==================== dcache_sdq_alloc
**dcache_sdq_alloc: PDN straps and rails**

Pins as bars on the die edge.
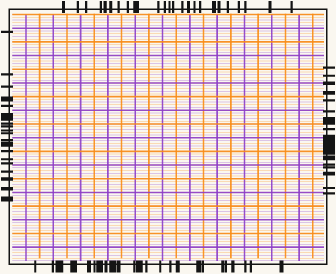
## src/rtl/dcache_sdq_alloc.sv

```systemverilog
// Store data queue for the non-blocking L1 D-cache: lowest-free allocation,
// indexed 1-cycle read, explicit free by index, occupancy and illegal-free flag.
//
// Optional feature macro: DCACHE_SDQ_BYPASS_EN
//   defined   : a read of the entry being allocated this cycle returns alloc_data
//   undefined : the same read returns the entry's previous contents
//
// Ports:
//   clock, reset_n (synchronous, active-low)
//   alloc_valid/alloc_ready/alloc_data/alloc_idx : allocate lowest free entry
//   rd_valid/rd_idx -> rd_data_valid/rd_data      : 1-cycle indexed read
//   free_valid/free_idx                           : release an entry
//   count/empty/full                              : registered occupancy
//   err_free                                      : 1-cycle pulse on illegal free
module dcache_sdq_alloc #(
  parameter int DEPTH     = 17,
  parameter int DATA_BITS = 64,
  parameter int IDX_BITS  = $clog2(DEPTH),
  parameter int CNT_BITS  = $clog2(DEPTH + 1)
) (
  input  logic                 clock,
  input  logic                 reset_n,
  input  logic                 alloc_valid,
  output logic                 alloc_ready,
  input  logic [DATA_BITS-1:0] alloc_data,
  output logic [IDX_BITS-1:0]  alloc_idx,
  input  logic                 rd_valid,
  input  logic [IDX_BITS-1:0]  rd_idx,
  output logic                 rd_data_valid,
  output logic [DATA_BITS-1:0] rd_data,
  input  logic                 free_valid,
  input  logic [IDX_BITS-1:0]  free_idx,
  output logic [CNT_BITS-1:0]  count,
  output logic                 empty,
  output logic                 full,
  output logic                 err_free
);

  localparam logic [IDX_BITS:0]   DEPTH_I = (IDX_BITS + 1)'(DEPTH);
  localparam logic [CNT_BITS-1:0] DEPTH_C = CNT_BITS'(DEPTH);

  logic [DEPTH-1:0]     valid_q;
  logic [DEPTH-1:0]     valid_d;
  logic [DATA_BITS-1:0] mem_q [DEPTH];
  logic [CNT_BITS-1:0]  count_q;
  logic [CNT_BITS-1:0]  count_d;
  logic                 full_q;
  logic                 empty_q;
  logic                 rdv_q;
  logic [DATA_BITS-1:0] rd_data_q;
  logic                 err_q;

  logic                 fire;
  logic                 free_ok;
  logic                 free_in;
  logic                 rd_in;
  logic [IDX_BITS-1:0]  low_free;
  logic [DATA_BITS-1:0] rd_word;

  // Allocator sees only registered state: a slot freed this cycle is
  // not offered until the next one.
  always_comb begin
    low_free = '0;
    for (int i = DEPTH - 1; i >= 0; i--) begin
      if (!valid_q[i]) low_free = IDX_BITS'(i);
    end
  end

  assign fire    = alloc_valid & ~full_q;
  assign free_in = {1'b0, free_idx} < DEPTH_I;
  assign rd_in   = {1'b0, rd_idx} < DEPTH_I;
  assign free_ok = free_valid & free_in & valid_q[free_idx];

  always_comb begin
    valid_d = valid_q;
    if (fire)    valid_d[low_free] = 1'b1;
    if (free_ok) valid_d[free_idx] = 1'b0;
  end

  assign count_d = count_q + CNT_BITS'(fire) - CNT_BITS'(free_ok);

  always_comb begin
    rd_word = '0;
    if (rd_in) rd_word = mem_q[rd_idx];
`ifdef DCACHE_SDQ_BYPASS_EN
    if (fire && rd_idx == low_free) rd_word = alloc_data;
`endif
  end

  always_ff @(posedge clock) begin
    if (!reset_n) begin
      valid_q   <= '0;
      count_q   <= '0;
      full_q    <= 1'b0;
      empty_q   <= 1'b1;
      rdv_q     <= 1'b0;
      rd_data_q <= '0;
      err_q     <= 1'b0;
    end else begin
      valid_q <= valid_d;
      count_q <= count_d;
      full_q  <= count_d == DEPTH_C;
      empty_q <= count_d == '0;
      rdv_q   <= rd_valid;
      if (rd_valid) rd_data_q <= rd_word;
      err_q   <= free_valid & ~free_ok;
    end
  end

  // Storage has no reset; writes are suppressed while reset is held.
  always_ff @(posedge clock) begin
    if (reset_n && fire) mem_q[low_free] <= alloc_data;
  end

  assign alloc_ready   = ~full_q;
  assign alloc_idx     = low_free;
  assign rd_data_valid = rdv_q;
  assign rd_data       = rd_data_q;
  assign count         = count_q;
  assign empty         = empty_q;
  assign full          = full_q;
  assign err_free      = err_q;

endmodule
```

## config.mk

```make
export PLATFORM = sky130hd
export DESIGN_NAME = dcache_sdq_alloc
export DESIGN_NICKNAME = d
export VERILOG_FILES = /design/src/rtl/dcache_sdq_alloc.sv
export SDC_FILE = /design/constraint.sdc
export NUM_CORES = 1
export LEC_CHECK = 0
export CORE_ASPECT_RATIO = 0.8
export CORE_MARGIN = 2
export CORE_UTILIZATION = 58
export DETAILED_ROUTE_END_ITERATION = 7
export GPL_ROUTABILITY_DRIVEN = 0
export PLACE_DENSITY = 0.76
export RECOVER_POWER = 25
export SLEW_MARGIN = 20
export SYNTH_ARGS = -nofsm -noshare
export SYNTH_HDL_FRONTEND = slang
export SYNTH_SLANG_ARGS = --single-unit
```

## constraint.sdc

```tcl
create_clock -name clock -period 12.45 [get_ports clock]
set_input_delay 1.245 -clock clock [delete_from_list [all_inputs] [get_ports clock]]
set_output_delay 1.245 -clock clock [all_outputs]
set_load 0.01 [all_outputs]
```

==> flow_summary.ini <==
; generated from flow reports
[yosys]
avgSynthCellArea_um2 = 20.31
aoi_share_pct = 5.334
netlist_area_mm2 = 0.04459
synth_adder_area_share_pct = 0.1852

[layout]
mostFrequentLayoutCells = 1,088 x edfxtp_1, 199 x mux4_2, 184 x mux2i_1
comb_share_pct = 18.80
final-comb-area_mm2 = 0.009537
layout.nets = 2460

[final_timing]
max_freq_mhz = 219.7
hold_violations = 0
finalCritPeriodShare_pct = 36.56
skew_ps = 25.18

[global_route]
grt_pass1_wl_um = 149600
grt_max_degree = 79

[critical_path]
crit_start = reset_n
worst_ep_arrival_time_ps = 4820
critPathCapture = mem_q[1][18]$_DFFE_PP_
r2r_slack_ps = 8210

[placed_design]
portBuffers = 157

[clock_network]
cts-resized-gates = 0

[status]
status = finished clean

[floorplan]
fp_util_pct = 58.83
die_area_mm2 = 0.07912

[min_path]
hold_path.class = reg -> reg

[routing]
drt_iter0_markers = 2928
About 'PDN straps and rails' of dcache_sdq_alloc:
- purple: VSS
- orange: VDD
- met1 rails: 91
- met5 straps: 18
- rows: 90
- met4 straps: 22
- signal pins: 158

sequential cells by signal, indices dropped and copies added, names as in the netlist:
name	count
mem_q	1088
rd_data	64
valid_q	17
count	5
empty	1
err_free	1
full	1
rd_data_valid	1
routing by layer:
metal	part of all wire [%]	wire [µm]
met5	0.068	69
met4	2.9	2905
met2	49	49550
met1	39	39940
met3	9.0	9112
critical path, cell delays in order:
cell and delay (ps):
clkdlybuf4s50_1 1020, nand2_1 320, or2_1 430, nor2_4 900, buf_4 870

==================== reorder_retire_ctrl
**reorder_retire_ctrl: PDN straps and rails**

Pins as bars on the die edge.
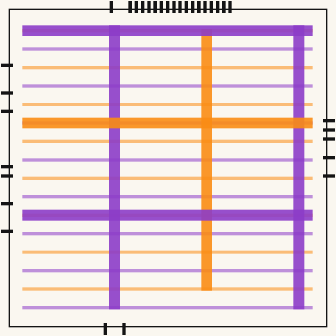
$ cat src/rtl/reorder_retire_ctrl_pkg.sv
// Shared types and constants for the reorder-buffer allocate/complete/retire controller.
// Optional check logic in the top level is enabled by REORDER_RETIRE_CTRL_CHECK_EN.
package reorder_retire_ctrl_pkg;

  localparam int unsigned TAG_W = 4;
  localparam int unsigned CNT_W = TAG_W + 1;
  localparam int unsigned DEPTH = 1 << TAG_W;

  typedef logic [TAG_W-1:0] tag_t;
  typedef logic [CNT_W-1:0] cnt_t;

  localparam logic VQ_SET = 1'b1;
  localparam logic VQ_CLR = 1'b0;

  // Queue depth for a given tag width.
  function automatic int unsigned depth_of(input int unsigned aw);
    return 32'(1) << aw;
  endfunction

endpackage

$ cat src/rtl/reorder_tag_ptr.sv
// Wrapping tag pointer with increment enable; wraps naturally at 2**WIDTH.
module reorder_tag_ptr
  import reorder_retire_ctrl_pkg::*;
#(
  parameter int unsigned WIDTH = TAG_W
) (
  input  logic             clock,
  input  logic             nrst,
  input  logic             inc,
  output logic [WIDTH-1:0] ptr
);

  always_ff @(posedge clock) begin
    if (!nrst) begin
      ptr <= '0;
    end else if (inc) begin
      ptr <= ptr + WIDTH'(1);
    end
  end

endmodule

$ cat src/rtl/reorder_retire_ctrl.sv
// In-order allocate/complete/retire controller driving the ROB valid queue.
// Define REORDER_RETIRE_CTRL_CHECK_EN to reject and flag completions outside head..tail-1.
module reorder_retire_ctrl
  import reorder_retire_ctrl_pkg::*;
#(
  parameter int unsigned ADDR_WIDTH = TAG_W
) (
  input  logic                  clock,
  input  logic                  nrst,
  input  logic                  alloc_req,
  output logic                  alloc_gnt,
  output logic [ADDR_WIDTH-1:0] alloc_tag,
  input  logic                  cpl_valid,
  input  logic [ADDR_WIDTH-1:0] cpl_tag,
  output logic                  cpl_ready,
  output logic                  ret_valid,
  output logic [ADDR_WIDTH-1:0] ret_tag,
  input  logic                  ret_ready,
  output logic                  vq_we,
  output logic [ADDR_WIDTH-1:0] vq_wraddr,
  output logic                  vq_wrdata,
  output logic [ADDR_WIDTH-1:0] vq_rdaddr,
  input  logic                  vq_q,
  output logic                  cpl_err
);

  localparam int unsigned   CW       = ADDR_WIDTH + 1;
  localparam int unsigned   QDEPTH   = depth_of(ADDR_WIDTH);
  localparam logic [CW-1:0] FULL_CNT = CW'(QDEPTH);

  logic [ADDR_WIDTH-1:0] head;
  logic [ADDR_WIDTH-1:0] tail;
  logic [ADDR_WIDTH-1:0] head_inc;
  logic [ADDR_WIDTH-1:0] rd_tag_q;
  logic [ADDR_WIDTH-1:0] rdaddr;
  logic [CW-1:0]         count;
  logic                  grant;
  logic                  ret_ok;
  logic                  retire_fire;
  logic                  cpl_take;
  logic                  cpl_wr_ok;

  reorder_tag_ptr #(.WIDTH(ADDR_WIDTH)) u_head (
    .clock (clock),
    .nrst  (nrst),
    .inc   (retire_fire),
    .ptr   (head)
  );

  reorder_tag_ptr #(.WIDTH(ADDR_WIDTH)) u_tail (
    .clock (clock),
    .nrst  (nrst),
    .inc   (grant),
    .ptr   (tail)
  );

  // Handshake decode; the read port looks one entry ahead when the head retires.
  always_comb begin
    grant       = alloc_req && (count != FULL_CNT);
    ret_ok      = (count != '0) && (rd_tag_q == head) && vq_q;
    retire_fire = ret_ok && ret_ready;
    cpl_take    = cpl_valid && !retire_fire;
    head_inc    = head + ADDR_WIDTH'(1);
    rdaddr      = retire_fire ? head_inc : head;
  end

`ifdef REORDER_RETIRE_CTRL_CHECK_EN
  logic [ADDR_WIDTH-1:0] cpl_off;
  logic                  cpl_err_q;

  // Legal when the modular distance from head is inside the occupied window.
  always_comb begin
    cpl_off   = cpl_tag - head;
    cpl_wr_ok = (count != '0) && (CW'(cpl_off) < count);
  end

  always_ff @(posedge clock) begin
    if (!nrst) begin
      cpl_err_q <= 1'b0;
    end else if (cpl_take && !cpl_wr_ok) begin
      cpl_err_q <= 1'b1;
    end
  end

  assign cpl_err = nrst && cpl_err_q;
`else
  assign cpl_wr_ok = 1'b1;
  assign cpl_err   = 1'b0;
`endif

  // Single write port: retire-clear wins over completion-set.
  always_comb begin
    vq_we     = 1'b0;
    vq_wraddr = '0;
    vq_wrdata = VQ_CLR;
    if (nrst) begin
      if (retire_fire) begin
        vq_we     = 1'b1;
        vq_wraddr = head;
        vq_wrdata = VQ_CLR;
      end else if (cpl_take && cpl_wr_ok) begin
        vq_we     = 1'b1;
        vq_wraddr = cpl_tag;
        vq_wrdata = VQ_SET;
      end
    end
  end

  assign alloc_gnt = nrst && grant;
  assign alloc_tag = nrst ? tail : '0;
  assign cpl_ready = nrst && !retire_fire;
  assign ret_valid = nrst && ret_ok;
  assign ret_tag   = nrst ? head : '0;
  assign vq_rdaddr = nrst ? rdaddr : '0;

  // Occupancy and the address whose data arrives on vq_q next cycle.
  always_ff @(posedge clock) begin
    if (!nrst) begin
      count    <= '0;
      rd_tag_q <= '0;
    end else begin
      case ({grant, retire_fire})
        2'b10:   count <= count + CW'(1);
        2'b01:   count <= count - CW'(1);
        default: count <= count;
      endcase
      rd_tag_q <= rdaddr;
    end
  end

endmodule

$ cat config.mk
export PLATFORM = sky130hd
export DESIGN_NAME = reorder_retire_ctrl
export DESIGN_NICKNAME = d
export VERILOG_FILES = /design/src/rtl/reorder_retire_ctrl_pkg.sv /design/src/rtl/reorder_tag_ptr.sv /design/src/rtl/reorder_retire_ctrl.sv
export SDC_FILE = /design/constraint.sdc
export NUM_CORES = 1
export LEC_CHECK = 0
export CAP_MARGIN = 20
export CORE_MARGIN = 1.5
export CORE_UTILIZATION = 47
export CTS_CLUSTER_DIAMETER = 40
export DETAILED_ROUTE_END_ITERATION = 12
export GPL_TIMING_DRIVEN = 0
export PLACE_DENSITY = 0.83
export SYNTH_ARGS = -nofsm -noshare
export SYNTH_HDL_FRONTEND = slang
export SYNTH_SLANG_ARGS = --single-unit
$ cat constraint.sdc
create_clock -name clock -period 4.1 [get_ports clock]
set_input_delay 0.82 -clock clock [delete_from_list [all_inputs] [get_ports clock]]
set_output_delay 0.82 -clock clock [all_outputs]
set_load 0.1 [all_outputs]
==> flow_summary.ini <==
; generated from flow reports
[status]
status = finished clean

[pwr]
ir_worst_vdd_mv = 0.2796
power.group.top = combinational logic

[critical_path]
crit_type = in -> out
cp.required_ps = 3280

[layout]
non_clock_inverter_count = 9

[final_timing]
fin_crit_ps = 4044

[yosys]
yosysTopAreaCell = dfxtp_1
ys_chip_area_um2 = 892.1
netlist_area_um2 = 892.1
synth_top_cell_by_count = dfxtp_1
ys_cells = 113
top_logic_kind = simple AND/OR/NAND/NOR gates

[routing]
drt_iter0_markers = 10
vias_per_cell = 5.262

[clock_network]
worst_skew_pair.late_latency_ps = 290

[floorplan]
die_x_um = 46.57
fp.dieH_um = 46.57

[placed_design]
hpwl_um = 1643

[run]
drv_cap = 0
Notes on 'PDN straps and rails' of reorder_retire_ctrl above:
- orange: VDD
- purple: VSS
- met5 straps: 3
- signal pins: 32

==> sequential cells by signal (all words and copies together) (netlist names) <==
signal	flops
count	5
u_head.ptr	4
u_tail.ptr	4
==> final timing paths <==
kind	cells past startpoint	slack [ps]	to	startpoint
min	2	520	count[3]$_SDFFE_PN0P_	count[3]$_SDFFE_PN0P_
max reg2reg	12	1080	count[2]$_SDFFE_PN0P_	count[1]$_SDFFE_PN0P_
max	5	60	vq_rdaddr[3]	vq_q
min reg2reg	2	520	count[3]$_SDFFE_PN0P_	count[3]$_SDFFE_PN0P_

==================== es_mapeada
**es_mapeada: PDN straps and rails**

Pins as bars on the die edge.
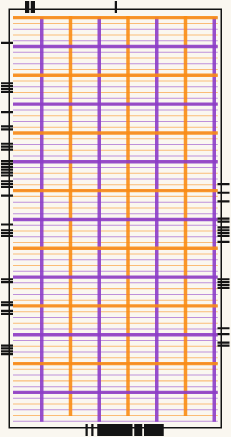
**es_mapeada: cell classes on the final placement**

The bar under the picture is 20 µm long.
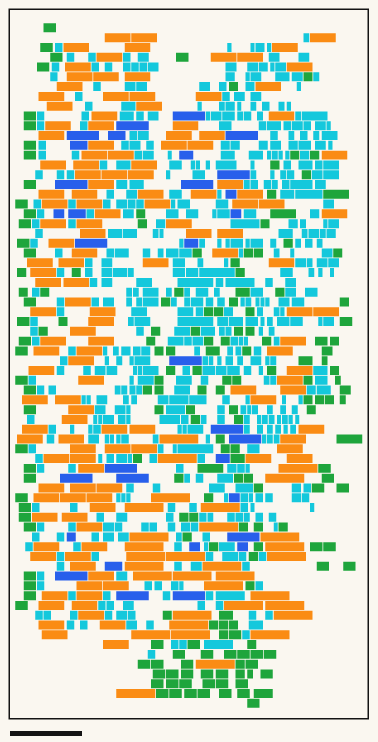
### src/rtl/es_mapeada.sv
// Memory-mapped I/O unit for the upper half of the data address space:
// output port registers, synchronised input ports with change interrupts, and a down-counting timer.
module es_mapeada #(
    parameter int DATA_W  = 8,
    parameter int ADDR_W  = 7,
    parameter int N_IN    = 4,
    parameter int N_OUT   = 4,
    parameter int TIMER_W = 16
) (
    input  logic                      clk,
    input  logic                      reset,
    input  logic                      en,
    input  logic                      we,
    input  logic [ADDR_W-1:0]         addr,
    input  logic [DATA_W-1:0]         wdata,
    output logic [DATA_W-1:0]         rdata,
    input  logic [N_IN*DATA_W-1:0]    in_ports,
    output logic [N_OUT*DATA_W-1:0]   out_ports,
    output logic                      irq
);

    localparam int HI_W = TIMER_W - DATA_W;

    localparam logic [ADDR_W-1:0] A_PEND   = ADDR_W'('h40);
    localparam logic [ADDR_W-1:0] A_MASK   = ADDR_W'('h41);
    localparam logic [ADDR_W-1:0] A_RLD_LO = ADDR_W'('h48);
    localparam logic [ADDR_W-1:0] A_RLD_HI = ADDR_W'('h49);
    localparam logic [ADDR_W-1:0] A_TCTL   = ADDR_W'('h4A);
    localparam logic [ADDR_W-1:0] A_CNT_LO = ADDR_W'('h4B);
    localparam logic [ADDR_W-1:0] A_CNT_HI = ADDR_W'('h4C);

    logic [DATA_W-1:0]      out_reg [N_OUT];
    logic [N_IN*DATA_W-1:0] sync_p0;
    logic [N_IN*DATA_W-1:0] sync_p1;
    logic [N_IN*DATA_W-1:0] hist_p2;
    logic [N_IN:0]          pend;
    logic [N_IN:0]          mask;
    logic [TIMER_W-1:0]     reload;
    logic [TIMER_W-1:0]     count;
    logic                   t_en;
    logic                   t_auto;

    logic                   wr;
    logic                   fire;
    logic [N_IN:0]          evt;
    logic [N_IN:0]          clr;

    assign wr   = en & we;
    assign fire = t_en && (count == '0);

    always_comb begin
        evt = '0;
        for (int i = 0; i < N_IN; i++) begin
            evt[i] = |(sync_p1[i*DATA_W +: DATA_W] ^ hist_p2[i*DATA_W +: DATA_W]);
        end
        evt[N_IN] = fire;
        clr = (wr && addr == A_PEND) ? wdata[N_IN:0] : '0;
    end

    genvar g;
    generate
        for (g = 0; g < N_OUT; g++) begin : g_out
            assign out_ports[g*DATA_W +: DATA_W] = out_reg[g];
        end
    endgenerate

    assign irq = |(pend & mask);

    always_ff @(posedge clk) begin
        if (reset) begin
            for (int i = 0; i < N_OUT; i++) begin
                out_reg[i] <= '0;
            end
            sync_p0 <= '0;
            sync_p1 <= '0;
            hist_p2 <= '0;
            pend    <= '0;
            mask    <= '0;
            reload  <= '0;
            count   <= '0;
            t_en    <= 1'b0;
            t_auto  <= 1'b0;
        end else begin
            // Two-flop synchroniser followed by the history stage used for change detection
            sync_p0 <= in_ports;
            sync_p1 <= sync_p0;
            hist_p2 <= sync_p1;

            // A hardware event in the same cycle as its clear wins
            pend <= (pend & ~clr) | evt;

            for (int i = 0; i < N_OUT; i++) begin
                if (wr && addr == ADDR_W'(i)) out_reg[i] <= wdata;
            end
            if (wr && addr == A_MASK)   mask <= wdata[N_IN:0];
            if (wr && addr == A_RLD_LO) reload[DATA_W-1:0] <= wdata;
            if (wr && addr == A_RLD_HI) reload[TIMER_W-1:DATA_W] <= wdata[HI_W-1:0];

            // A TCTL write overrides whatever the timer would have done this cycle
            if (wr && addr == A_TCTL) begin
                t_en   <= wdata[0];
                t_auto <= wdata[1];
                if (wdata[0]) count <= reload;
            end else if (t_en) begin
                if (count == '0) begin
                    if (t_auto) count <= reload;
                    else        t_en  <= 1'b0;
                end else begin
                    count <= count - TIMER_W'(1);
                end
            end
        end
    end

    always_comb begin
        rdata = '0;
        if (en) begin
            for (int i = 0; i < N_OUT; i++) begin
                if (addr == ADDR_W'(i)) rdata = out_reg[i];
            end
            for (int i = 0; i < N_IN; i++) begin
                if (addr == ADDR_W'(32 + i)) rdata = sync_p1[i*DATA_W +: DATA_W];
            end
            case (addr)
                A_PEND:   rdata = DATA_W'(pend);
                A_MASK:   rdata = DATA_W'(mask);
                A_RLD_LO: rdata = reload[DATA_W-1:0];
                A_RLD_HI: rdata = DATA_W'(reload[TIMER_W-1:DATA_W]);
                A_TCTL:   rdata = DATA_W'({t_auto, t_en});
                A_CNT_LO: rdata = count[DATA_W-1:0];
                A_CNT_HI: rdata = DATA_W'(count[TIMER_W-1:DATA_W]);
                default:  ;
            endcase
        end
    end

endmodule

### config.mk
export PLATFORM = sky130hd
export DESIGN_NAME = es_mapeada
export DESIGN_NICKNAME = d
export VERILOG_FILES = /design/src/rtl/es_mapeada.sv
export SDC_FILE = /design/constraint.sdc
export NUM_CORES = 1
export LEC_CHECK = 0
export CORE_ASPECT_RATIO = 2
export CORE_UTILIZATION = 40
export CTS_CLUSTER_DIAMETER = 80
export CTS_CLUSTER_SIZE = 20
export DETAILED_ROUTE_END_ITERATION = 16
export GPL_ROUTABILITY_DRIVEN = 0
export HOLD_SLACK_MARGIN = 0.1
export SYNTH_ARGS = -nofsm -noshare
export SYNTH_HDL_FRONTEND = slang
export SYNTH_SLANG_ARGS = --single-unit
### constraint.sdc
create_clock -name clk -period 2.95 [get_ports clk]
set_clock_uncertainty 0.15 [all_clocks]
set_input_delay 0.59 -clock clk [delete_from_list [all_inputs] [get_ports clk]]
set_output_delay 0.59 -clock clk [all_outputs]
set_load 0.02 [all_outputs]
==> flow_summary.ini <==
; generated from flow reports
[critical_path]
slowest_delay_ps = 430
ff2ff_path_depth = 7
r2r_slack_ps = 150
crit_slowest_cell = or3b_4
cp.buffers_inverters = 2
cp.depth = 7
start_kind = input port
worst_ep_arrival_time_ps = 2200
path_cells = buf_2, or3b_4, or3_4, o2bb2ai_4, o31ai_2, a31oi_2, buf_4

[yosys]
syn_inst = 766
xor_share_pct = 3.696
aoi_share_pct = 13.74
common_cells = 140 x dfxtp_1, 95 x nor2b_1, 46 x nor2_1
ys_cells = 766
synth_top_cell_by_count = dfxtp_1
area_leaders = dfxtp_1 37%, edfxtp_1 13%, nor2b_1 7.8%
avgSynthCellArea_um2 = 9.900
yosysTopAreaCell = dfxtp_1

[status]
status = finished clean

[pwr]
power_density_mw_per_mm2 = 522.5
power.share.switching_pct = 24.61
pwr-share-seq_pct = 47.9
switching_power_mw = 1.296
finalPower_mw = 5.266
power.group.top = sequential cells
pg_comb_uw = 518

[layout]
mostFrequentLayoutCells = 140 x dfxtp_1, 95 x nor2b_1, 91 x buf_4
final_common_cell = dfxtp_1
area_growth_pct = 32.90
post-route-cell-area_mm2 = 0.01008
n_antenna_cell = 0

[placed_design]
placed_area_mm2 = 0.009219
dp_slack_ps = -964.2

[min_path]
holdPathEnd = sync_p1[27]$_SDFF_PP0_
hold_path.class = reg -> reg

[final_timing]
holdWs_ps = 277.4
finalMaxSlewViolations = 0
fin_crit_ps = 2941
tightest_slew_ps = 597.9
layout_setup_ws_ps = 9.104

[routing]
drtPass1Iterations = 5
wire_per_inst_um = 20.38
vias = 6475
drt_iter0_markers = 444

[global_route]
grt_max_degree = 107
antenna_found_initial = 0

[clock_network]
htree_levels = 4
clock-sinks = 172
cts_tree = yes

[floorplan]
fp.dieH_um = 196.7
die_x_um = 99.36
## Picture notes: 'PDN straps and rails' of es_mapeada
- purple: VSS
- orange: VDD
- rows: 70
- met1 rails: 71
- met5 straps: 14
- met4 straps: 7
- signal pins: 92

## Picture notes: 'cell classes on the final placement' of es_mapeada
- green: remaining buffers and delay cells (cells 182; share of their area 17%)
- cyan: remaining logic cells (cells 540; share of their area 39%)
- blue: clock drivers and dummy loads (cells 32; share of their area 6.1%)
- orange: registers (cells 172; share of their area 38%)

==> metal layers <==
layer / vias up / part of all wire, % / global-route usage (%)
met4: 0 / 7.9 / 19.44
li1: 3039 / - / -
met3: 94 / 4.8 / 4.007
met5: - / 0 / 0
met2: 274 / 52 / 43.67
met1: 3068 / 35 / 25.54
==> final cells by class <==
cell class / count / area [µm²]
Multi-Input combinational cell: 525 / 3766
Fill cell: 1614 / 8314
Clock inverter: 10 / 93.84
Clock buffer: 22 / 505.5
Sequential cell: 172 / 3764
Tap cell: 216 / 270.3
Inverter: 15 / 56.30
Timing Repair Buffer: 182 / 1623

==================== ofm_addr_controller
**ofm_addr_controller: PDN straps and rails**

Pins as bars on the die edge.
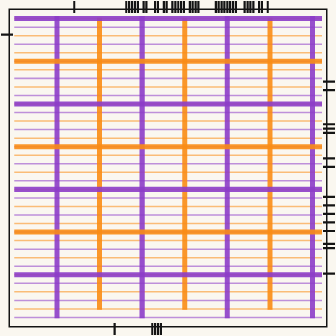
**ofm_addr_controller: cell classes on the final placement**

The bar under the picture is 20 µm long.
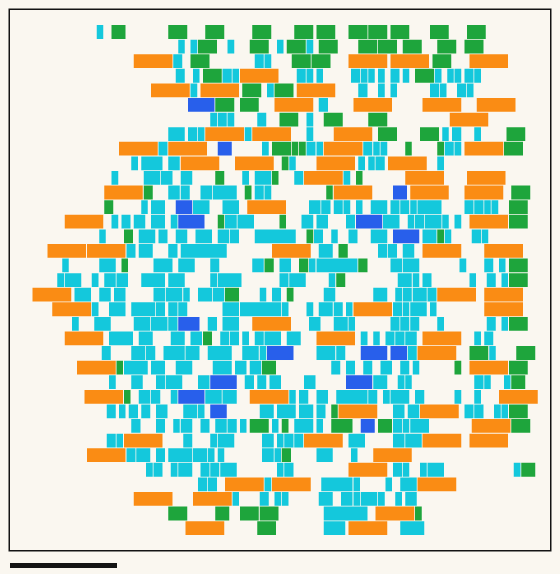
**ofm_addr_controller: clock wires, drivers and flops**

The bar under the picture is 20 µm long.
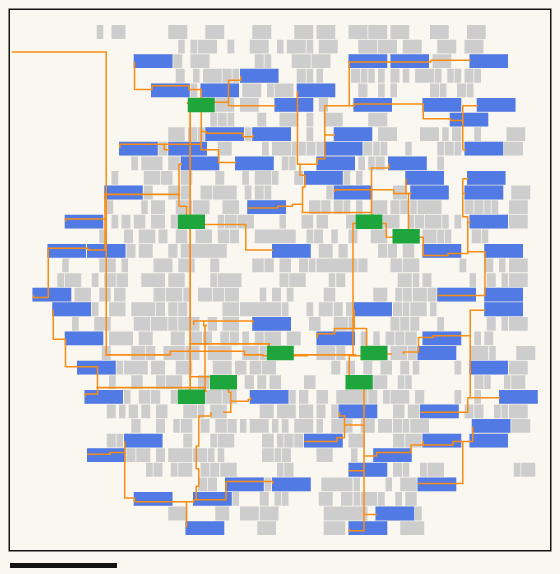
--- src/rtl/ofm_addr_controller_pkg.sv ---
// Shared definitions for the IFM/OFM address controllers: FSM state type and
// layer-geometry helpers, with constants for the default 26x26x20 layer.
package ofm_addr_controller_pkg;

    typedef enum logic {
        IDLE = 1'b0,
        RUN  = 1'b1
    } state_t;

    function automatic int calc_plane(input int ofm_size);
        return ofm_size * ofm_size;
    endfunction

    function automatic int calc_stride(input int ofm_size, input int tile);
        return tile * ofm_size * ofm_size;
    endfunction

    function automatic int calc_groups(input int channels, input int tile);
        return (channels + tile - 1) / tile;
    endfunction

    function automatic int calc_last_size(input int channels, input int tile);
        return channels - (calc_groups(channels, tile) - 1) * tile;
    endfunction

    function automatic int calc_total(input int ofm_size, input int channels);
        return ofm_size * ofm_size * channels;
    endfunction

    localparam int PLANE           = calc_plane(26);
    localparam int GROUP_STRIDE    = calc_stride(26, 16);
    localparam int NUM_GROUPS      = calc_groups(20, 16);
    localparam int LAST_GROUP_SIZE = calc_last_size(20, 16);
    localparam int TOTAL_WRITES    = calc_total(26, 20);

endpackage

--- src/rtl/ofm_addr_controller.sv ---
// OFM buffer write-address generator: stores the array result stream in
// channel-major layout, one registered write per accepted word.
module ofm_addr_controller
    import ofm_addr_controller_pkg::*;
#(
    parameter int OFM_SIZE    = 26,
    parameter int OFM_CHANNEL = 20,
    parameter int TILE        = 16,
    parameter int DATA_WIDTH  = 16,
    parameter int ADDR_WIDTH  = 14
) (
    input  logic                  clk,
    input  logic                  rst_n,
    input  logic                  load,
    input  logic                  valid,
    input  logic [DATA_WIDTH-1:0] in_data,
    output logic [4:0]            size,
    output logic [ADDR_WIDTH-1:0] ofm_addr,
    output logic [DATA_WIDTH-1:0] ofm_data,
    output logic                  write_en,
    output logic                  done
);

    localparam int CFG_PLANE  = calc_plane(OFM_SIZE);
    localparam int CFG_GROUPS = calc_groups(OFM_CHANNEL, TILE);
    localparam int CFG_LAST   = calc_last_size(OFM_CHANNEL, TILE);
    localparam int PIX_W      = (CFG_PLANE > 1) ? $clog2(CFG_PLANE) : 1;
    localparam int GRP_W      = (CFG_GROUPS > 1) ? $clog2(CFG_GROUPS) : 1;

    localparam logic [ADDR_WIDTH-1:0] STRIDE     = ADDR_WIDTH'(calc_stride(OFM_SIZE, TILE));
    localparam logic [ADDR_WIDTH-1:0] PLANE_STEP = ADDR_WIDTH'(CFG_PLANE);
    localparam logic [4:0]            FIRST_SIZE = 5'((TILE < OFM_CHANNEL) ? TILE : OFM_CHANNEL);
    localparam logic [4:0]            FULL_SIZE  = 5'(TILE);
    localparam logic [4:0]            LAST_SIZE  = 5'(CFG_LAST);
    localparam logic [PIX_W-1:0]      PIX_LAST   = PIX_W'(CFG_PLANE - 1);
    localparam logic [GRP_W-1:0]      GRP_LAST   = GRP_W'(CFG_GROUPS - 1);
    localparam logic [GRP_W-1:0]      GRP_PENULT = GRP_W'(CFG_GROUPS - 2);

    state_t                r_state;
    logic [PIX_W-1:0]      r_pix;
    logic [4:0]            r_ch;
    logic [GRP_W-1:0]      r_grp;
    logic [ADDR_WIDTH-1:0] r_grp_addr;
    logic [ADDR_WIDTH-1:0] r_addr;
    logic [4:0]            r_size;
    logic [ADDR_WIDTH-1:0] r_wr_addr;
    logic [DATA_WIDTH-1:0] r_wr_data;
    logic                  r_we;
    logic                  r_done;

    logic w_ch_end;
    logic w_pix_end;
    logic w_grp_last;

    assign w_ch_end   = (r_ch == r_size - 5'd1);
    assign w_pix_end  = (r_pix == PIX_LAST);
    assign w_grp_last = (r_grp == GRP_LAST);

    always_ff @(posedge clk) begin
        if (!rst_n) begin
            r_state    <= IDLE;
            r_pix      <= '0;
            r_ch       <= '0;
            r_grp      <= '0;
            r_grp_addr <= '0;
            r_addr     <= '0;
            r_size     <= '0;
            r_wr_addr  <= '0;
            r_wr_data  <= '0;
            r_we       <= 1'b0;
            r_done     <= 1'b0;
        end else begin
            r_we   <= 1'b0;
            r_done <= 1'b0;
            case (r_state)
                IDLE: begin
                    if (load) begin
                        r_state    <= RUN;
                        r_pix      <= '0;
                        r_ch       <= '0;
                        r_grp      <= '0;
                        r_grp_addr <= '0;
                        r_addr     <= '0;
                        r_size     <= FIRST_SIZE;
                    end
                end
                RUN: begin
                    if (valid) begin
                        r_wr_addr <= r_addr;
                        r_wr_data <= in_data;
                        r_we      <= 1'b1;
                        if (!w_ch_end) begin
                            r_ch   <= r_ch + 5'd1;
                            r_addr <= r_addr + PLANE_STEP;
                        end else if (!w_pix_end) begin
                            r_ch   <= '0;
                            r_pix  <= r_pix + PIX_W'(1);
                            r_addr <= r_grp_addr + ADDR_WIDTH'(r_pix) + ADDR_WIDTH'(1);
                        end else if (!w_grp_last) begin
                            // Next group starts TILE planes further on; the last group may be narrower.
                            r_ch       <= '0;
                            r_pix      <= '0;
                            r_grp      <= r_grp + GRP_W'(1);
                            r_grp_addr <= r_grp_addr + STRIDE;
                            r_addr     <= r_grp_addr + STRIDE;
                            r_size     <= (r_grp == GRP_PENULT) ? LAST_SIZE : FULL_SIZE;
                        end else begin
                            r_state <= IDLE;
                            r_done  <= 1'b1;
                        end
                    end
                end
                default: r_state <= IDLE;
            endcase
        end
    end

    assign size     = r_size;
    assign ofm_addr = r_wr_addr;
    assign ofm_data = r_wr_data;
    assign write_en = r_we;
    assign done     = r_done;

endmodule

--- config.mk ---
export PLATFORM = sky130hd
export DESIGN_NAME = ofm_addr_controller
export DESIGN_NICKNAME = d
export VERILOG_FILES = /design/src/rtl/ofm_addr_controller_pkg.sv /design/src/rtl/ofm_addr_controller.sv
export SDC_FILE = /design/constraint.sdc
export NUM_CORES = 1
export LEC_CHECK = 0
export CORE_UTILIZATION = 40
export DETAILED_ROUTE_END_ITERATION = 6
export GPL_TIMING_DRIVEN = 0
export PLACE_DENSITY_LB_ADDON = 0.3
export SYNTH_ARGS = -nofsm -noshare
export SYNTH_HDL_FRONTEND = slang
export SYNTH_SLANG_ARGS = --single-unit
--- constraint.sdc ---
create_clock -name clk -period 5.95 [get_ports clk]
set_input_delay 1.785 -clock clk [delete_from_list [all_inputs] [get_ports clk]]
set_output_delay 1.785 -clock clk [all_outputs]
set_load 0.005 [all_outputs]
==> flow_summary.ini <==
; generated from flow reports
[status]
status = finished clean

[final_timing]
tns_ps = 0
max_freq_mhz = 275.9
fin_crit_ps = 3625
slew_headroom_pct = 42.09
holdWs_ps = 456.3

[floorplan]
core_mm2 = 0.009328
fp_util_pct = 41.74
die_x_um = 100.7

[layout]
mostFrequentLayoutCells = 90 x nand2_1, 73 x dfxtp_1, 57 x a21oi_1
seq_area_share_pct = 30.59
nFillCells = 921
largest_cell_class = combinational gates
regArea_mm2 = 0.001461
nonClockBufferCount = 93
logic_gates = 370
nonClkBufAreaFrac_pct = 15.24
drive_gt1_share_pct = 8.897

[clock_network]
post_cts_buffers = 0
cts_max_path_buffers = 2

[global_route]
grt_pass1_vias = 3454
grt_max_degree = 16
grt_util_all_layers_pct = 21.22
antenna_found_initial = 0

[yosys]
yosysTopAreaCell = dfxtp_1
numSynthFlops = 73
yosysTopAreaCellShare_pct = 37.53
ys_seq_share_pct = 37.53
ff_type = dfxtp_1
synth_warnings = 0
edf_count = 0

[critical_path]
path_common_cell = nor2_1
cp.buffers_inverters = 3
slowest_delay_ps = 470
crit_path_max_fanout = 10
r2r_slack_ps = 3440
crit_type = in -> reg
path_cells = clkdlybuf4s50_1, and2_1, buf_2, a21oi_1, clkbuf_1, nor2_1, mux2_2, nor2_1
endpoint_kind = flip-flop
crit_start = valid

[pwr]
ir_worst_vdd_mv = 0.1195
leakagePower_nw = 1.678
pg_comb_uw = 97.5
power_density_mw_per_mm2 = 204.6
pwr-share-seq_pct = 51.8
switching_power_uw = 279.5

[routing]
vias_per_cell = 5.428
drtPass1Iterations = 5
wl_met1_um = 4805
drcViolationCount = 0
drt-total-wl_um = 10310
ant_nets = 0

[run]
warnings = 26
drv_cap = 0

[min_path]
hold_depth = 2
About 'PDN straps and rails' of ofm_addr_controller:
- purple: VSS
- orange: VDD
- met4 straps: 7
- rows: 35
- met5 straps: 7
- signal pins: 57
- met1 rails: 36

About 'cell classes on the final placement' of ofm_addr_controller:
- blue: clock drivers and dummy loads (cells 16; share of their area 4.0%)
- cyan: remaining logic cells (cells 380; share of their area 49%)
- orange: registers (cells 73; share of their area 32%)
- green: remaining buffers and delay cells (cells 93; share of their area 16%)

About 'clock wires, drivers and flops' of ofm_addr_controller:
- green: clock-net drivers (count 9)
- orange: clock wires (length 999 µm)
- blue: flip-flops (count 73)
- flops lie: spread over the die
- routed clock nets: 10

state kept, by name, indices dropped and copies added, names as in the netlist:
register / count
done: 1
ofm_addr: 14
ofm_data: 16
r_addr: 14
r_ch: 5
r_grp: 1
r_grp_addr: 8
r_pix: 10
r_state: 1
size: 2
write_en: 1
metrics by stage:
step,instances,setup slack (ps),cell area [µm²]
finish,691,2325,4777
global route,691,2139,4777
CTS,691,2336,4777
detailed placement,675,1968,4593
global placement,675,2005,4593
floorplan,493,2829,3901

==================== imem_loader
$ cat src/rtl/imem_loader.sv
// rtl/imem_loader.sv - boot-time byte-stream loader for the instruction ROM with fetch gating
module imem_loader #(
  parameter int unsigned XLEN      = 32,
  parameter int unsigned ROM_SIZE  = 8192,
  parameter int unsigned BASE_ADDR = 0,
  parameter int unsigned TIMEOUT   = 65535
) (
  input  logic            clk,
  input  logic            reset,
  input  logic            start,
  input  logic            byte_valid,
  input  logic [7:0]      byte_data,
  output logic            byte_ready,
  output logic            prog_en,
  output logic [XLEN-1:0] prog_addr,
  output logic [XLEN-1:0] prog_data,
  input  logic            fetch_ren_in,
  output logic            fetch_ren_out,
  output logic            core_hold,
  output logic            busy,
  output logic            done,
  output logic            error,
  output logic [15:0]     words_loaded
);

  typedef enum logic [2:0] {
    S_IDLE,
    S_HDR,
    S_DATA,
    S_WRITE,
    S_DONE,
    S_ERR
  } state_t;

  localparam logic [31:0] CAPACITY  = 32'(ROM_SIZE / 4);
  localparam logic [31:0] TIMEOUT_W = 32'(TIMEOUT);

  state_t      state, state_nx;
  logic [1:0]  byte_idx, byte_idx_nx;
  logic [31:0] word_cnt, word_cnt_nx;
  logic [31:0] word_sr, word_sr_nx;
  logic [31:0] wd_cnt, wd_nx;
  logic [15:0] words_nx;
  logic [15:0] words_inc;
  logic [31:0] shifted_cnt;
  logic [31:0] shifted_sr;
  logic [31:0] wd_inc;
  logic        xfer;

  assign xfer        = byte_valid & byte_ready;
  // Right-shift assembly: after four bytes, byte k sits in bits [8k+7:8k].
  assign shifted_cnt = {byte_data, word_cnt[31:8]};
  assign shifted_sr  = {byte_data, word_sr[31:8]};
  assign words_inc   = words_loaded + 16'd1;
  assign wd_inc      = wd_cnt + 32'd1;

  always_ff @(posedge clk or posedge reset) begin
    if (reset) begin
      state        <= S_IDLE;
      byte_idx     <= 2'd0;
      word_cnt     <= 32'd0;
      word_sr      <= 32'd0;
      wd_cnt       <= 32'd0;
      words_loaded <= 16'd0;
    end else begin
      state        <= state_nx;
      byte_idx     <= byte_idx_nx;
      word_cnt     <= word_cnt_nx;
      word_sr      <= word_sr_nx;
      wd_cnt       <= wd_nx;
      words_loaded <= words_nx;
    end
  end

  always_comb begin
    state_nx    = state;
    byte_idx_nx = byte_idx;
    word_cnt_nx = word_cnt;
    word_sr_nx  = word_sr;
    wd_nx       = wd_cnt;
    words_nx    = words_loaded;
    case (state)
      S_IDLE, S_DONE, S_ERR: begin
        if (start) begin
          state_nx    = S_HDR;
          byte_idx_nx = 2'd0;
          word_cnt_nx = 32'd0;
          wd_nx       = 32'd0;
          words_nx    = 16'd0;
        end
      end
      S_HDR: begin
        if (xfer) begin
          word_cnt_nx = shifted_cnt;
          byte_idx_nx = byte_idx + 2'd1;
          wd_nx       = 32'd0;
          if (byte_idx == 2'd3) begin
            if (shifted_cnt == 32'd0)         state_nx = S_DONE;
            else if (shifted_cnt > CAPACITY)  state_nx = S_ERR;
            else                              state_nx = S_DATA;
          end
        end else if (wd_inc >= TIMEOUT_W) begin
          state_nx = S_ERR;
        end else begin
          wd_nx = wd_inc;
        end
      end
      S_DATA: begin
        if (xfer) begin
          word_sr_nx  = shifted_sr;
          byte_idx_nx = byte_idx + 2'd1;
          wd_nx       = 32'd0;
          if (byte_idx == 2'd3) state_nx = S_WRITE;
        end else if (wd_inc >= TIMEOUT_W) begin
          state_nx = S_ERR;
        end else begin
          wd_nx = wd_inc;
        end
      end
      S_WRITE: begin
        words_nx = words_inc;
        state_nx = ({16'd0, words_inc} == word_cnt) ? S_DONE : S_DATA;
      end
      default: state_nx = S_IDLE;
    endcase
  end

  assign byte_ready    = (state == S_HDR) || (state == S_DATA);
  assign busy          = (state == S_HDR) || (state == S_DATA) || (state == S_WRITE);
  assign done          = (state == S_DONE);
  assign error         = (state == S_ERR);
  assign core_hold     = (state != S_DONE);
  assign prog_en       = (state == S_WRITE);
  assign prog_addr     = prog_en ? (XLEN'(BASE_ADDR) + (XLEN'(words_loaded) << 2)) : '0;
  assign prog_data     = prog_en ? XLEN'(word_sr) : '0;
  assign fetch_ren_out = fetch_ren_in & ~core_hold;

endmodule

$ cat config.mk
export PLATFORM = sky130hd
export DESIGN_NAME = imem_loader
export DESIGN_NICKNAME = d
export VERILOG_FILES = /design/src/rtl/imem_loader.sv
export SDC_FILE = /design/constraint.sdc
export NUM_CORES = 1
export LEC_CHECK = 0
export CAP_MARGIN = 10
export CORE_ASPECT_RATIO = 0.7
export CORE_UTILIZATION = 30
export CTS_CLUSTER_DIAMETER = 60
export DETAILED_ROUTE_END_ITERATION = 10
export MAX_ROUTING_LAYER = met4
export SLEW_MARGIN = 20
export SYNTH_ARGS = -nofsm -noshare
export SYNTH_HDL_FRONTEND = slang
export SYNTH_SLANG_ARGS = --single-unit
$ cat constraint.sdc
create_clock -name clk -period 5.09 [get_ports clk]
set_clock_uncertainty 0.1 [all_clocks]
set_input_delay 1.018 -clock clk [delete_from_list [all_inputs] [get_ports clk]]
set_output_delay 1.018 -clock clk [all_outputs]
set_load 0.005 [all_outputs]
==> flow_summary.ini <==
; generated from flow reports
[status]
status = finished with violations
violations = design-rule violations

[critical_path]
ff2ff_path_depth = 9
r2r-start = wd_cnt[0]$_DFFE_PP0P_
cp.required_ps = 3970
crit_slowest_cell = dfrtp_1

[routing]
drcViolationCount = 18
dr_wl_met2_um = 6115
drtPass1Iterations = 8
wl_met3_um = 887
vias_per_cell = 5.026

[layout]
nonClockBufferCount = 92
post-route-cell-area_mm2 = 0.008173
non_clock_inverter_count = 15

[placed_design]
place.gp.congestion = 0.8676
hpwl_um = 11070
dp_slack_ps = 1275
placed_area_mm2 = 0.007589
portBuffers = 83

[final_timing]
tightest_slew_ps = 1086
layout_setup_ws_ps = 932.1
setup_viol = 0

[floorplan]
fp_util_pct = 31.15
rows = 44
ios = 100
well_tap_count = 276

[pwr]
power_density_mw_per_mm2 = 455.2
powerClk_mw = 1.21
pwr-share-comb_pct = 30.5

[clock_network]
ctsHoldBuffers = 0
worst_skew_pair.late_latency_ps = 430
cts_tree = yes
htree_levels = 4
cts-resized-gates = 0

[yosys]
synth_adder_area_share_pct = 0.7600
synth.area.mux_share_pct = 6.251
ys_chip_area_mm2 = 0.006585
aoi_share_pct = 11.19
ff_type = dfrtp_1

[min_path]
hold_path.class = reg -> reg
==> cell usage after synthesis (5+ instances only) <==
cell type	instances
a21oi_1	19
a31oi_1	14
and2_1	62
and3_1	14
buf_2	6
buf_4	16
clkbuf_1	32
dfrtp_1	117
inv_1	14
mux2_2	33
nand2_1	108
nand2b_1	7
nand3_1	58
nand4_1	9
nor2_1	39
nor3_1	14
nor4_1	18
o21ai_0	27
o31ai_1	7
or2_2	5
xnor2_1	20
xor2_1	16
==> worst min-delay path, cell delays in order, from the launching register on <==
cell	delay, ps
dfrtp_1	360
nand2_1	50
nand2_1	50
**imem_loader: PDN straps and rails**

Pins as bars on the die edge.
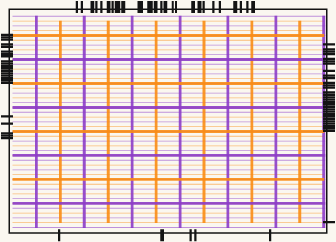
- orange: VDD
- purple: VSS
- rows: 44
- signal pins: 100
- met4 straps: 13
- met5 straps: 8

**imem_loader: cell classes on the final placement**

The bar under the picture is 50 µm long.
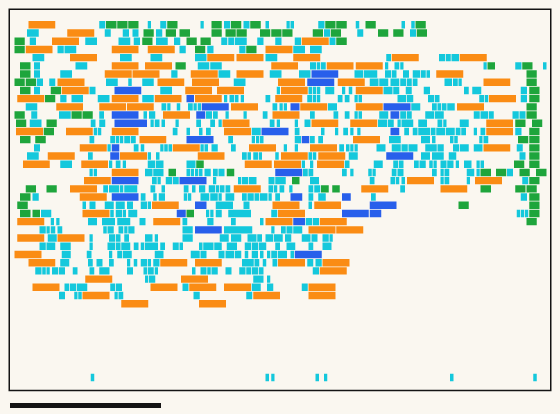
- blue: clock drivers and dummy loads (cells 32; share of their area 7.5%)
- cyan: remaining logic cells (cells 564; share of their area 44%)
- green: remaining buffers and delay cells (cells 92; share of their area 11%)
- orange: registers (cells 117; share of their area 37%)


==================== sram_stream_reader
**sram_stream_reader: PDN straps and rails**

Pins as bars on the die edge.
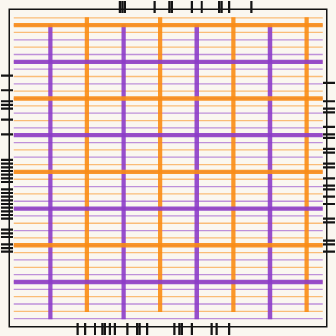
<file path="src/rtl/sram_stream_reader.sv">
// sram_stream_reader: reads a block of SRAM words over Avalon-MM and streams them out
// through a small FIFO, issuing reads only when the FIFO has room for their data.
module sram_stream_reader #(
  parameter int ADDR_W     = 12,
  parameter int DATA_W     = 16,
  parameter int FIFO_DEPTH = 4
) (
  input  logic                clk,
  input  logic                reset_n,
  input  logic                start,
  input  logic [ADDR_W-1:0]   base_addr,
  input  logic [ADDR_W:0]     length,
  output logic                busy,
  output logic                done,
  output logic [ADDR_W-1:0]   address,
  output logic                chipselect,
  output logic                write,
  output logic [DATA_W/8-1:0] byteenable,
  input  logic [DATA_W-1:0]   readdata,
  output logic [DATA_W-1:0]   out_data,
  output logic                out_valid,
  input  logic                out_ready
);
  localparam int PW = $clog2(FIFO_DEPTH);
  localparam int CW = PW + 1;
  typedef enum logic [1:0] {IDLE, RUN, DRAIN} state_t;
  state_t            state_q, state_d;
  logic [ADDR_W-1:0] addr_q, addr_d;
  logic [ADDR_W:0]   remaining_q, remaining_d;
  logic              inflight_q, inflight_d;
  logic [PW-1:0]     wr_q, wr_d, rd_q, rd_d;
  logic [CW-1:0]     count_q, count_d;
  logic [DATA_W-1:0] mem_q [FIFO_DEPTH];
  logic [DATA_W-1:0] mem_d [FIFO_DEPTH];
  logic              push, pop;
  assign write      = 1'b0;
  assign byteenable = '1;
  assign address    = addr_q;
  assign out_valid  = count_q != '0;
  assign out_data   = mem_q[rd_q];
  assign busy       = state_q != IDLE;
  assign push       = inflight_q;
  assign pop        = out_valid && out_ready;
  // Credit counts words already buffered plus the one in flight; same-cycle pops are ignored.
  assign chipselect = state_q == RUN && (count_q + CW'(inflight_q)) < CW'(FIFO_DEPTH);
  always_comb begin
    state_d     = state_q;
    addr_d      = addr_q;
    remaining_d = remaining_q;
    done        = 1'b0;
    inflight_d  = chipselect;
    count_d     = count_q + CW'(push) - CW'(pop);
    wr_d        = wr_q + PW'(push);
    rd_d        = rd_q + PW'(pop);
    mem_d       = mem_q;
    if (push) mem_d[wr_q] = readdata;
    if (state_q == IDLE && start) begin
      addr_d      = base_addr;
      remaining_d = length;
      state_d     = length == '0 ? DRAIN : RUN;
    end else if (state_q == RUN && chipselect) begin
      addr_d      = addr_q + 1'b1;
      remaining_d = remaining_q - 1'b1;
      state_d     = remaining_q == 1 ? DRAIN : RUN;
    end else if (state_q == DRAIN && count_q == '0 && !inflight_q) begin
      done    = 1'b1;
      state_d = IDLE;
    end
  end
  always_ff @(posedge clk) begin
    if (!reset_n) begin
      state_q     <= IDLE;
      addr_q      <= '0;
      remaining_q <= '0;
      inflight_q  <= 1'b0;
      wr_q        <= '0;
      rd_q        <= '0;
      count_q     <= '0;
    end else begin
      state_q     <= state_d;
      addr_q      <= addr_d;
      remaining_q <= remaining_d;
      inflight_q  <= inflight_d;
      wr_q        <= wr_d;
      rd_q        <= rd_d;
      count_q     <= count_d;
    end
  end
  always_ff @(posedge clk) mem_q <= mem_d;
endmodule
</file>
<file path="config.mk">
export PLATFORM = sky130hd
export DESIGN_NAME = sram_stream_reader
export DESIGN_NICKNAME = d
export VERILOG_FILES = /design/src/rtl/sram_stream_reader.sv
export SDC_FILE = /design/constraint.sdc
export NUM_CORES = 1
export LEC_CHECK = 0
export ABC_AREA = 1
export CAP_MARGIN = 20
export CORE_UTILIZATION = 35
export DETAILED_ROUTE_END_ITERATION = 6
export SLEW_MARGIN = 20
export SYNTH_ARGS = -nofsm -noshare
export SYNTH_HDL_FRONTEND = slang
export SYNTH_SLANG_ARGS = --single-unit
export TNS_END_PERCENT = 30
</file>
<file path="constraint.sdc">
create_clock -name clk -period 4.8 [get_ports clk]
set_input_delay 0.96 -clock clk [delete_from_list [all_inputs] [get_ports clk]]
set_output_delay 0.96 -clock clk [all_outputs]
set_load 0.03 [all_outputs]
</file>
==> flow_summary.ini <==
; generated from flow reports
[status]
status = finished clean

[final_timing]
layout_setup_ws_ps = 1346
skew_ps = 7.163

[yosys]
synth_top_cell_by_count = nand2_1
yosysTopAreaCellShare_pct = 41.42

[layout]
logic_gates = 338
drive_gt1_share_pct = 6.250

[min_path]
hold_path.class = reg -> reg
holdPathEnd = remaining_q[2]$_SDFFE_PN0P_
hold_depth = 2

[global_route]
gr-total-overflow = 0
grt_pass1_wl_um = 16290

[pwr]
power.group.top = sequential cells

[routing]
drcViolationCount = 0

[placed_design]
portBuffers = 76
## Picture notes: 'PDN straps and rails' of sram_stream_reader
- orange: VDD
- purple: VSS
- met5 straps: 8
- rows: 41
- signal pins: 80

[flip-flops by register name (all words and copies together) (netlist names)]
register     count
mem_q           64
remaining_q     13
address         12
count_q          3
rd_q             2
state_q          2
wr_q             2
inflight_q       1
[worst max-delay path, delay by kind of cell (launching register included)]
kind | cells | cell delay, ps
xor gates and xnor gates | 1 | 200
adders and majority gates | 2 | 450
buffers and inverters | 1 | 770
DFF | 1 | 330
and+or+nand+nor | 1 | 390
[per-layer routing]
layer	track usage, %	up-vias	share of wire (%)
met4	4.135	0	0.95
li1	-	1854	-
met5	0	-	0
met3	4.428	10	5.2
met2	27.34	98	48
met1	19.48	1644	46

==================== eda_window_scan_ctrl_flat
**eda_window_scan_ctrl_flat: PDN straps and rails**

Pins as bars on the die edge.
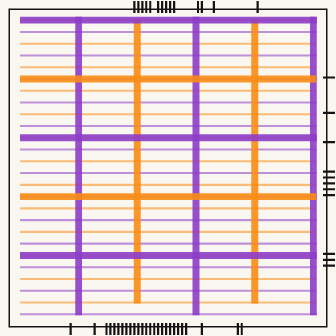
**eda_window_scan_ctrl_flat: cell classes on the final placement**

The bar under the picture is 20 µm long.
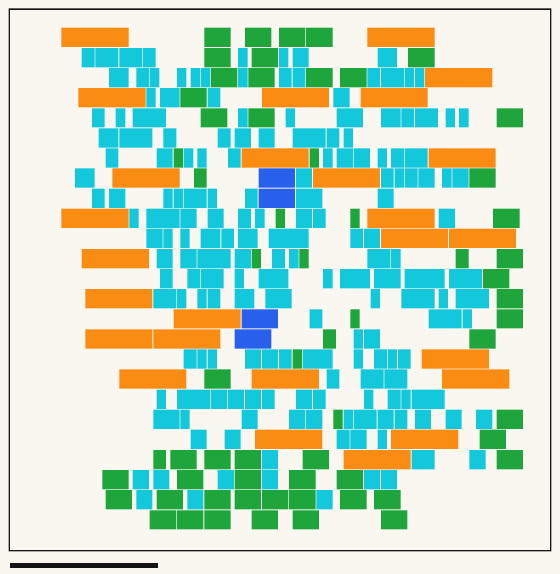
### src/rtl/eda_window_scan_ctrl_if.sv
// Pixel-stream, RAM-port and window-handshake bundle for eda_window_scan_ctrl.
// master = controller side, slave = pixel source / RAM / window consumer side.
interface eda_window_scan_ctrl_if #(
  parameter int unsigned PIXEL_WIDTH = 8,
  parameter int unsigned ADDR_WIDTH  = 8
);
  logic                   pix_valid;
  logic [PIXEL_WIDTH-1:0] pix_data;
  logic                   pix_ready;
  logic                   ram_write_en;
  logic [ADDR_WIDTH-1:0]  ram_wr_addr;
  logic [PIXEL_WIDTH-1:0] ram_pixel_out;
  logic [ADDR_WIDTH-1:0]  ram_center_addr;
  logic [7:0]             neigh_valid;
  logic                   win_valid;
  logic                   win_ready;
  logic                   win_last;

  modport master (
    input  pix_valid, pix_data, win_ready,
    output pix_ready, ram_write_en, ram_wr_addr, ram_pixel_out,
           ram_center_addr, neigh_valid, win_valid, win_last
  );

  modport slave (
    output pix_valid, pix_data, win_ready,
    input  pix_ready, ram_write_en, ram_wr_addr, ram_pixel_out,
           ram_center_addr, neigh_valid, win_valid, win_last
  );
endinterface

### src/rtl/eda_window_scan_ctrl.sv
// Loads one raster frame into the 3x3 window RAM, then walks every centre address
// with border masks. Define SCAN_BORDER_SKIP_EN to visit interior centres only.
module eda_window_scan_ctrl #(
  parameter int unsigned M           = 16,
  parameter int unsigned N           = 16,
  parameter int unsigned PIXEL_WIDTH = 8,
  parameter int unsigned ADDR_WIDTH  = $clog2(M*N)
) (
  input  logic clk,
  input  logic reset_n,
  input  logic start,
  output logic busy,
  output logic done,
  eda_window_scan_ctrl_if.master bus
);

  localparam int unsigned RW        = (N > 1) ? $clog2(N) : 1;
  localparam int unsigned CW        = (M > 1) ? $clog2(M) : 1;
  localparam int unsigned LAST_ADDR = M*N - 1;

`ifdef SCAN_BORDER_SKIP_EN
  localparam int R_FIRST = 1;
  localparam int C_FIRST = 1;
  localparam int R_LAST  = int'(N) - 2;
  localparam int C_LAST  = int'(M) - 2;
  localparam bit SCAN_OK = (M >= 3) && (N >= 3);
`else
  localparam int R_FIRST = 0;
  localparam int C_FIRST = 0;
  localparam int R_LAST  = int'(N) - 1;
  localparam int C_LAST  = int'(M) - 1;
  localparam bit SCAN_OK = 1'b1;
`endif
  // Address jump when the column wraps: skips any excluded border columns.
  localparam int WRAP_STEP  = int'(M) - C_LAST + C_FIRST;
  localparam int FIRST_ADDR = R_FIRST * int'(M) + C_FIRST;

  typedef enum logic [1:0] {S_IDLE, S_LOAD, S_SCAN, S_DONE} state_t;

  state_t                r_state, w_state_nxt;
  logic [ADDR_WIDTH-1:0] r_wr_cnt, w_wr_cnt_nxt;
  logic [ADDR_WIDTH-1:0] r_center, w_center_nxt;
  logic [RW-1:0]         r_row, w_row_nxt;
  logic [CW-1:0]         r_col, w_col_nxt;
  logic [7:0]            w_mask;
  logic                  w_last;
  logic                  w_col_wrap;

`ifdef SCAN_BORDER_SKIP_EN
  assign w_mask = 8'hFF;
`else
  logic w_up, w_dn, w_lf, w_rt;
  assign w_up   = (r_row != '0);
  assign w_dn   = (r_row != RW'(N - 1));
  assign w_lf   = (r_col != '0);
  assign w_rt   = (r_col != CW'(M - 1));
  assign w_mask = {w_up & w_lf, w_up, w_up & w_rt, w_lf, w_rt,
                   w_dn & w_lf, w_dn, w_dn & w_rt};
`endif

  assign w_col_wrap = (r_col == CW'(C_LAST));
  assign w_last     = (r_row == RW'(R_LAST)) && w_col_wrap;

  // State and counter registers
  always_ff @(posedge clk or negedge reset_n) begin
    if (!reset_n) begin
      r_state  <= S_IDLE;
      r_wr_cnt <= '0;
      r_center <= '0;
      r_row    <= '0;
      r_col    <= '0;
    end else begin
      r_state  <= w_state_nxt;
      r_wr_cnt <= w_wr_cnt_nxt;
      r_center <= w_center_nxt;
      r_row    <= w_row_nxt;
      r_col    <= w_col_nxt;
    end
  end

  // Next-state, counter update and output decode
  always_comb begin
    w_state_nxt         = r_state;
    w_wr_cnt_nxt        = r_wr_cnt;
    w_center_nxt        = r_center;
    w_row_nxt           = r_row;
    w_col_nxt           = r_col;
    bus.pix_ready       = 1'b0;
    bus.ram_write_en    = 1'b0;
    bus.ram_wr_addr     = '0;
    bus.ram_pixel_out   = '0;
    bus.ram_center_addr = '0;
    bus.neigh_valid     = '0;
    bus.win_valid       = 1'b0;
    bus.win_last        = 1'b0;
    busy                = 1'b0;
    done                = 1'b0;

    unique case (r_state)
      S_IDLE: begin
        if (start) begin
          w_state_nxt  = S_LOAD;
          w_wr_cnt_nxt = '0;
        end
      end
      S_LOAD: begin
        busy            = 1'b1;
        bus.pix_ready   = 1'b1;
        bus.ram_wr_addr = r_wr_cnt;
        if (bus.pix_valid) begin
          bus.ram_write_en  = 1'b1;
          bus.ram_pixel_out = PIXEL_WIDTH'(bus.pix_data);
          if (r_wr_cnt == ADDR_WIDTH'(LAST_ADDR)) begin
            w_state_nxt  = SCAN_OK ? S_SCAN : S_DONE;
            w_row_nxt    = RW'(R_FIRST);
            w_col_nxt    = CW'(C_FIRST);
            w_center_nxt = ADDR_WIDTH'(FIRST_ADDR);
          end else begin
            w_wr_cnt_nxt = r_wr_cnt + ADDR_WIDTH'(1);
          end
        end
      end
      S_SCAN: begin
        busy                = 1'b1;
        bus.win_valid       = 1'b1;
        bus.ram_center_addr = r_center;
        bus.neigh_valid     = w_mask;
        bus.win_last        = w_last;
        if (bus.win_ready) begin
          if (w_last) begin
            w_state_nxt = S_DONE;
          end else if (w_col_wrap) begin
            w_col_nxt    = CW'(C_FIRST);
            w_row_nxt    = r_row + RW'(1);
            w_center_nxt = r_center + ADDR_WIDTH'(WRAP_STEP);
          end else begin
            w_col_nxt    = r_col + CW'(1);
            w_center_nxt = r_center + ADDR_WIDTH'(1);
          end
        end
      end
      S_DONE: begin
        done        = 1'b1;
        w_state_nxt = S_IDLE;
      end
      default: w_state_nxt = S_IDLE;
    endcase
  end

endmodule

### src/flat_wrapper.sv
// flat-port wrapper written by rule: the top's interface ports become plain ports
module eda_window_scan_ctrl_flat 
#(
  parameter int unsigned M           = 16,
  parameter int unsigned N           = 16,
  parameter int unsigned PIXEL_WIDTH = 8,
  parameter int unsigned ADDR_WIDTH  = $clog2(M*N)
)
  (clk, reset_n, start, busy, done, bus_pix_valid, bus_pix_data, bus_win_ready, bus_pix_ready, bus_ram_write_en, bus_ram_wr_addr, bus_ram_pixel_out, bus_ram_center_addr, bus_neigh_valid, bus_win_valid, bus_win_last);
  eda_window_scan_ctrl_if #(.PIXEL_WIDTH(PIXEL_WIDTH), .ADDR_WIDTH(ADDR_WIDTH)) bus_i ();
  input  logic clk;
  input  logic reset_n;
  input  logic start;
  output logic busy;
  output logic done;
  input wire logic [$bits(bus_i.pix_valid)-1:0] bus_pix_valid;
  input wire logic [$bits(bus_i.pix_data)-1:0] bus_pix_data;
  input wire logic [$bits(bus_i.win_ready)-1:0] bus_win_ready;
  output wire logic [$bits(bus_i.pix_ready)-1:0] bus_pix_ready;
  output wire logic [$bits(bus_i.ram_write_en)-1:0] bus_ram_write_en;
  output wire logic [$bits(bus_i.ram_wr_addr)-1:0] bus_ram_wr_addr;
  output wire logic [$bits(bus_i.ram_pixel_out)-1:0] bus_ram_pixel_out;
  output wire logic [$bits(bus_i.ram_center_addr)-1:0] bus_ram_center_addr;
  output wire logic [$bits(bus_i.neigh_valid)-1:0] bus_neigh_valid;
  output wire logic [$bits(bus_i.win_valid)-1:0] bus_win_valid;
  output wire logic [$bits(bus_i.win_last)-1:0] bus_win_last;
  assign bus_i.pix_valid = bus_pix_valid;
  assign bus_i.pix_data = bus_pix_data;
  assign bus_i.win_ready = bus_win_ready;
  assign bus_pix_ready = bus_i.pix_ready;
  assign bus_ram_write_en = bus_i.ram_write_en;
  assign bus_ram_wr_addr = bus_i.ram_wr_addr;
  assign bus_ram_pixel_out = bus_i.ram_pixel_out;
  assign bus_ram_center_addr = bus_i.ram_center_addr;
  assign bus_neigh_valid = bus_i.neigh_valid;
  assign bus_win_valid = bus_i.win_valid;
  assign bus_win_last = bus_i.win_last;
  eda_window_scan_ctrl #(.M(M), .N(N), .PIXEL_WIDTH(PIXEL_WIDTH), .ADDR_WIDTH(ADDR_WIDTH)) u_core (.clk(clk), .reset_n(reset_n), .start(start), .busy(busy), .done(done), .bus(bus_i));
endmodule
### config.mk
export PLATFORM = sky130hd
export DESIGN_NAME = eda_window_scan_ctrl_flat
export DESIGN_NICKNAME = d
export VERILOG_FILES = /design/src/rtl/eda_window_scan_ctrl_if.sv /design/src/rtl/eda_window_scan_ctrl.sv /design/src/flat_wrapper.sv
export SDC_FILE = /design/constraint.sdc
export NUM_CORES = 1
export LEC_CHECK = 0
export ABC_CLOCK_PERIOD_IN_PS = 4800
export CELL_PAD_IN_SITES_DETAIL_PLACEMENT = 0
export CELL_PAD_IN_SITES_GLOBAL_PLACEMENT = 1
export CORE_MARGIN = 2
export CORE_UTILIZATION = 38
export CTS_CLUSTER_DIAMETER = 80
export DETAILED_ROUTE_END_ITERATION = 10
export GPL_TIMING_DRIVEN = 0
export PLACE_DENSITY = 0.95
export SLEW_MARGIN = 20
export SYNTH_ARGS = -nofsm -noshare
export SYNTH_HDL_FRONTEND = slang
export SYNTH_SLANG_ARGS = --single-unit
### constraint.sdc
create_clock -name clk -period 4.8 [get_ports clk]
set_input_delay 1.2 -clock clk [delete_from_list [all_inputs] [get_ports clk]]
set_output_delay 1.2 -clock clk [all_outputs]
set_load 0.005 [all_outputs]
==> flow_summary.ini <==
; generated from flow reports
[status]
status = finished clean

[critical_path]
crit_path_max_fanout = 10
path_delay_family = buffers and inverters
rr_endpoint = u_core.r_center[6]$_DFFE_PN0P_
r2r-start = u_core.r_state[0]$_DFFE_PN0P_

[yosys]
yosysTopAreaCell = dfrtp_1
yosysUniqueCellTypes = 40
synthArstFlopShare_pct = 100.0
synth_top_cell_by_count = dfrtp_1
yosysTopAreaCellShare_pct = 35.89
synth_warnings = 0
ys_chip_area_mm2 = 0.001813

[placed_design]
dp_slack_ps = 1054
hpwl_um = 3380

[final_timing]
finalMaxSlewViolations = 0
layout_setup_ws_ps = 818.9
max_freq_mhz = 251.2
setup_viol = 0
tns_ps = 0

[min_path]
hold_depth = 1
hold_path.class = reg -> reg

[routing]
dr_wl_met2_um = 2192

[pwr]
power_density_mw_per_mm2 = 491.7
ir_worst_vdd_mv = 0.1538

[layout]
post-route-util_pct = 52.16
largest_cell_class = combinational gates
post-route-cell-area_mm2 = 0.002431
area_growth_pct = 34.09
final_common_cell = clkdlybuf4s50_1

[clock_network]
cts_made_buffers = 3
worst_skew_pair.late_latency_ps = 270
About 'PDN straps and rails' of eda_window_scan_ctrl_flat:
- orange: VDD
- purple: VSS
- rows: 25
- met1 rails: 26
- met4 straps: 5
- signal pins: 51

About 'cell classes on the final placement' of eda_window_scan_ctrl_flat:
- blue: clock drivers and dummy loads (cells 4; share of their area 2.3%)
- orange: registers (cells 26; share of their area 28%)
- cyan: remaining logic cells (cells 179; share of their area 47%)
- green: remaining buffers and delay cells (cells 62; share of their area 23%)

-- sequential cells by signal, summed over array words and instances (netlist names) --
name and cells:
u_core.r_wr_cnt 8, u_core.r_col 4, u_core.r_row 4, u_core.r_state 2, u_core.r_center 8
-- cells by family after synthesis --
group,count (synthesis),share of synthesized area [%]
flip-flops,26,35.89
buffers and inverters,27,5.797
multiplexers,5,3.105
AND/OR/NAND/NOR,93,27.54
AND-OR/OR-AND,56,20.77
adder cells (fa/ha/maj),10,6.901
-- power breakdown --
group	switching (mW)	internal, mW
Clock	0.0688	0.0734
Sequential	0.0715	0.283
Combinational	0.370	0.329
Total	0.511	0.685

==================== data_mem_arbiter
`src/rtl/data_mem_arbiter.sv`:
```
// data_mem_arbiter
//   Round-robin arbiter and 3-cycle sequencer in front of the single-port,
//   byte-addressed data memory. The memory has a combinational read and a clocked write.
//   Requester 0 is the CPU load/store path. Requester 1 is the debug/program loader.
//   The block checks alignment, pulses the memory write enable for exactly one cycle,
//   and sign-extends byte/half loads. The memory returns those zero-extended.
//
//   state  | meaning
//   -------+-------------------------------------------------------------
//   IDLE   | wait for a request; grant the winner combinationally, latch its fields
//   ACCESS | drive memory from latched fields; write pulse or capture load data
//   RESP   | rvalid to owner with registered rdata/err; update round-robin pointer
//
// Ports
//   clk, rst_n           clock (rising edge), async active-low reset
//   req[1:0], we[1:0]    per-requester request and store flag
//   addr[63:0]           addr[32i+31:32i] byte address of requester i
//   wdata[63:0]          wdata[32i+31:32i] store data of requester i, LSB-aligned
//   memsrc[5:0]          memsrc[3i+2:3i]: [1:0] 00 byte, 01 half, 1x word; [2] unsigned load
//   gnt[1:0]             one-hot pulse, request accepted this edge
//   rvalid[1:0]          one-hot pulse, transaction complete
//   rdata[31:0], err     load result / misalignment flag, valid with rvalid
//   mem_addr, mem_wdata, mem_we, mem_src, mem_rdata   memory port

module data_mem_arbiter #(
    parameter int A_WIDTH = 20
) (
    input  logic        clk,
    input  logic        rst_n,
    input  logic [1:0]  req,
    input  logic [1:0]  we,
    input  logic [63:0] addr,
    input  logic [63:0] wdata,
    input  logic [5:0]  memsrc,
    output logic [1:0]  gnt,
    output logic [1:0]  rvalid,
    output logic [31:0] rdata,
    output logic        err,
    output logic [31:0] mem_addr,
    output logic [31:0] mem_wdata,
    output logic        mem_we,
    output logic [2:0]  mem_src,
    input  logic [31:0] mem_rdata
);

    localparam logic [1:0] S_IDLE   = 2'd0;
    localparam logic [1:0] S_ACCESS = 2'd1;
    localparam logic [1:0] S_RESP   = 2'd2;

    logic [1:0]         state_q,   state_d;
    logic               rr_last_q, rr_last_d;
    logic               owner_q,   owner_d;
    logic               we_q,      we_d;
    logic [A_WIDTH-1:0] addr_q,    addr_d;
    logic [31:0]        wdata_q,   wdata_d;
    logic [2:0]         src_q,     src_d;
    logic [31:0]        rdata_q,   rdata_d;
    logic               err_q,     err_d;

    logic        win;
    logic        is_word;
    logic        is_half;
    logic        misalign;
    logic        sext;
    logic [31:0] load_ext;

    // Address bits above A_WIDTH are never forwarded to the memory.
    logic unused_addr_hi;
    assign unused_addr_hi = ^{addr[63:32+A_WIDTH], addr[31:A_WIDTH]};

    // Single requester wins outright; on a tie the one that did not go last wins.
    assign win = (req == 2'b11) ? ~rr_last_q : req[1];

    assign gnt = (state_q == S_IDLE && req != 2'b00) ? (win ? 2'b10 : 2'b01) : 2'b00;

    assign is_word  = src_q[1];
    assign is_half  = ~src_q[1] & src_q[0];
    assign misalign = (is_half & addr_q[0]) | (is_word & (addr_q[1:0] != 2'b00));
    assign sext     = ~src_q[2];

    always_comb begin
        load_ext = mem_rdata;
        if (is_half) begin
            load_ext = {{16{sext & mem_rdata[15]}}, mem_rdata[15:0]};
        end else if (!is_word) begin
            load_ext = {{24{sext & mem_rdata[7]}}, mem_rdata[7:0]};
        end
    end

    // Memory-side fields come straight from the latches, which only change on a
    // grant, so they naturally hold the last ACCESS values between transactions.
    assign mem_addr  = {{(32-A_WIDTH){1'b0}}, addr_q};
    assign mem_wdata = wdata_q;
    assign mem_src   = src_q[1] ? {src_q[2], 2'b10} : src_q;
    // Combinational so that an async reset mid-ACCESS drops the write at once.
    assign mem_we    = (state_q == S_ACCESS) & we_q & ~misalign;

    assign rvalid = (state_q == S_RESP) ? (owner_q ? 2'b10 : 2'b01) : 2'b00;
    assign rdata  = rdata_q;
    assign err    = err_q;

    always_comb begin
        state_d   = state_q;
        rr_last_d = rr_last_q;
        owner_d   = owner_q;
        we_d      = we_q;
        addr_d    = addr_q;
        wdata_d   = wdata_q;
        src_d     = src_q;
        rdata_d   = rdata_q;
        err_d     = err_q;
        case (state_q)
            S_IDLE: begin
                if (req != 2'b00) begin
                    owner_d = win;
                    we_d    = win ? we[1] : we[0];
                    addr_d  = win ? addr[32+A_WIDTH-1:32] : addr[A_WIDTH-1:0];
                    wdata_d = win ? wdata[63:32] : wdata[31:0];
                    src_d   = win ? memsrc[5:3] : memsrc[2:0];
                    state_d = S_ACCESS;
                end
            end
            S_ACCESS: begin
                state_d = S_RESP;
                err_d   = misalign;
                rdata_d = (misalign || we_q) ? 32'h0 : load_ext;
            end
            S_RESP: begin
                state_d   = S_IDLE;
                rr_last_d = owner_q;
                rdata_d   = 32'h0;
                err_d     = 1'b0;
            end
            default: state_d = S_IDLE;
        endcase
    end

    always_ff @(posedge clk or negedge rst_n) begin
        if (!rst_n) begin
            state_q   <= S_IDLE;
            rr_last_q <= 1'b1;
            owner_q   <= 1'b0;
            we_q      <= 1'b0;
            addr_q    <= '0;
            wdata_q   <= 32'h0;
            src_q     <= 3'b000;
            rdata_q   <= 32'h0;
            err_q     <= 1'b0;
        end else begin
            state_q   <= state_d;
            rr_last_q <= rr_last_d;
            owner_q   <= owner_d;
            we_q      <= we_d;
            addr_q    <= addr_d;
            wdata_q   <= wdata_d;
            src_q     <= src_d;
            rdata_q   <= rdata_d;
            err_q     <= err_d;
        end
    end

endmodule
```
`config.mk`:
```
export PLATFORM = sky130hd
export DESIGN_NAME = data_mem_arbiter
export DESIGN_NICKNAME = d
export VERILOG_FILES = /design/src/rtl/data_mem_arbiter.sv
export SDC_FILE = /design/constraint.sdc
export NUM_CORES = 1
export LEC_CHECK = 0
export CAP_MARGIN = 20
export CORE_UTILIZATION = 39
export CTS_CLUSTER_DIAMETER = 50
export DETAILED_ROUTE_END_ITERATION = 12
export PLACE_DENSITY = 0.86
export SETUP_SLACK_MARGIN = 0.1
export SLEW_MARGIN = 20
export SYNTH_ARGS = -nofsm -noshare
export SYNTH_HDL_FRONTEND = slang
export SYNTH_SLANG_ARGS = --single-unit
```
`constraint.sdc`:
```
create_clock -name clk -period 4.85 [get_ports clk]
set_input_delay 1.2125 -clock clk [delete_from_list [all_inputs] [get_ports clk]]
set_output_delay 1.2125 -clock clk [all_outputs]
set_load 0.01 [all_outputs]
```
**data_mem_arbiter: PDN straps and rails**

Pins as bars on the die edge.
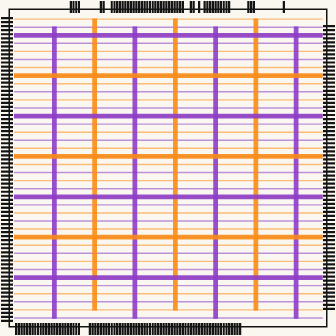
- purple: VSS
- orange: VDD
- met1 rails: 38
- met5 straps: 7
- rows: 37

==> flow_summary.ini <==
; generated from flow reports
[status]
status = finished clean

[layout]
nonClkBufAreaFrac_pct = 35.53
non_clock_inverter_count = 29
layout.nets = 768
seq_area_share_pct = 33.67
n_antenna_cell = 0
post-route-util_pct = 66.10
drive_gt1_share_pct = 5.201
fin_cells = 732
post-route-cell-area_mm2 = 0.006915
nFillCells = 822
regArea_mm2 = 0.002328
flops = 93

[clock_network]
ctsHoldBuffers = 0
cts_made_buffers = 9
worst_skew_pair.late_latency_ps = 350
htree_levels = 3
cts_tree = yes

[yosys]
ff_type = dfrtp_1
synth_adder_area_share_pct = 1.471
ys_cells = 367
netlist_area_mm2 = 0.004253
simple_gate_share_pct = 11.15
synthArstFlopShare_pct = 100.0
ys_seq_share_pct = 54.75

[global_route]
grt_max_degree = 61
grtUsageMet3_pct = 5.947
grt_pass1_wl_um = 20590

[critical_path]
cp.buffers_inverters = 2
path_common_cell = clkdlybuf4s50_1
r2r-start = state_q[0]$_DFFE_PN0P_
ff2ff_path_depth = 5
crit_start = req[1]
cp.required_ps = 3640
path_cells = clkdlybuf4s50_1, nand2_1, a21oi_4, clkdlybuf4s50_1
cp.depth = 4

[final_timing]
fin_crit_ps = 3910
max_freq_mhz = 255.7
rsz0062_at_grt = false
tightest_slew_ps = 871.1

[floorplan]
die_area_mm2 = 0.01133
ios = 277
fp.dieH_um = 106.4

[run]
warnings = 54

[pwr]
pwr-share-seq_pct = 32.0
power_density_mw_per_mm2 = 595.3
switching_power_mw = 1.519
power.internal_mw = 2.598

[routing]
dr_wl_met2_um = 6649
wl_met3_um = 1152

[placed_design]
placed_area_mm2 = 0.006693
place.gp.congestion = 0.8573
## worst reg2reg max path, cell delays in order (launching register included)
cell     delay, ps
dfrtp_1        400
inv_1          100
ha_1           860
nor3b_4        380
a21bo_4        330
o32ai_1        310
## synthesized netlist by cell type (all sizes together) (2+ instances only)
master,instances
buf,23
o22ai,16
inv,28
a21oi,3
nand2,4
a221o,56
nor2b,3
clkbuf,20
ha,5
nor2,12
o21ai,2
dfrtp,92
and2,57
a22o,8
o32ai,24
mux2,2
nor3b,2

==================== branch_hazard_unit
## config.mk

```make
export PLATFORM = sky130hd
export DESIGN_NAME = branch_hazard_unit
export DESIGN_NICKNAME = d
export VERILOG_FILES = /design/src/rtl/branch_hazard_unit.sv
export SDC_FILE = /design/constraint.sdc
export NUM_CORES = 1
export LEC_CHECK = 0
export ABC_AREA = 1
export CAP_MARGIN = 20
export CORE_MARGIN = 8
export CORE_UTILIZATION = 37
export CTS_CLUSTER_SIZE = 20
export DETAILED_ROUTE_END_ITERATION = 12
export HOLD_SLACK_MARGIN = 0.03
export PLACE_DENSITY = 0.65
export REMOVE_ABC_BUFFERS = 1
export SLEW_MARGIN = 20
export SYNTH_ARGS = -nofsm -noshare
export SYNTH_HDL_FRONTEND = slang
export SYNTH_SLANG_ARGS = --single-unit
```

## constraint.sdc

```tcl
create_clock -name clk -period 9 [get_ports clk]
set_input_delay 1.8 -clock clk [delete_from_list [all_inputs] [get_ports clk]]
set_output_delay 1.8 -clock clk [all_outputs]
set_load 0.005 [all_outputs]
```

## src/rtl/branch_hazard_unit.sv

```systemverilog
// Decode-stage hazard unit: shadow rd pipeline, branch-operand match flags,
// and stall/bubble/flush control for branches waiting on in-flight results.
module branch_hazard_unit #(
  parameter int REGW     = 5,
  parameter int MAXSTALL = 2
) (
  input  logic            clk,
  input  logic            rst,
  input  logic            freeze,
  input  logic            id_valid,
  input  logic [REGW-1:0] id_rs1,
  input  logic [REGW-1:0] id_rs2,
  input  logic            id_use_rs1,
  input  logic            id_use_rs2,
  input  logic            id_is_branch,
  input  logic [REGW-1:0] id_rd,
  input  logic            id_regwrite,
  input  logic            id_memread,
  input  logic            branch_taken,
  output logic            zero3,
  output logic            zero4,
  output logic            zeroa,
  output logic            zerob,
  output logic            EX_MEM_regwrite,
  output logic            EX_MEM_memread,
  output logic            MEM_WB_regwrite,
  output logic            stall,
  output logic            bubble,
  output logic            flush_if,
  output logic [1:0]      stall_cnt
);

  typedef enum logic {ST_RUN, ST_STALL} state_t;

  state_t          r_state, w_state_next;
  logic [1:0]      r_cnt, w_cnt_next;
  logic [REGW-1:0] r_idex_rd, r_exmem_rd, r_memwb_rd;
  logic            r_idex_rw, r_idex_mr, r_exmem_rw, r_exmem_mr, r_memwb_rw;
  logic [1:0]      w_need1, w_need2, w_need;

  // Stall cycles one source operand needs before forwarding can cover it.
  function automatic logic [1:0] f_need(
    input logic [REGW-1:0] s,
    input logic            use_s,
    input logic            valid,
    input logic            is_branch,
    input logic [REGW-1:0] idex_rd,
    input logic            idex_rw,
    input logic            idex_mr,
    input logic [REGW-1:0] exmem_rd,
    input logic            exmem_mr
  );
    logic [1:0] n;
    n = 2'd0;
    if (valid && use_s && (s != '0)) begin
      if (is_branch) begin
        if (idex_rw && (idex_rd == s))
          n = idex_mr ? 2'(MAXSTALL) : 2'd1;
        else if (exmem_mr && (exmem_rd == s))
          n = 2'd1;
      end else if (idex_mr && (idex_rd == s)) begin
        n = 2'd1;
      end
    end
    return n;
  endfunction

  assign w_need1 = f_need(id_rs1, id_use_rs1, id_valid, id_is_branch,
                          r_idex_rd, r_idex_rw, r_idex_mr, r_exmem_rd, r_exmem_mr);
  assign w_need2 = f_need(id_rs2, id_use_rs2, id_valid, id_is_branch,
                          r_idex_rd, r_idex_rw, r_idex_mr, r_exmem_rd, r_exmem_mr);
  assign w_need  = (w_need1 > w_need2) ? w_need1 : w_need2;

  always_comb begin
    w_state_next = r_state;
    w_cnt_next   = r_cnt;
    stall        = 1'b0;
    stall_cnt    = 2'd0;
    case (r_state)
      ST_RUN: begin
        if (w_need != 2'd0) begin
          stall     = 1'b1;
          stall_cnt = w_need;
          if (w_need > 2'd1) begin
            w_state_next = ST_STALL;
            w_cnt_next   = w_need - 2'd1;
          end
        end
      end
      ST_STALL: begin
        stall      = 1'b1;
        stall_cnt  = r_cnt;
        w_cnt_next = r_cnt - 2'd1;
        if (r_cnt == 2'd1) w_state_next = ST_RUN;
      end
      default: w_state_next = ST_RUN;
    endcase
  end

  assign bubble   = stall & ~freeze;
  assign flush_if = id_valid & id_is_branch & branch_taken & ~stall & ~freeze;

  always_ff @(posedge clk or posedge rst) begin
    if (rst) begin
      r_state <= ST_RUN;
      r_cnt   <= 2'd0;
    end else if (!freeze) begin
      r_state <= w_state_next;
      r_cnt   <= w_cnt_next;
    end
  end

  // A stalled cycle pushes a NOP into ID/EX while the ID instruction is held.
  always_ff @(posedge clk or posedge rst) begin
    if (rst) begin
      r_idex_rd  <= '0;
      r_idex_rw  <= 1'b0;
      r_idex_mr  <= 1'b0;
      r_exmem_rd <= '0;
      r_exmem_rw <= 1'b0;
      r_exmem_mr <= 1'b0;
      r_memwb_rd <= '0;
      r_memwb_rw <= 1'b0;
    end else if (!freeze) begin
      r_idex_rd  <= id_rd;
      r_idex_rw  <= id_regwrite & id_valid & ~stall;
      r_idex_mr  <= id_memread & id_valid & ~stall;
      r_exmem_rd <= r_idex_rd;
      r_exmem_rw <= r_idex_rw;
      r_exmem_mr <= r_idex_mr;
      r_memwb_rd <= r_exmem_rd;
      r_memwb_rw <= r_exmem_rw;
    end
  end

  assign zero3 = id_use_rs1 & (r_exmem_rd != '0) & (r_exmem_rd == id_rs1);
  assign zero4 = id_use_rs2 & (r_exmem_rd != '0) & (r_exmem_rd == id_rs2);
  assign zeroa = id_use_rs1 & (r_memwb_rd != '0) & (r_memwb_rd == id_rs1);
  assign zerob = id_use_rs2 & (r_memwb_rd != '0) & (r_memwb_rd == id_rs2);

  assign EX_MEM_regwrite = r_exmem_rw;
  assign EX_MEM_memread  = r_exmem_mr;
  assign MEM_WB_regwrite = r_memwb_rw;

endmodule

```

**branch_hazard_unit: PDN straps and rails**

Pins as bars on the die edge.
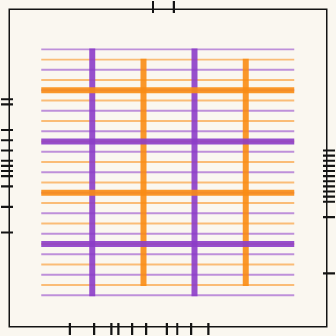
- orange: VDD
- purple: VSS
- met5 straps: 4
- signal pins: 37

**branch_hazard_unit: cell classes on the final placement**

The bar under the picture is 20 µm long.
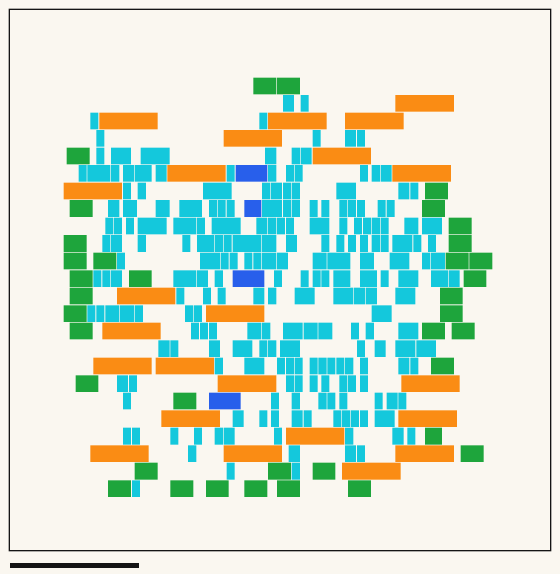
- orange: registers (cells 23; share of their area 28%)
- cyan: remaining logic cells (cells 220; share of their area 53%)
- green: remaining buffers and delay cells (cells 37; share of their area 18%)
- blue: clock drivers and dummy loads (cells 4; share of their area 2.3%)

==> flow_summary.ini <==
; generated from flow reports
[status]
status = finished clean

[critical_path]
crit_type = in -> out
cp.depth = 21
cp.buffers_inverters = 6
rr_endpoint = r_cnt[1]$_DFFE_PP0P_
crit_start = id_rs2[1]
slowest_delay_ps = 550
endpoint_kind = output pin
cp.required_ps = 7200
ff2ff_path_depth = 20
crit_path_max_fanout = 5

[clock_network]
cts_root_buf = clkbuf_8
clk_pin_slew_ps = 90
worst_skew_pair.late_latency_ps = 280

[yosys]
common_cells = 83 x nand2_1, 33 x inv_1, 23 x dfrtp_1
numSynthFlops = 23
ys_chip_area_mm2 = 0.001704
synth_warnings = 0
netlist_area_mm2 = 0.001704
simple_gate_share_pct = 33.33
yosysUniqueCellTypes = 30
edf_count = 0
synth.area.mux_share_pct = 0
area_leaders = dfrtp_1 34%, nand2_1 18%, inv_1 7.3%
ff_type = dfrtp_1

[min_path]
hold_path.class = reg -> reg

[pwr]
switching_power_uw = 95.66
powerClk_uw = 68.6
pg_comb_uw = 80.6
power_density_mw_per_mm2 = 131.1

[layout]
nFillCells = 451
fin_cells = 336
nClkBuffers = 3
non_clock_inverter_count = 38
drive_gt1_share_pct = 7.394

[global_route]
gr-usage-met2_pct = 20.84
grt-busiest-layer = met2

[placed_design]
placed_area_mm2 = 0.002106

[final_timing]
holdWs_ps = 489.1

[routing]
drt_iter0_markers = 89
drtPass1Iterations = 4

[floorplan]
fp.dieH_um = 83.87
-- routing by layer --
metal	up-vias	routed length [µm]
li1	857	-
met1	730	2193
met2	32	2000
met3	5	169
met4	0	49
met5	-	0
-- worst register-to-register path, cell delays in order (launching register included) --
cell and delay, ps:
dfrtp_1 440, inv_1 150, nand2_1 70, nand2_1 50
nand2_1 50, nor2_1 130, nand4_1 110, or2_2 310
ha_1 300, nor2_1 50, o21a_1 180, inv_1 70
nand3_2 70, nand2_2 80, inv_1 40, ha_1 190
nand2_1 90, inv_1 60, nor3_1 380, o211ai_1 150
o21ai_0 100

==================== prio_arbiter
**prio_arbiter: PDN straps and rails**

Pins as bars on the die edge.
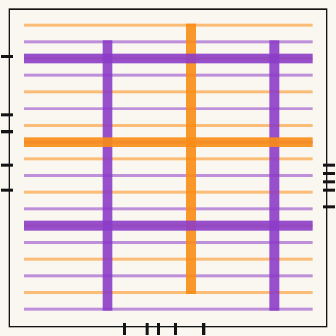
**prio_arbiter: cell classes on the final placement**

The bar under the picture is 20 µm long.
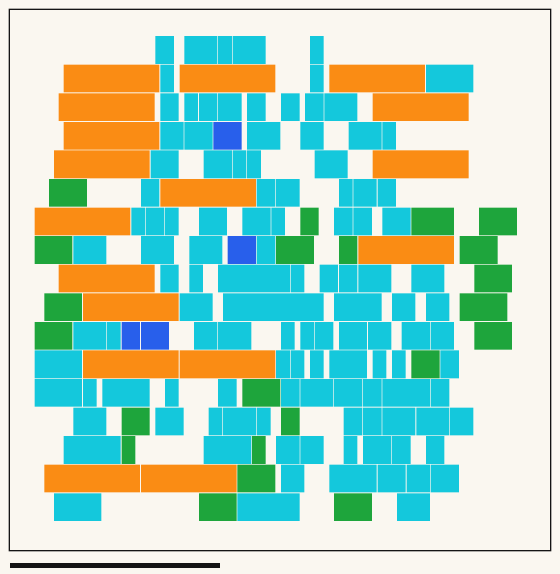
$ cat config.mk
export PLATFORM = sky130hd
export DESIGN_NAME = prio_arbiter
export DESIGN_NICKNAME = d
export VERILOG_FILES = /design/src/rtl/prio_arbiter_pkg.sv /design/src/rtl/prio_arbiter_enc.sv /design/src/rtl/prio_arbiter.sv
export SDC_FILE = /design/constraint.sdc
export NUM_CORES = 1
export LEC_CHECK = 0
export CAP_MARGIN = 40
export CORE_MARGIN = 2
export CORE_UTILIZATION = 55
export DETAILED_ROUTE_END_ITERATION = 10
export GPL_TIMING_DRIVEN = 0
export PLACE_DENSITY = 0.79
export SLEW_MARGIN = 25
export SYNTH_ARGS = -nofsm -noshare
export SYNTH_HDL_FRONTEND = slang
export SYNTH_SLANG_ARGS = --single-unit
$ cat constraint.sdc
create_clock -name clk -period 3.4 [get_ports clk]
set_clock_uncertainty 0.1 [all_clocks]
set_input_delay 0.68 -clock clk [delete_from_list [all_inputs] [get_ports clk]]
set_output_delay 0.68 -clock clk [all_outputs]
set_load 0.01 [all_outputs]
$ cat src/rtl/prio_arbiter_pkg.sv
// Shared encodings and helpers for the priority/round-robin arbiter.
package prio_arbiter_pkg;

  typedef enum logic {FIXED = 1'b0, RR = 1'b1} mode_e;
  typedef enum logic {IDLE = 1'b0, BUSY = 1'b1} state_e;

  // Index width, never less than one bit.
  function automatic int clog2(input int n);
    int r;
    r = 0;
    while ((1 << r) < n) r++;
    return (r < 1) ? 1 : r;
  endfunction

endpackage

$ cat src/rtl/prio_arbiter_enc.sv
// Highest-index-first priority encoder with a found flag.
module prio_enc #(
  parameter int N = 4,
  parameter int W = 2
) (
  input  logic [N-1:0] vec,
  output logic [W-1:0] idx,
  output logic         found
);

  // Ascending scan: the last set bit seen is the highest.
  always_comb begin
    idx   = '0;
    found = 1'b0;
    for (int i = 0; i < N; i++) begin
      if (vec[i]) begin
        idx   = W'(i);
        found = 1'b1;
      end
    end
  end

endmodule

$ cat src/rtl/prio_arbiter.sv
// N-way arbiter: fixed priority or round-robin, with optional grant hold
// bounded by MAX_HOLD consecutive cycles while others are waiting.
module prio_arbiter
  import prio_arbiter_pkg::*;
#(
  parameter  int N        = 4,
  parameter  int MAX_HOLD = 8,
  localparam int IDXW     = clog2(N)
) (
  input  logic            clk,
  input  logic            rst_n,
  input  logic [N-1:0]    req,
  input  logic            mode,
  input  logic            hold,
  output logic [N-1:0]    gnt,
  output logic [IDXW-1:0] gnt_idx,
  output logic            gnt_vld
);

  state_e            state, nxt_state;
  logic [IDXW-1:0]   ptr, nxt_ptr, nxt_idx, enc_idx, win;
  logic [N-1:0]      nxt_gnt, arb_req, rr_vec, enc_in;
  logic [7:0]        cnt, nxt_cnt;
  logic              enc_found, owner_req, others, lock, stay;

  always_comb begin
    owner_req = gnt_vld & hold & req[gnt_idx];
    others    = |(req & ~gnt);
    lock      = owner_req && (cnt < 8'(MAX_HOLD));
    // Hold budget spent but nobody else is asking: keep the grant as is.
    stay      = owner_req && !lock && !others;
    arb_req   = req;
    if (owner_req) arb_req[gnt_idx] = 1'b0;
    // Reverse the ptr-rotated vector so the lowest offset from ptr lands on
    // the highest bit, letting the same highest-first encoder serve RR.
    rr_vec = '0;
    for (int k = 0; k < N; k++)
      rr_vec[N-1-k] = arb_req[(int'(ptr) + k) % N];
    enc_in = (mode_e'(mode) == RR) ? rr_vec : arb_req;
  end

  prio_enc #(.N(N), .W(IDXW)) u_enc (
    .vec   (enc_in),
    .idx   (enc_idx),
    .found (enc_found)
  );

  always_comb begin
    if (mode_e'(mode) == RR)
      win = IDXW'((int'(ptr) + N - 1 - int'(enc_idx)) % N);
    else
      win = enc_idx;
  end

  always_comb begin
    nxt_state = state;
    nxt_gnt   = gnt;
    nxt_idx   = gnt_idx;
    nxt_cnt   = cnt;
    nxt_ptr   = ptr;
    case (state)
      IDLE: begin
        if (enc_found) begin
          nxt_state = BUSY;
          nxt_gnt   = N'(1) << win;
          nxt_idx   = win;
          nxt_cnt   = 8'd1;
          nxt_ptr   = IDXW'((int'(win) + 1) % N);
        end
      end
      BUSY: begin
        if (lock) begin
          nxt_cnt = cnt + 8'd1;
        end else if (!stay) begin
          if (enc_found) begin
            nxt_gnt = N'(1) << win;
            nxt_idx = win;
            nxt_cnt = 8'd1;
            nxt_ptr = IDXW'((int'(win) + 1) % N);
          end else begin
            nxt_state = IDLE;
            nxt_gnt   = '0;
            nxt_idx   = '0;
            nxt_cnt   = 8'd0;
          end
        end
      end
      default: nxt_state = IDLE;
    endcase
  end

  always_ff @(posedge clk or negedge rst_n) begin
    if (!rst_n) begin
      state   <= IDLE;
      gnt     <= '0;
      gnt_idx <= '0;
      gnt_vld <= 1'b0;
      ptr     <= '0;
      cnt     <= 8'd0;
    end else begin
      state   <= nxt_state;
      gnt     <= nxt_gnt;
      gnt_idx <= nxt_idx;
      gnt_vld <= (nxt_state == BUSY);
      ptr     <= nxt_ptr;
      cnt     <= nxt_cnt;
    end
  end

endmodule

==> flow_summary.ini <==
; generated from flow reports
[global_route]
grt-busiest-layer = met1
grt_max_degree = 18
gr-usage-met2_pct = 35.90
grt_pass1_vias = 1019

[critical_path]
crit_path_max_fanout = 5
worst_ep_arrival_time_ps = 3350
r2r_slack_ps = 390

[yosys]
xor_share_pct = 1.417
synth_warnings = 0
numSynthFlops = 17
syn_inst = 137
edf_count = 0
ys_seq_share_pct = 34.41
simple_gate_share_pct = 21.76
synth_adder_area_share_pct = 6.073
synth.area.mux_share_pct = 3.340
top_logic_kind = AND-OR/OR-AND gates

[final_timing]
finalMaxSlewViolations = 0
fin_crit_ps = 3259
setup_viol = 0
tns_ps = 0
tightest_slew_ps = 493.9

[clock_network]
worst_skew_pair.late_latency_ps = 300
clock-sinks = 17
clk_pin_slew_ps = 90
cts_tree = yes
cts_root_buf = clkbuf_4
cts_made_buffers = 3

[floorplan]
core_mm2 = 0.002170
ios = 15
rows = 17
well_tap_count = 28
fp.dieH_um = 51.41
die_area_mm2 = 0.002643

[run]
warnings = 29

[layout]
non_clock_inverter_count = 13
nFillCells = 191
post-route-cell-area_mm2 = 0.001476
nonClkBufAreaFrac_pct = 12.97
nClkBuffers = 3
regArea_um2 = 425.4
post-route-util_pct = 68.05
final_common_cell = dfrtp_1

[pwr]
power_frac_clock_pct = 9.5
finalPower_mw = 1.159
power.share.switching_pct = 43.21
ir_worst_vdd_mv = 0.6221
leakagePower_nw = 0.6410
switching_power_uw = 500.9
pwr-share-comb_pct = 62.0

[routing]
wl_met3_um = 170
drcViolationCount = 0
vias = 1159
drt-total-wl_um = 2948
drtPass1Iterations = 4
drt_iter0_markers = 46

[placed_design]
place_inst = 179
place.gp.congestion = 0.8778
hpwl_um = 2056

[min_path]
hold_path.class = reg -> reg
holdPathEnd = cnt[7]$_DFFE_PN0P_

[status]
status = finished clean
Notes on 'PDN straps and rails' of prio_arbiter above:
- purple: VSS
- orange: VDD
- met4 straps: 3
- signal pins: 15
- met1 rails: 18
- met5 straps: 3

Notes on 'cell classes on the final placement' of prio_arbiter above:
- blue: clock drivers and dummy loads (cells 4; share of their area 1.9%)
- cyan: remaining logic cells (cells 115; share of their area 55%)
- orange: registers (cells 17; share of their area 30%)
- green: remaining buffers and delay cells (cells 22; share of their area 13%)

==> flip-flops by register name (all words and copies together), names as in the netlist <==
register and cells:
state 1, gnt 4, cnt 8, gnt_idx 2
ptr 2
==> worst max-delay path: stages <==
cell and delay [ps]:
clkdlybuf4s50_1 560, inv_1 90, nor3b_1 290, o32a_1 240, nand2_1 70, a32oi_1 230
ha_1 200, xnor2_1 110, nand2_1 100, xor2_2 240, ha_1 280, mux2_4 260
==> timing repair <==
action | 4_1_cts | 5_1_grt
resized | 1 | 3
setup endpoints to repair | 1 | 4
cloned | 0 | 0
setup buffers | 0 | 2
hold buffers | 0 | 0

==================== u8inbuf_flat
**u8inbuf_flat: PDN straps and rails**

Pins as bars on the die edge.
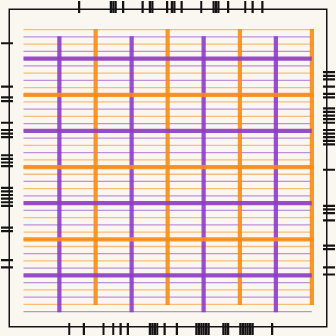
**u8inbuf_flat: cell classes on the final placement**

The bar under the picture is 20 µm long.
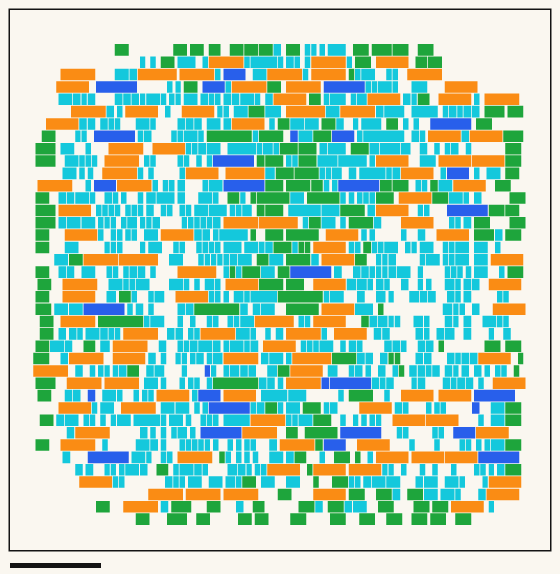
==> config.mk <==
export PLATFORM = sky130hd
export DESIGN_NAME = u8inbuf_flat
export DESIGN_NICKNAME = d
export VERILOG_FILES = /design/src/rtl/u8inbuf_if.sv /design/src/rtl/u8inbuf.sv /design/src/flat_wrapper.sv
export SDC_FILE = /design/constraint.sdc
export NUM_CORES = 1
export LEC_CHECK = 0
export ABC_AREA = 1
export ABC_CLOCK_PERIOD_IN_PS = 1600
export CORE_MARGIN = 5
export CORE_UTILIZATION = 49
export CTS_CLUSTER_DIAMETER = 80
export CTS_CLUSTER_SIZE = 12
export DETAILED_ROUTE_END_ITERATION = 10
export GPL_TIMING_DRIVEN = 0
export MAX_ROUTING_LAYER = met4
export PLACE_DENSITY_LB_ADDON = 0.1
export SYNTH_ARGS = -nofsm -noshare
export SYNTH_HDL_FRONTEND = slang
export SYNTH_SLANG_ARGS = --single-unit
==> constraint.sdc <==
create_clock -name clk -period 1.6 [get_ports clk]
set_input_delay 0.32 -clock clk [delete_from_list [all_inputs] [get_ports clk]]
set_output_delay 0.32 -clock clk [all_outputs]
set_load 0.005 [all_outputs]
==> src/rtl/u8inbuf_if.sv <==
// Generator and memory-port bundle for u8inbuf; master = generator/memory side, slave = responder.
interface u8inbuf_if #(
  parameter int Np = 1,
  parameter int AW = 24
);
  logic [Np-1:0][AW-1:0] in_adr;
  logic [Np-1:0]         valid;
  logic                  in_rdy;
  logic [Np-1:0][7:0]    in_data;
  logic [Np-1:0]         in_dvalid;
  logic                  mem_req;
  logic [AW-3:0]         mem_adr;
  logic                  mem_gnt;
  logic                  mem_rvalid;
  logic [31:0]           mem_rdata;

  modport master (
    output in_adr, valid, mem_gnt, mem_rvalid, mem_rdata,
    input  in_rdy, in_data, in_dvalid, mem_req, mem_adr
  );

  modport slave (
    input  in_adr, valid, mem_gnt, mem_rvalid, mem_rdata,
    output in_rdy, in_data, in_dvalid, mem_req, mem_adr
  );
endinterface

==> src/rtl/u8inbuf.sv <==
// Per-lane one-word tagged input buffer answering byte reads; misses filled via one shared word port.
// Optional hit/miss counters enabled by U8INBUF_STATS_EN.
module u8inbuf #(
  parameter int Np = 1,
  parameter int AW = 24
) (
  input  logic        clk,
  input  logic        rst,
  input  logic        kick,
`ifdef U8INBUF_STATS_EN
  output logic [23:0] hit_cnt,
  output logic [23:0] miss_cnt,
`endif
  u8inbuf_if.slave    bus
);

  typedef enum logic [1:0] {SERVE, FILL, WAIT, RESP} state_t;

  state_t                state;
  logic [Np-1:0][AW-3:0] tag;
  logic [Np-1:0]         tag_v;
  logic [Np-1:0][31:0]   word;
  logic [Np-1:0][AW-1:0] pend_adr;
  logic [Np-1:0]         pend_vld;

  logic [Np-1:0]         in_hit;
  logic [Np-1:0]         pend_miss;
  logic [Np-1:0]         still_miss;
  logic [AW-3:0]         sel_wadr;
  logic                  rdata_take;

  always_comb begin
    in_hit     = '0;
    pend_miss  = '0;
    still_miss = '0;
    sel_wadr   = pend_adr[0][AW-1:2];
    for (int i = 0; i < Np; i++) begin
      in_hit[i]     = !bus.valid[i] ||
                      (tag_v[i] && !kick && tag[i] == bus.in_adr[i][AW-1:2]);
      pend_miss[i]  = pend_vld[i] && !(tag_v[i] && tag[i] == pend_adr[i][AW-1:2]);
      still_miss[i] = pend_miss[i] && (pend_adr[i][AW-1:2] != bus.mem_adr);
    end
    // descending scan so the lowest missing lane wins
    for (int i = Np - 1; i >= 0; i--) begin
      if (pend_miss[i]) sel_wadr = pend_adr[i][AW-1:2];
    end
  end

  // grant and data in the same cycle is taken as grant-then-data
  assign rdata_take = bus.mem_rvalid &&
                      ((state == WAIT) || (state == FILL && bus.mem_req && bus.mem_gnt));

  always_ff @(posedge clk) begin
    if (rst) begin
      state         <= SERVE;
      bus.in_rdy    <= 1'b1;
      bus.in_data   <= '0;
      bus.in_dvalid <= '0;
      bus.mem_req   <= 1'b0;
      bus.mem_adr   <= '0;
      tag           <= '0;
      tag_v         <= '0;
      word          <= '0;
      pend_adr      <= '0;
      pend_vld      <= '0;
    end else begin
      case (state)
        SERVE: begin
          if (&in_hit) begin
            for (int i = 0; i < Np; i++) begin
              bus.in_data[i] <= bus.valid[i] ?
                                word[i][{bus.in_adr[i][1:0], 3'b000} +: 8] : 8'h00;
            end
            bus.in_dvalid <= bus.valid;
          end else begin
            pend_adr      <= bus.in_adr;
            pend_vld      <= bus.valid;
            bus.in_rdy    <= 1'b0;
            bus.in_dvalid <= '0;
            bus.in_data   <= '0;
            state         <= FILL;
          end
        end
        FILL: begin
          if (!bus.mem_req) begin
            bus.mem_req <= 1'b1;
            bus.mem_adr <= sel_wadr;
          end else if (bus.mem_gnt) begin
            bus.mem_req <= 1'b0;
            if (!rdata_take) state <= WAIT;
          end
        end
        WAIT: begin
        end
        RESP: begin
          for (int i = 0; i < Np; i++) begin
            bus.in_data[i] <= pend_vld[i] ?
                              word[i][{pend_adr[i][1:0], 3'b000} +: 8] : 8'h00;
          end
          bus.in_dvalid <= pend_vld;
          bus.in_rdy    <= 1'b1;
          state         <= SERVE;
        end
        default: state <= SERVE;
      endcase

      // one fetch fills every pending lane that shares the word
      if (rdata_take) begin
        for (int i = 0; i < Np; i++) begin
          if (pend_vld[i] && pend_adr[i][AW-1:2] == bus.mem_adr) begin
            word[i]  <= bus.mem_rdata;
            tag[i]   <= bus.mem_adr;
            tag_v[i] <= 1'b1;
          end
        end
        state <= (|still_miss) ? FILL : RESP;
      end

      if (kick) tag_v <= '0;
    end
  end

`ifdef U8INBUF_STATS_EN
  always_ff @(posedge clk) begin
    if (rst || kick) begin
      hit_cnt  <= '0;
      miss_cnt <= '0;
    end else begin
      if (state == SERVE && (&in_hit) && hit_cnt != 24'hFFFFFF) hit_cnt <= hit_cnt + 24'd1;
      if (rdata_take && miss_cnt != 24'hFFFFFF) miss_cnt <= miss_cnt + 24'd1;
    end
  end
`endif

endmodule
==> src/flat_wrapper.sv <==
// flat-port wrapper written by rule: the top's interface ports become plain ports
module u8inbuf_flat 
#(
  parameter int Np = 1,
  parameter int AW = 24
)
  (clk, rst, kick, bus_in_adr, bus_valid, bus_mem_gnt, bus_mem_rvalid, bus_mem_rdata, bus_in_rdy, bus_in_data, bus_in_dvalid, bus_mem_req, bus_mem_adr);
  u8inbuf_if #(.Np(Np), .AW(AW)) bus_i ();
  input  logic clk;
  input  logic rst;
  input  logic kick;
  input wire logic [$bits(bus_i.in_adr)-1:0] bus_in_adr;
  input wire logic [$bits(bus_i.valid)-1:0] bus_valid;
  input wire logic [$bits(bus_i.mem_gnt)-1:0] bus_mem_gnt;
  input wire logic [$bits(bus_i.mem_rvalid)-1:0] bus_mem_rvalid;
  input wire logic [$bits(bus_i.mem_rdata)-1:0] bus_mem_rdata;
  output wire logic [$bits(bus_i.in_rdy)-1:0] bus_in_rdy;
  output wire logic [$bits(bus_i.in_data)-1:0] bus_in_data;
  output wire logic [$bits(bus_i.in_dvalid)-1:0] bus_in_dvalid;
  output wire logic [$bits(bus_i.mem_req)-1:0] bus_mem_req;
  output wire logic [$bits(bus_i.mem_adr)-1:0] bus_mem_adr;
  assign bus_i.in_adr = bus_in_adr;
  assign bus_i.valid = bus_valid;
  assign bus_i.mem_gnt = bus_mem_gnt;
  assign bus_i.mem_rvalid = bus_mem_rvalid;
  assign bus_i.mem_rdata = bus_mem_rdata;
  assign bus_in_rdy = bus_i.in_rdy;
  assign bus_in_data = bus_i.in_data;
  assign bus_in_dvalid = bus_i.in_dvalid;
  assign bus_mem_req = bus_i.mem_req;
  assign bus_mem_adr = bus_i.mem_adr;
  u8inbuf #(.Np(Np), .AW(AW)) u_core (.clk(clk), .rst(rst), .kick(kick), .bus(bus_i));
endmodule
==> flow_summary.ini <==
; generated from flow reports
[status]
status = finished with violations
violations = negative setup slack

[floorplan]
die_area_mm2 = 0.01415

[critical_path]
ff2ff_path_depth = 10
crit_start = u_core.bus.mem_adr[20]$_SDFFE_PP0P_
path_cells = xor2_2, nor2_1, nand2_1, nor2_2, nand3_4, nor2_4, nand2_4, buf_8, o21ai_2, nor2_1

[final_timing]
slew_headroom_pct = 49.35
layout_setup_ws_ps = -271.0
setup_viol = 94

[pwr]
power.share.switching_pct = 36.49

[global_route]
grt_pass1_wl_um = 30420
grt_util_all_layers_pct = 28.43

[yosys]
top_logic_kind = simple AND/OR/NAND/NOR gates
yosysTopAreaCellShare_pct = 39.59

[min_path]
hold_path.class = in -> reg

[routing]
wl_met1_um = 7948

[clock_network]
clock-sinks = 115

[run]
warnings = 32

[layout]
final_common_cell = nor2_1
Notes on 'PDN straps and rails' of u8inbuf_flat above:
- purple: VSS
- orange: VDD
- rows: 39
- met1 rails: 40

Notes on 'cell classes on the final placement' of u8inbuf_flat above:
- orange: registers (cells 115; share of their area 29%)
- cyan: remaining logic cells (cells 701; share of their area 44%)
- blue: clock drivers and dummy loads (cells 30; share of their area 6.7%)
- green: remaining buffers and delay cells (cells 170; share of their area 20%)

[power groups by stage]
stage / Sequential [mW] / Combinational [mW] / Clock, mW
floorplan: 3.84 / 2.09 / 0
global placement: 3.91 / 3.52 / 0
detailed placement: 3.92 / 3.55 / 0
CTS: 3.95 / 4.15 / 3.60
global route: 4.07 / 4.98 / 3.74
finish: 4.01 / 4.59 / 3.59
[worst max-delay path: cells and delay by family, from the launching register on]
family          cells  cell delay (ps)
compound gates      1              130
simple gates        7              910
flops               1              360
buf+inv             1              180
xor+xnor            1              170

==================== uart_rx
**uart_rx: PDN straps and rails**

Pins as bars on the die edge.
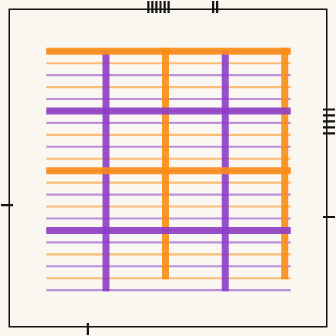
[config.mk]
export PLATFORM = sky130hd
export DESIGN_NAME = uart_rx
export DESIGN_NICKNAME = d
export VERILOG_FILES = /design/src/rtl/uart_rx.sv
export SDC_FILE = /design/constraint.sdc
export NUM_CORES = 1
export LEC_CHECK = 0
export CAP_MARGIN = 40
export CORE_MARGIN = 8
export CORE_UTILIZATION = 50
export DETAILED_ROUTE_END_ITERATION = 10
export PLACE_DENSITY = 0.83
export SLEW_MARGIN = 20
export SYNTH_ARGS = -nofsm -noshare
export SYNTH_HDL_FRONTEND = slang
export SYNTH_SLANG_ARGS = --single-unit
[constraint.sdc]
create_clock -name clk -period 2.8 [get_ports clk]
set_clock_uncertainty 0.2 [all_clocks]
set_input_delay 0.42 -clock clk [delete_from_list [all_inputs] [get_ports clk]]
set_output_delay 0.42 -clock clk [all_outputs]
set_load 0.03 [all_outputs]
[src/rtl/uart_rx.sv]
`default_nettype none
// ----------------------------------------------------------------------------
// uart_rx : 16x-oversampled 8N1 UART receiver with one-entry holding register
// Revision: 1.0
// ----------------------------------------------------------------------------
module uart_rx #(
  parameter int DBIT    = 8,
  parameter int SB_TICK = 16,
  parameter int CLK_DIV = 27
) (
  input  logic            clk,
  input  logic            rst_n,
  input  logic            rx,
  input  logic            rd_en,
  output logic [DBIT-1:0] dout,
  output logic            rx_valid,
  output logic            rx_done_tick,
  output logic            frame_err,
  output logic            overrun_err
);

  localparam int SW = (SB_TICK > 16) ? $clog2(SB_TICK) : 4;
  localparam int NW = (DBIT > 1) ? $clog2(DBIT) : 1;
  localparam int DW = (CLK_DIV > 1) ? $clog2(CLK_DIV) : 1;

  localparam logic [1:0] IDLE  = 2'd0;
  localparam logic [1:0] START = 2'd1;
  localparam logic [1:0] DATA  = 2'd2;
  localparam logic [1:0] STOP  = 2'd3;

  localparam logic [SW-1:0] S_MID    = SW'(7);
  localparam logic [SW-1:0] S_BIT    = SW'(15);
  localparam logic [SW-1:0] S_STOP   = SW'(SB_TICK - 1);
  localparam logic [NW-1:0] N_LAST   = NW'(DBIT - 1);
  localparam logic [DW-1:0] DIV_LAST = DW'(CLK_DIV - 1);

  logic            rx_meta, rx_s, rx_s_d;
  logic [DW-1:0]   div_cnt;
  logic            tick;
  logic [1:0]      state, state_next;
  logic [SW-1:0]   s, s_next;
  logic [NW-1:0]   n, n_next;
  logic [DBIT-1:0] b, b_next;
  logic            commit, frame_fault;

  // Two-flop synchronizer plus one delayed copy for falling-edge detection
  always_ff @(posedge clk) begin
    if (!rst_n) begin
      rx_meta <= 1'b1;
      rx_s    <= 1'b1;
      rx_s_d  <= 1'b1;
    end else begin
      rx_meta <= rx;
      rx_s    <= rx_meta;
      rx_s_d  <= rx_s;
    end
  end

  assign tick = (div_cnt == DIV_LAST);

  always_ff @(posedge clk) begin
    if (!rst_n || tick) div_cnt <= '0;
    else                div_cnt <= div_cnt + 1'b1;
  end

  always_ff @(posedge clk) begin
    if (!rst_n) begin
      state <= IDLE;
      s     <= '0;
      n     <= '0;
      b     <= '0;
    end else begin
      state <= state_next;
      s     <= s_next;
      n     <= n_next;
      b     <= b_next;
    end
  end

  always_comb begin
    state_next = state;
    s_next     = s;
    n_next     = n;
    b_next     = b;
    unique case (state)
      IDLE: begin
        if (rx_s_d && !rx_s) begin
          state_next = START;
          s_next     = '0;
        end
      end
      START: begin
        if (tick) begin
          if (s == S_MID) begin
            s_next = '0;
            n_next = '0;
            // Line high again at mid-start-bit means it was a glitch
            state_next = rx_s ? IDLE : DATA;
          end else begin
            s_next = s + 1'b1;
          end
        end
      end
      DATA: begin
        if (tick) begin
          if (s == S_BIT) begin
            s_next = '0;
            b_next = DBIT'({rx_s, b} >> 1);
            if (n == N_LAST) state_next = STOP;
            else             n_next     = n + 1'b1;
          end else begin
            s_next = s + 1'b1;
          end
        end
      end
      STOP: begin
        if (tick) begin
          if (s == S_STOP) begin
            s_next     = '0;
            state_next = IDLE;
          end else begin
            s_next = s + 1'b1;
          end
        end
      end
      default: state_next = IDLE;
    endcase
  end

  always_comb begin
    commit      = 1'b0;
    frame_fault = 1'b0;
    if (state == STOP && tick && s == S_STOP) begin
      commit      = rx_s;
      frame_fault = !rx_s;
    end
  end

  // A commit takes priority over a same-cycle read, so the new byte stays valid
  always_ff @(posedge clk) begin
    if (!rst_n) begin
      dout         <= '0;
      rx_valid     <= 1'b0;
      rx_done_tick <= 1'b0;
      frame_err    <= 1'b0;
      overrun_err  <= 1'b0;
    end else begin
      rx_done_tick <= commit;
      frame_err    <= frame_fault;
      overrun_err  <= commit && rx_valid && !rd_en;
      if (commit) begin
        dout     <= b;
        rx_valid <= 1'b1;
      end else if (rd_en) begin
        rx_valid <= 1'b0;
      end
    end
  end

endmodule
`default_nettype wire

==> flow_summary.ini <==
; generated from flow reports
[placed_design]
place.gp.congestion = 0.7481

[critical_path]
start_kind = flip-flop
crit_start = div_cnt[0]$_SDFF_PP0_
slowest_delay_ps = 410
cp.depth = 6
r2r_slack_ps = 760

[layout]
area_growth_pct = 16.63
clk_share_pct = 4.661
final_common_cell = dfxtp_1

[global_route]
gr-total-overflow = 0

[yosys]
yosysTopAreaCellShare_pct = 47.32
simple_gate_share_pct = 27.66
edf_count = 0
fp_nets = 173
ys_cells = 164
yosysTopAreaCell = dfxtp_1

[status]
status = finished clean

[pwr]
leakagePower_nw = 0.7083
switching_power_uw = 196.8

[clock_network]
htree_levels = 2
worst_skew_pair.late_latency_ps = 340

[floorplan]
die_x_um = 71.95

[routing]
dr.max_layer_used = met4
vias_per_cell = 5.191

[final_timing]
fin_crit_ps = 2043
Notes on 'PDN straps and rails' of uart_rx above:
- orange: VDD
- purple: VSS
- met1 rails: 21
- rows: 20
- met4 straps: 4
- signal pins: 16

through the flow:
stage          std cells  total power [mW]  instance area [µm²]
2_1_floorplan        164            0.5720                 1565
3_3_place_gp         217            0.5799                 1740
3_5_place_dp         217            0.5825                 1740
4_1_cts              225            0.9634                 1826
5_1_grt              225            0.9905                 1826
6_report             225            0.9576                 1826
logic make-up after synthesis:
group,after synthesis
and+or+nand+nor,76
DFF,37
buffers and inverters,10
adders and majority gates,5
muxes,13
AOI/OAI and AO/OA,19
xor gates and xnor gates,4

==================== sort3_collector
**sort3_collector: PDN straps and rails**

Pins as bars on the die edge.
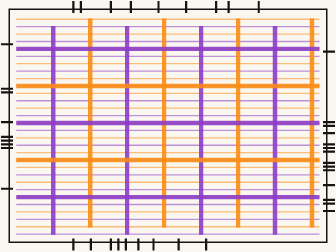
### config.mk
export PLATFORM = sky130hd
export DESIGN_NAME = sort3_collector
export DESIGN_NICKNAME = d
export VERILOG_FILES = /design/src/rtl/sort3_collector.sv
export SDC_FILE = /design/constraint.sdc
export NUM_CORES = 1
export LEC_CHECK = 0
export ABC_AREA = 1
export CAP_MARGIN = 25
export CELL_PAD_IN_SITES_DETAIL_PLACEMENT = 0
export CELL_PAD_IN_SITES_GLOBAL_PLACEMENT = 1
export CORE_AREA = 2 2 114 83
export CTS_CLUSTER_DIAMETER = 100
export DETAILED_ROUTE_END_ITERATION = 6
export DIE_AREA = 0 0 116 85
export PLACE_DENSITY_LB_ADDON = 0.3
export SYNTH_ARGS = -nofsm -noshare
export SYNTH_HDL_FRONTEND = slang
export SYNTH_SLANG_ARGS = --single-unit
export TNS_END_PERCENT = 5
### constraint.sdc
create_clock -name clk -period 1.6 [get_ports clk]
set_clock_uncertainty 0.2 [all_clocks]
set_input_delay 0.16 -clock clk [delete_from_list [all_inputs] [get_ports clk]]
set_output_delay 0.16 -clock clk [all_outputs]
set_load 0.005 [all_outputs]
### src/rtl/sort3_collector.sv
// sort3_collector: groups a valid/ready byte stream into A/B/C triplets for the
// three-input sorter, padding short frames, with a one-triplet collect buffer
// behind the output register so collection can continue while a triplet is held.
//
// state | meaning
// FILL0 | waiting for first beat of a triplet
// FILL1 | slot 0 filled, waiting for second beat
// FILL2 | slots 0..1 filled, waiting for third beat
// HOLD  | padded triplet parked in the slots, output register busy

module sort3_collector #(
    parameter int                WIDTH     = 8,
    parameter logic [WIDTH-1:0]  PAD_VALUE = {WIDTH{1'b1}}
) (
    input  logic             clk,
    input  logic             rst_n,
    input  logic [WIDTH-1:0] in_data,
    input  logic             in_valid,
    input  logic             in_last,
    output logic             in_ready,
    output logic [WIDTH-1:0] out_a,
    output logic [WIDTH-1:0] out_b,
    output logic [WIDTH-1:0] out_c,
    output logic [1:0]       out_count,
    output logic             out_valid,
    input  logic             out_ready
);

    typedef enum logic [1:0] {FILL0, FILL1, FILL2, HOLD} state_t;

    state_t           state, state_next;
    logic [WIDTH-1:0] slot0, slot1, slot2;
    logic [1:0]       slot_count;
    logic [WIDTH-1:0] cand_a, cand_b, cand_c;
    logic [1:0]       cand_count;
    logic             fire, complete, load_ok, load_direct, load_held;

    // in_ready depends only on registered state, never on in_valid
    assign in_ready    = (state != HOLD);
    assign fire        = in_valid & in_ready;
    assign load_ok     = ~out_valid | out_ready;
    assign load_direct = complete & load_ok;
    assign load_held   = (state == HOLD) & load_ok;

    // Candidate triplet (earlier slots + current beat + padding) and completion
    always_comb begin
        cand_a     = slot0;
        cand_b     = PAD_VALUE;
        cand_c     = PAD_VALUE;
        cand_count = 2'd0;
        complete   = 1'b0;
        case (state)
            FILL0: begin
                cand_a     = in_data;
                cand_count = 2'd1;
                complete   = fire & in_last;
            end
            FILL1: begin
                cand_b     = in_data;
                cand_count = 2'd2;
                complete   = fire & in_last;
            end
            FILL2: begin
                cand_b     = slot1;
                cand_c     = in_data;
                cand_count = 2'd3;
                complete   = fire;
            end
            default: ;
        endcase
    end

    // Next-state logic
    always_comb begin
        state_next = state;
        case (state)
            FILL0:   if (complete) state_next = load_ok ? FILL0 : HOLD;
                     else if (fire) state_next = FILL1;
            FILL1:   if (complete) state_next = load_ok ? FILL0 : HOLD;
                     else if (fire) state_next = FILL2;
            FILL2:   if (complete) state_next = load_ok ? FILL0 : HOLD;
            HOLD:    if (load_ok) state_next = FILL0;
            default: state_next = FILL0;
        endcase
    end

    // State register
    always_ff @(posedge clk or negedge rst_n) begin
        if (!rst_n) state <= FILL0;
        else        state <= state_next;
    end

    // Collect slots: partial beats, or the whole padded triplet when parking in HOLD
    always_ff @(posedge clk or negedge rst_n) begin
        if (!rst_n) begin
            slot0      <= '0;
            slot1      <= '0;
            slot2      <= '0;
            slot_count <= 2'd0;
        end else if (complete && !load_ok) begin
            slot0      <= cand_a;
            slot1      <= cand_b;
            slot2      <= cand_c;
            slot_count <= cand_count;
        end else if (fire && !complete) begin
            if (state == FILL0) slot0 <= in_data;
            if (state == FILL1) slot1 <= in_data;
        end
    end

    // Output register: load direct or from the parked triplet, else retire on accept
    always_ff @(posedge clk or negedge rst_n) begin
        if (!rst_n) begin
            out_a     <= '0;
            out_b     <= '0;
            out_c     <= '0;
            out_count <= 2'd0;
            out_valid <= 1'b0;
        end else if (load_direct) begin
            out_a     <= cand_a;
            out_b     <= cand_b;
            out_c     <= cand_c;
            out_count <= cand_count;
            out_valid <= 1'b1;
        end else if (load_held) begin
            out_a     <= slot0;
            out_b     <= slot1;
            out_c     <= slot2;
            out_count <= slot_count;
            out_valid <= 1'b1;
        end else if (out_ready) begin
            out_valid <= 1'b0;
        end
    end

endmodule
==> flow_summary.ini <==
; generated from flow reports
[run]
warnings = 33
drv_cap = 0

[critical_path]
rr_endpoint = out_b[6]$_DFFE_PN0P_
crit_start = state[0]$_DFFE_PN0P_
cp.buffers_inverters = 2
path_cells = buf_4, ha_4, o21ai_4, nand2_4, nand3_4, buf_6, o21ai_0, nand2_1, nand2_1
crit_slowest_cell = dfrtp_1
r2r_slack_ps = -300
cp.required_ps = 1580
slowest_delay_ps = 410
path_delay_family = flip-flops
path_common_cell = nand2_1
r2r-start = state[0]$_DFFE_PN0P_

[yosys]
ys_chip_area_mm2 = 0.003060
area_leaders = dfrtp_1 45%, nand2_1 20%, nand3_1 6.5%
simple_gate_share_pct = 33.12
fp_nets = 448
ys_seq_share_pct = 44.97
synth.area.mux_share_pct = 0
synthArstFlopShare_pct = 100.0
netlist_area_mm2 = 0.003060
ys_cells = 430
syn_inst = 430
common_cells = 166 x nand2_1, 55 x dfrtp_1, 45 x inv_1

[final_timing]
hold_violations = 0
finalMaxSlewViolations = 0
setup_viol = 56
layout_setup_ws_ps = -297.8
max_freq_mhz = 526.9
tns_ps = -12510
holdWs_ps = 181.1
rsz0062_at_grt = true
slew_headroom_pct = 78.50
fin_crit_ps = 1898

[layout]
nClkBuffers = 6
drive_gt1_share_pct = 17.91
regArea_mm2 = 0.001376
final-comb-area_mm2 = 0.001486
logic_gates = 301
clk_share_pct = 4.292
final_common_cell = nand2_1
non_clock_inverter_count = 49
n_antenna_cell = 0
largest_cell_class = combinational gates
fin_cells = 632
nonClkBufAreaFrac_pct = 22.40

[clock_network]
cts_tree = yes
cts_root_buf = clkbuf_16

[global_route]
grt_pass1_wl_um = 14580
grt_util_met1_pct = 27.83
grt_util_all_layers_pct = 18.77
antenna_found_initial = 0
gr-total-overflow = 0

[pwr]
pg_comb_mw = 5.07
power_frac_clock_pct = 15.7
finalPower_mw = 8.963

[status]
status = finished with violations
violations = negative setup slack

[routing]
ant_nets = 0
vias = 2967
drt_iter0_markers = 203

[floorplan]
fp_util_pct = 34.85
rows = 29

[min_path]
hold_path.class = in -> async

[placed_design]
placed_area_mm2 = 0.003861
hpwl_um = 5787
## Picture notes: 'PDN straps and rails' of sort3_collector
- orange: VDD
- purple: VSS
- rows: 29
- met5 straps: 5
- met1 rails: 30

-- tightest hold or removal path: cells and delay by family --
kind,cells,cell delay (ps)
buffers and inverters,3,900
-- repair_timing --
item	4_1_cts	5_1_grt
setup buffers	12	0
hold buffers	1	0
hold endpoints to repair	55	0
endpoints found under the setup margin	57	56
pin swaps	7	4
gates cloned	2	0
gates resized	38	19
-- metal layers --
metal | up-vias | routed length [µm]
met5 | - | 0
met4 | 0 | 67
met3 | 5 | 548
met2 | 93 | 3855
met1 | 1364 | 4158
li1 | 1505 | -


## Gallery

Cell classes on the final placement.
Plate I
The bar under the picture is 20 µm long.
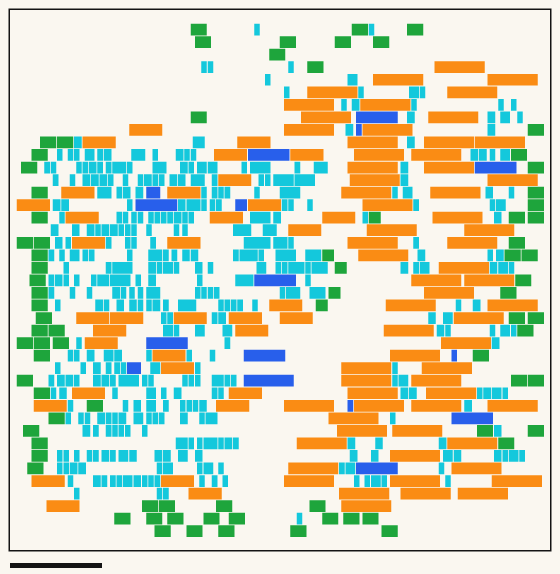
Plate II
The bar under the picture is 100 µm long.
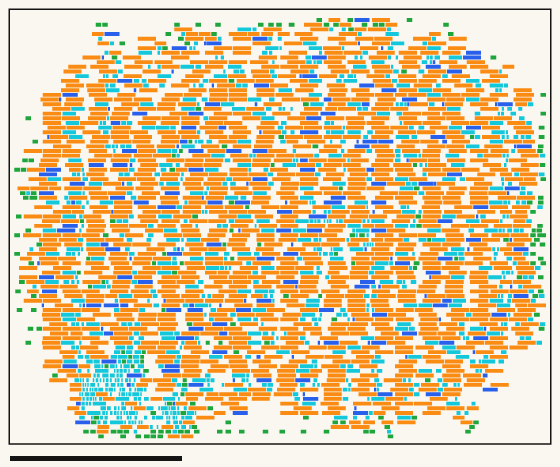
Plate III
The bar under the picture is 10 µm long.
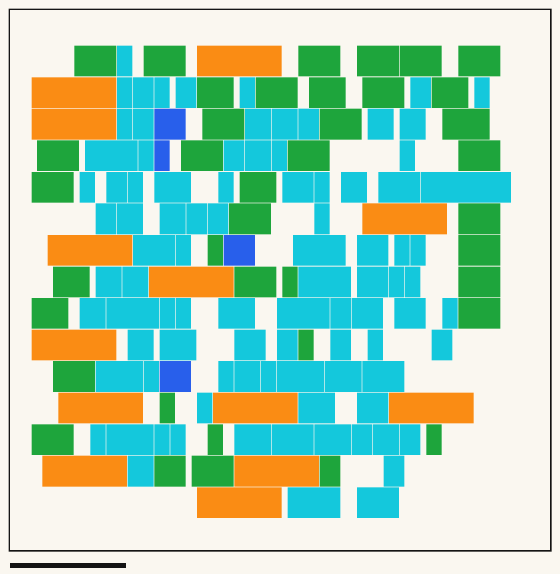
Plate IV
The bar under the picture is 20 µm long.
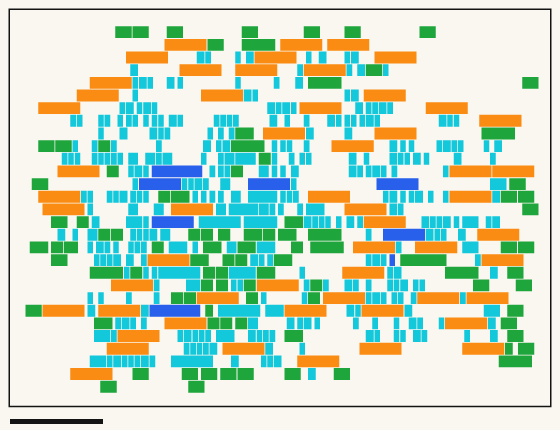
Plate V
The bar under the picture is 20 µm long.
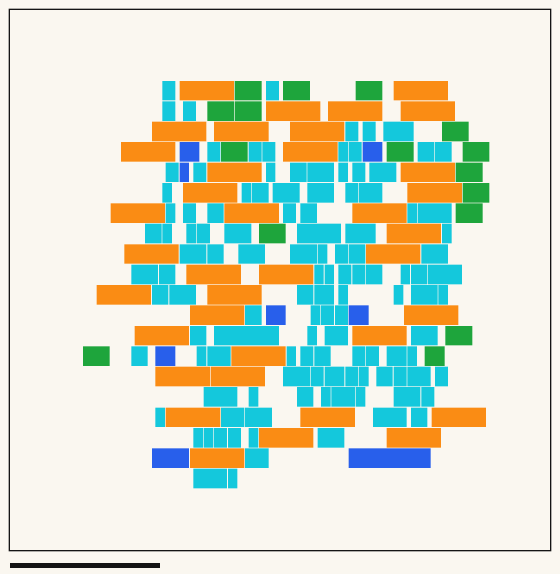
Plate VI
The bar under the picture is 20 µm long.
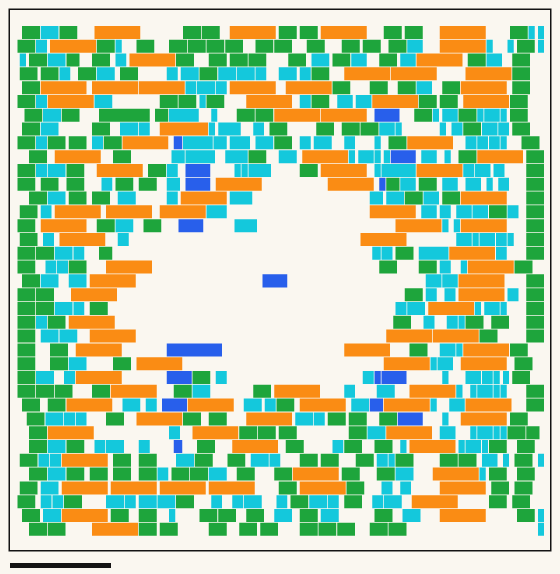
- Plate IV = sort3_collector
- Plate VI = data_mem_arbiter
- Plate II = dcache_sdq_alloc
- Plate I = sram_stream_reader
- Plate V = uart_rx
- Plate III = reorder_retire_ctrl
Of these, most cells: Plate II


==> gallery <==
Signal wires by layer.
Two of the layers only.
shot_01.png
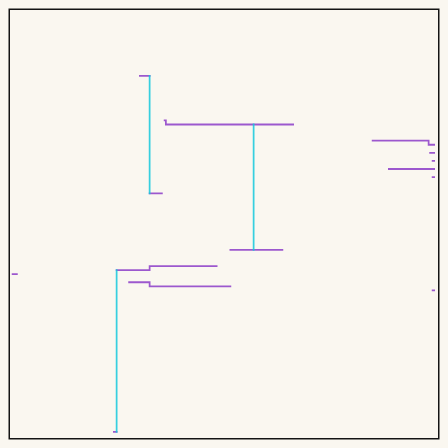
shot_02.png
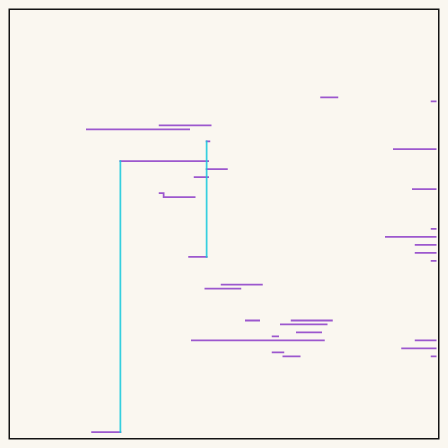
shot_03.png
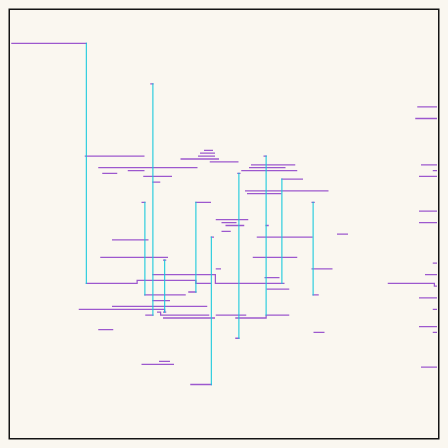
shot_04.png
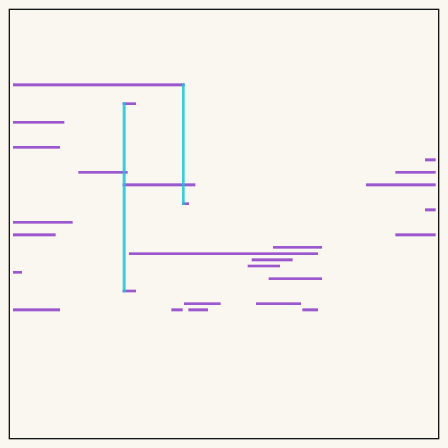
shot_05.png
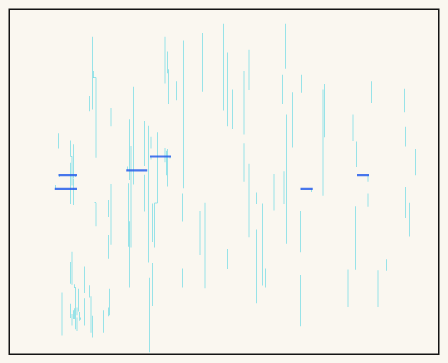
shot_06.png
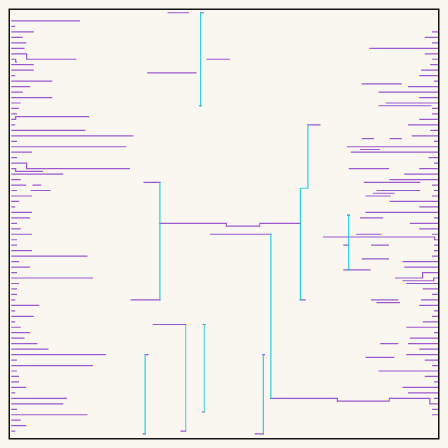
shot_04.png: reorder_retire_ctrl
shot_02.png: eda_window_scan_ctrl_flat
shot_03.png: ofm_addr_controller
shot_01.png: uart_rx
shot_06.png: data_mem_arbiter
shot_05.png: dcache_sdq_alloc
Of these, least wire: shot_04.png
Of these, most wire: shot_05.png

Key to shot_01.png:
- purple: M3 (wire length 90.8 µm)
- cyan: M4 (wire length 68.0 µm)

No activity file was given, so power comes from the tool's default toggle rates.
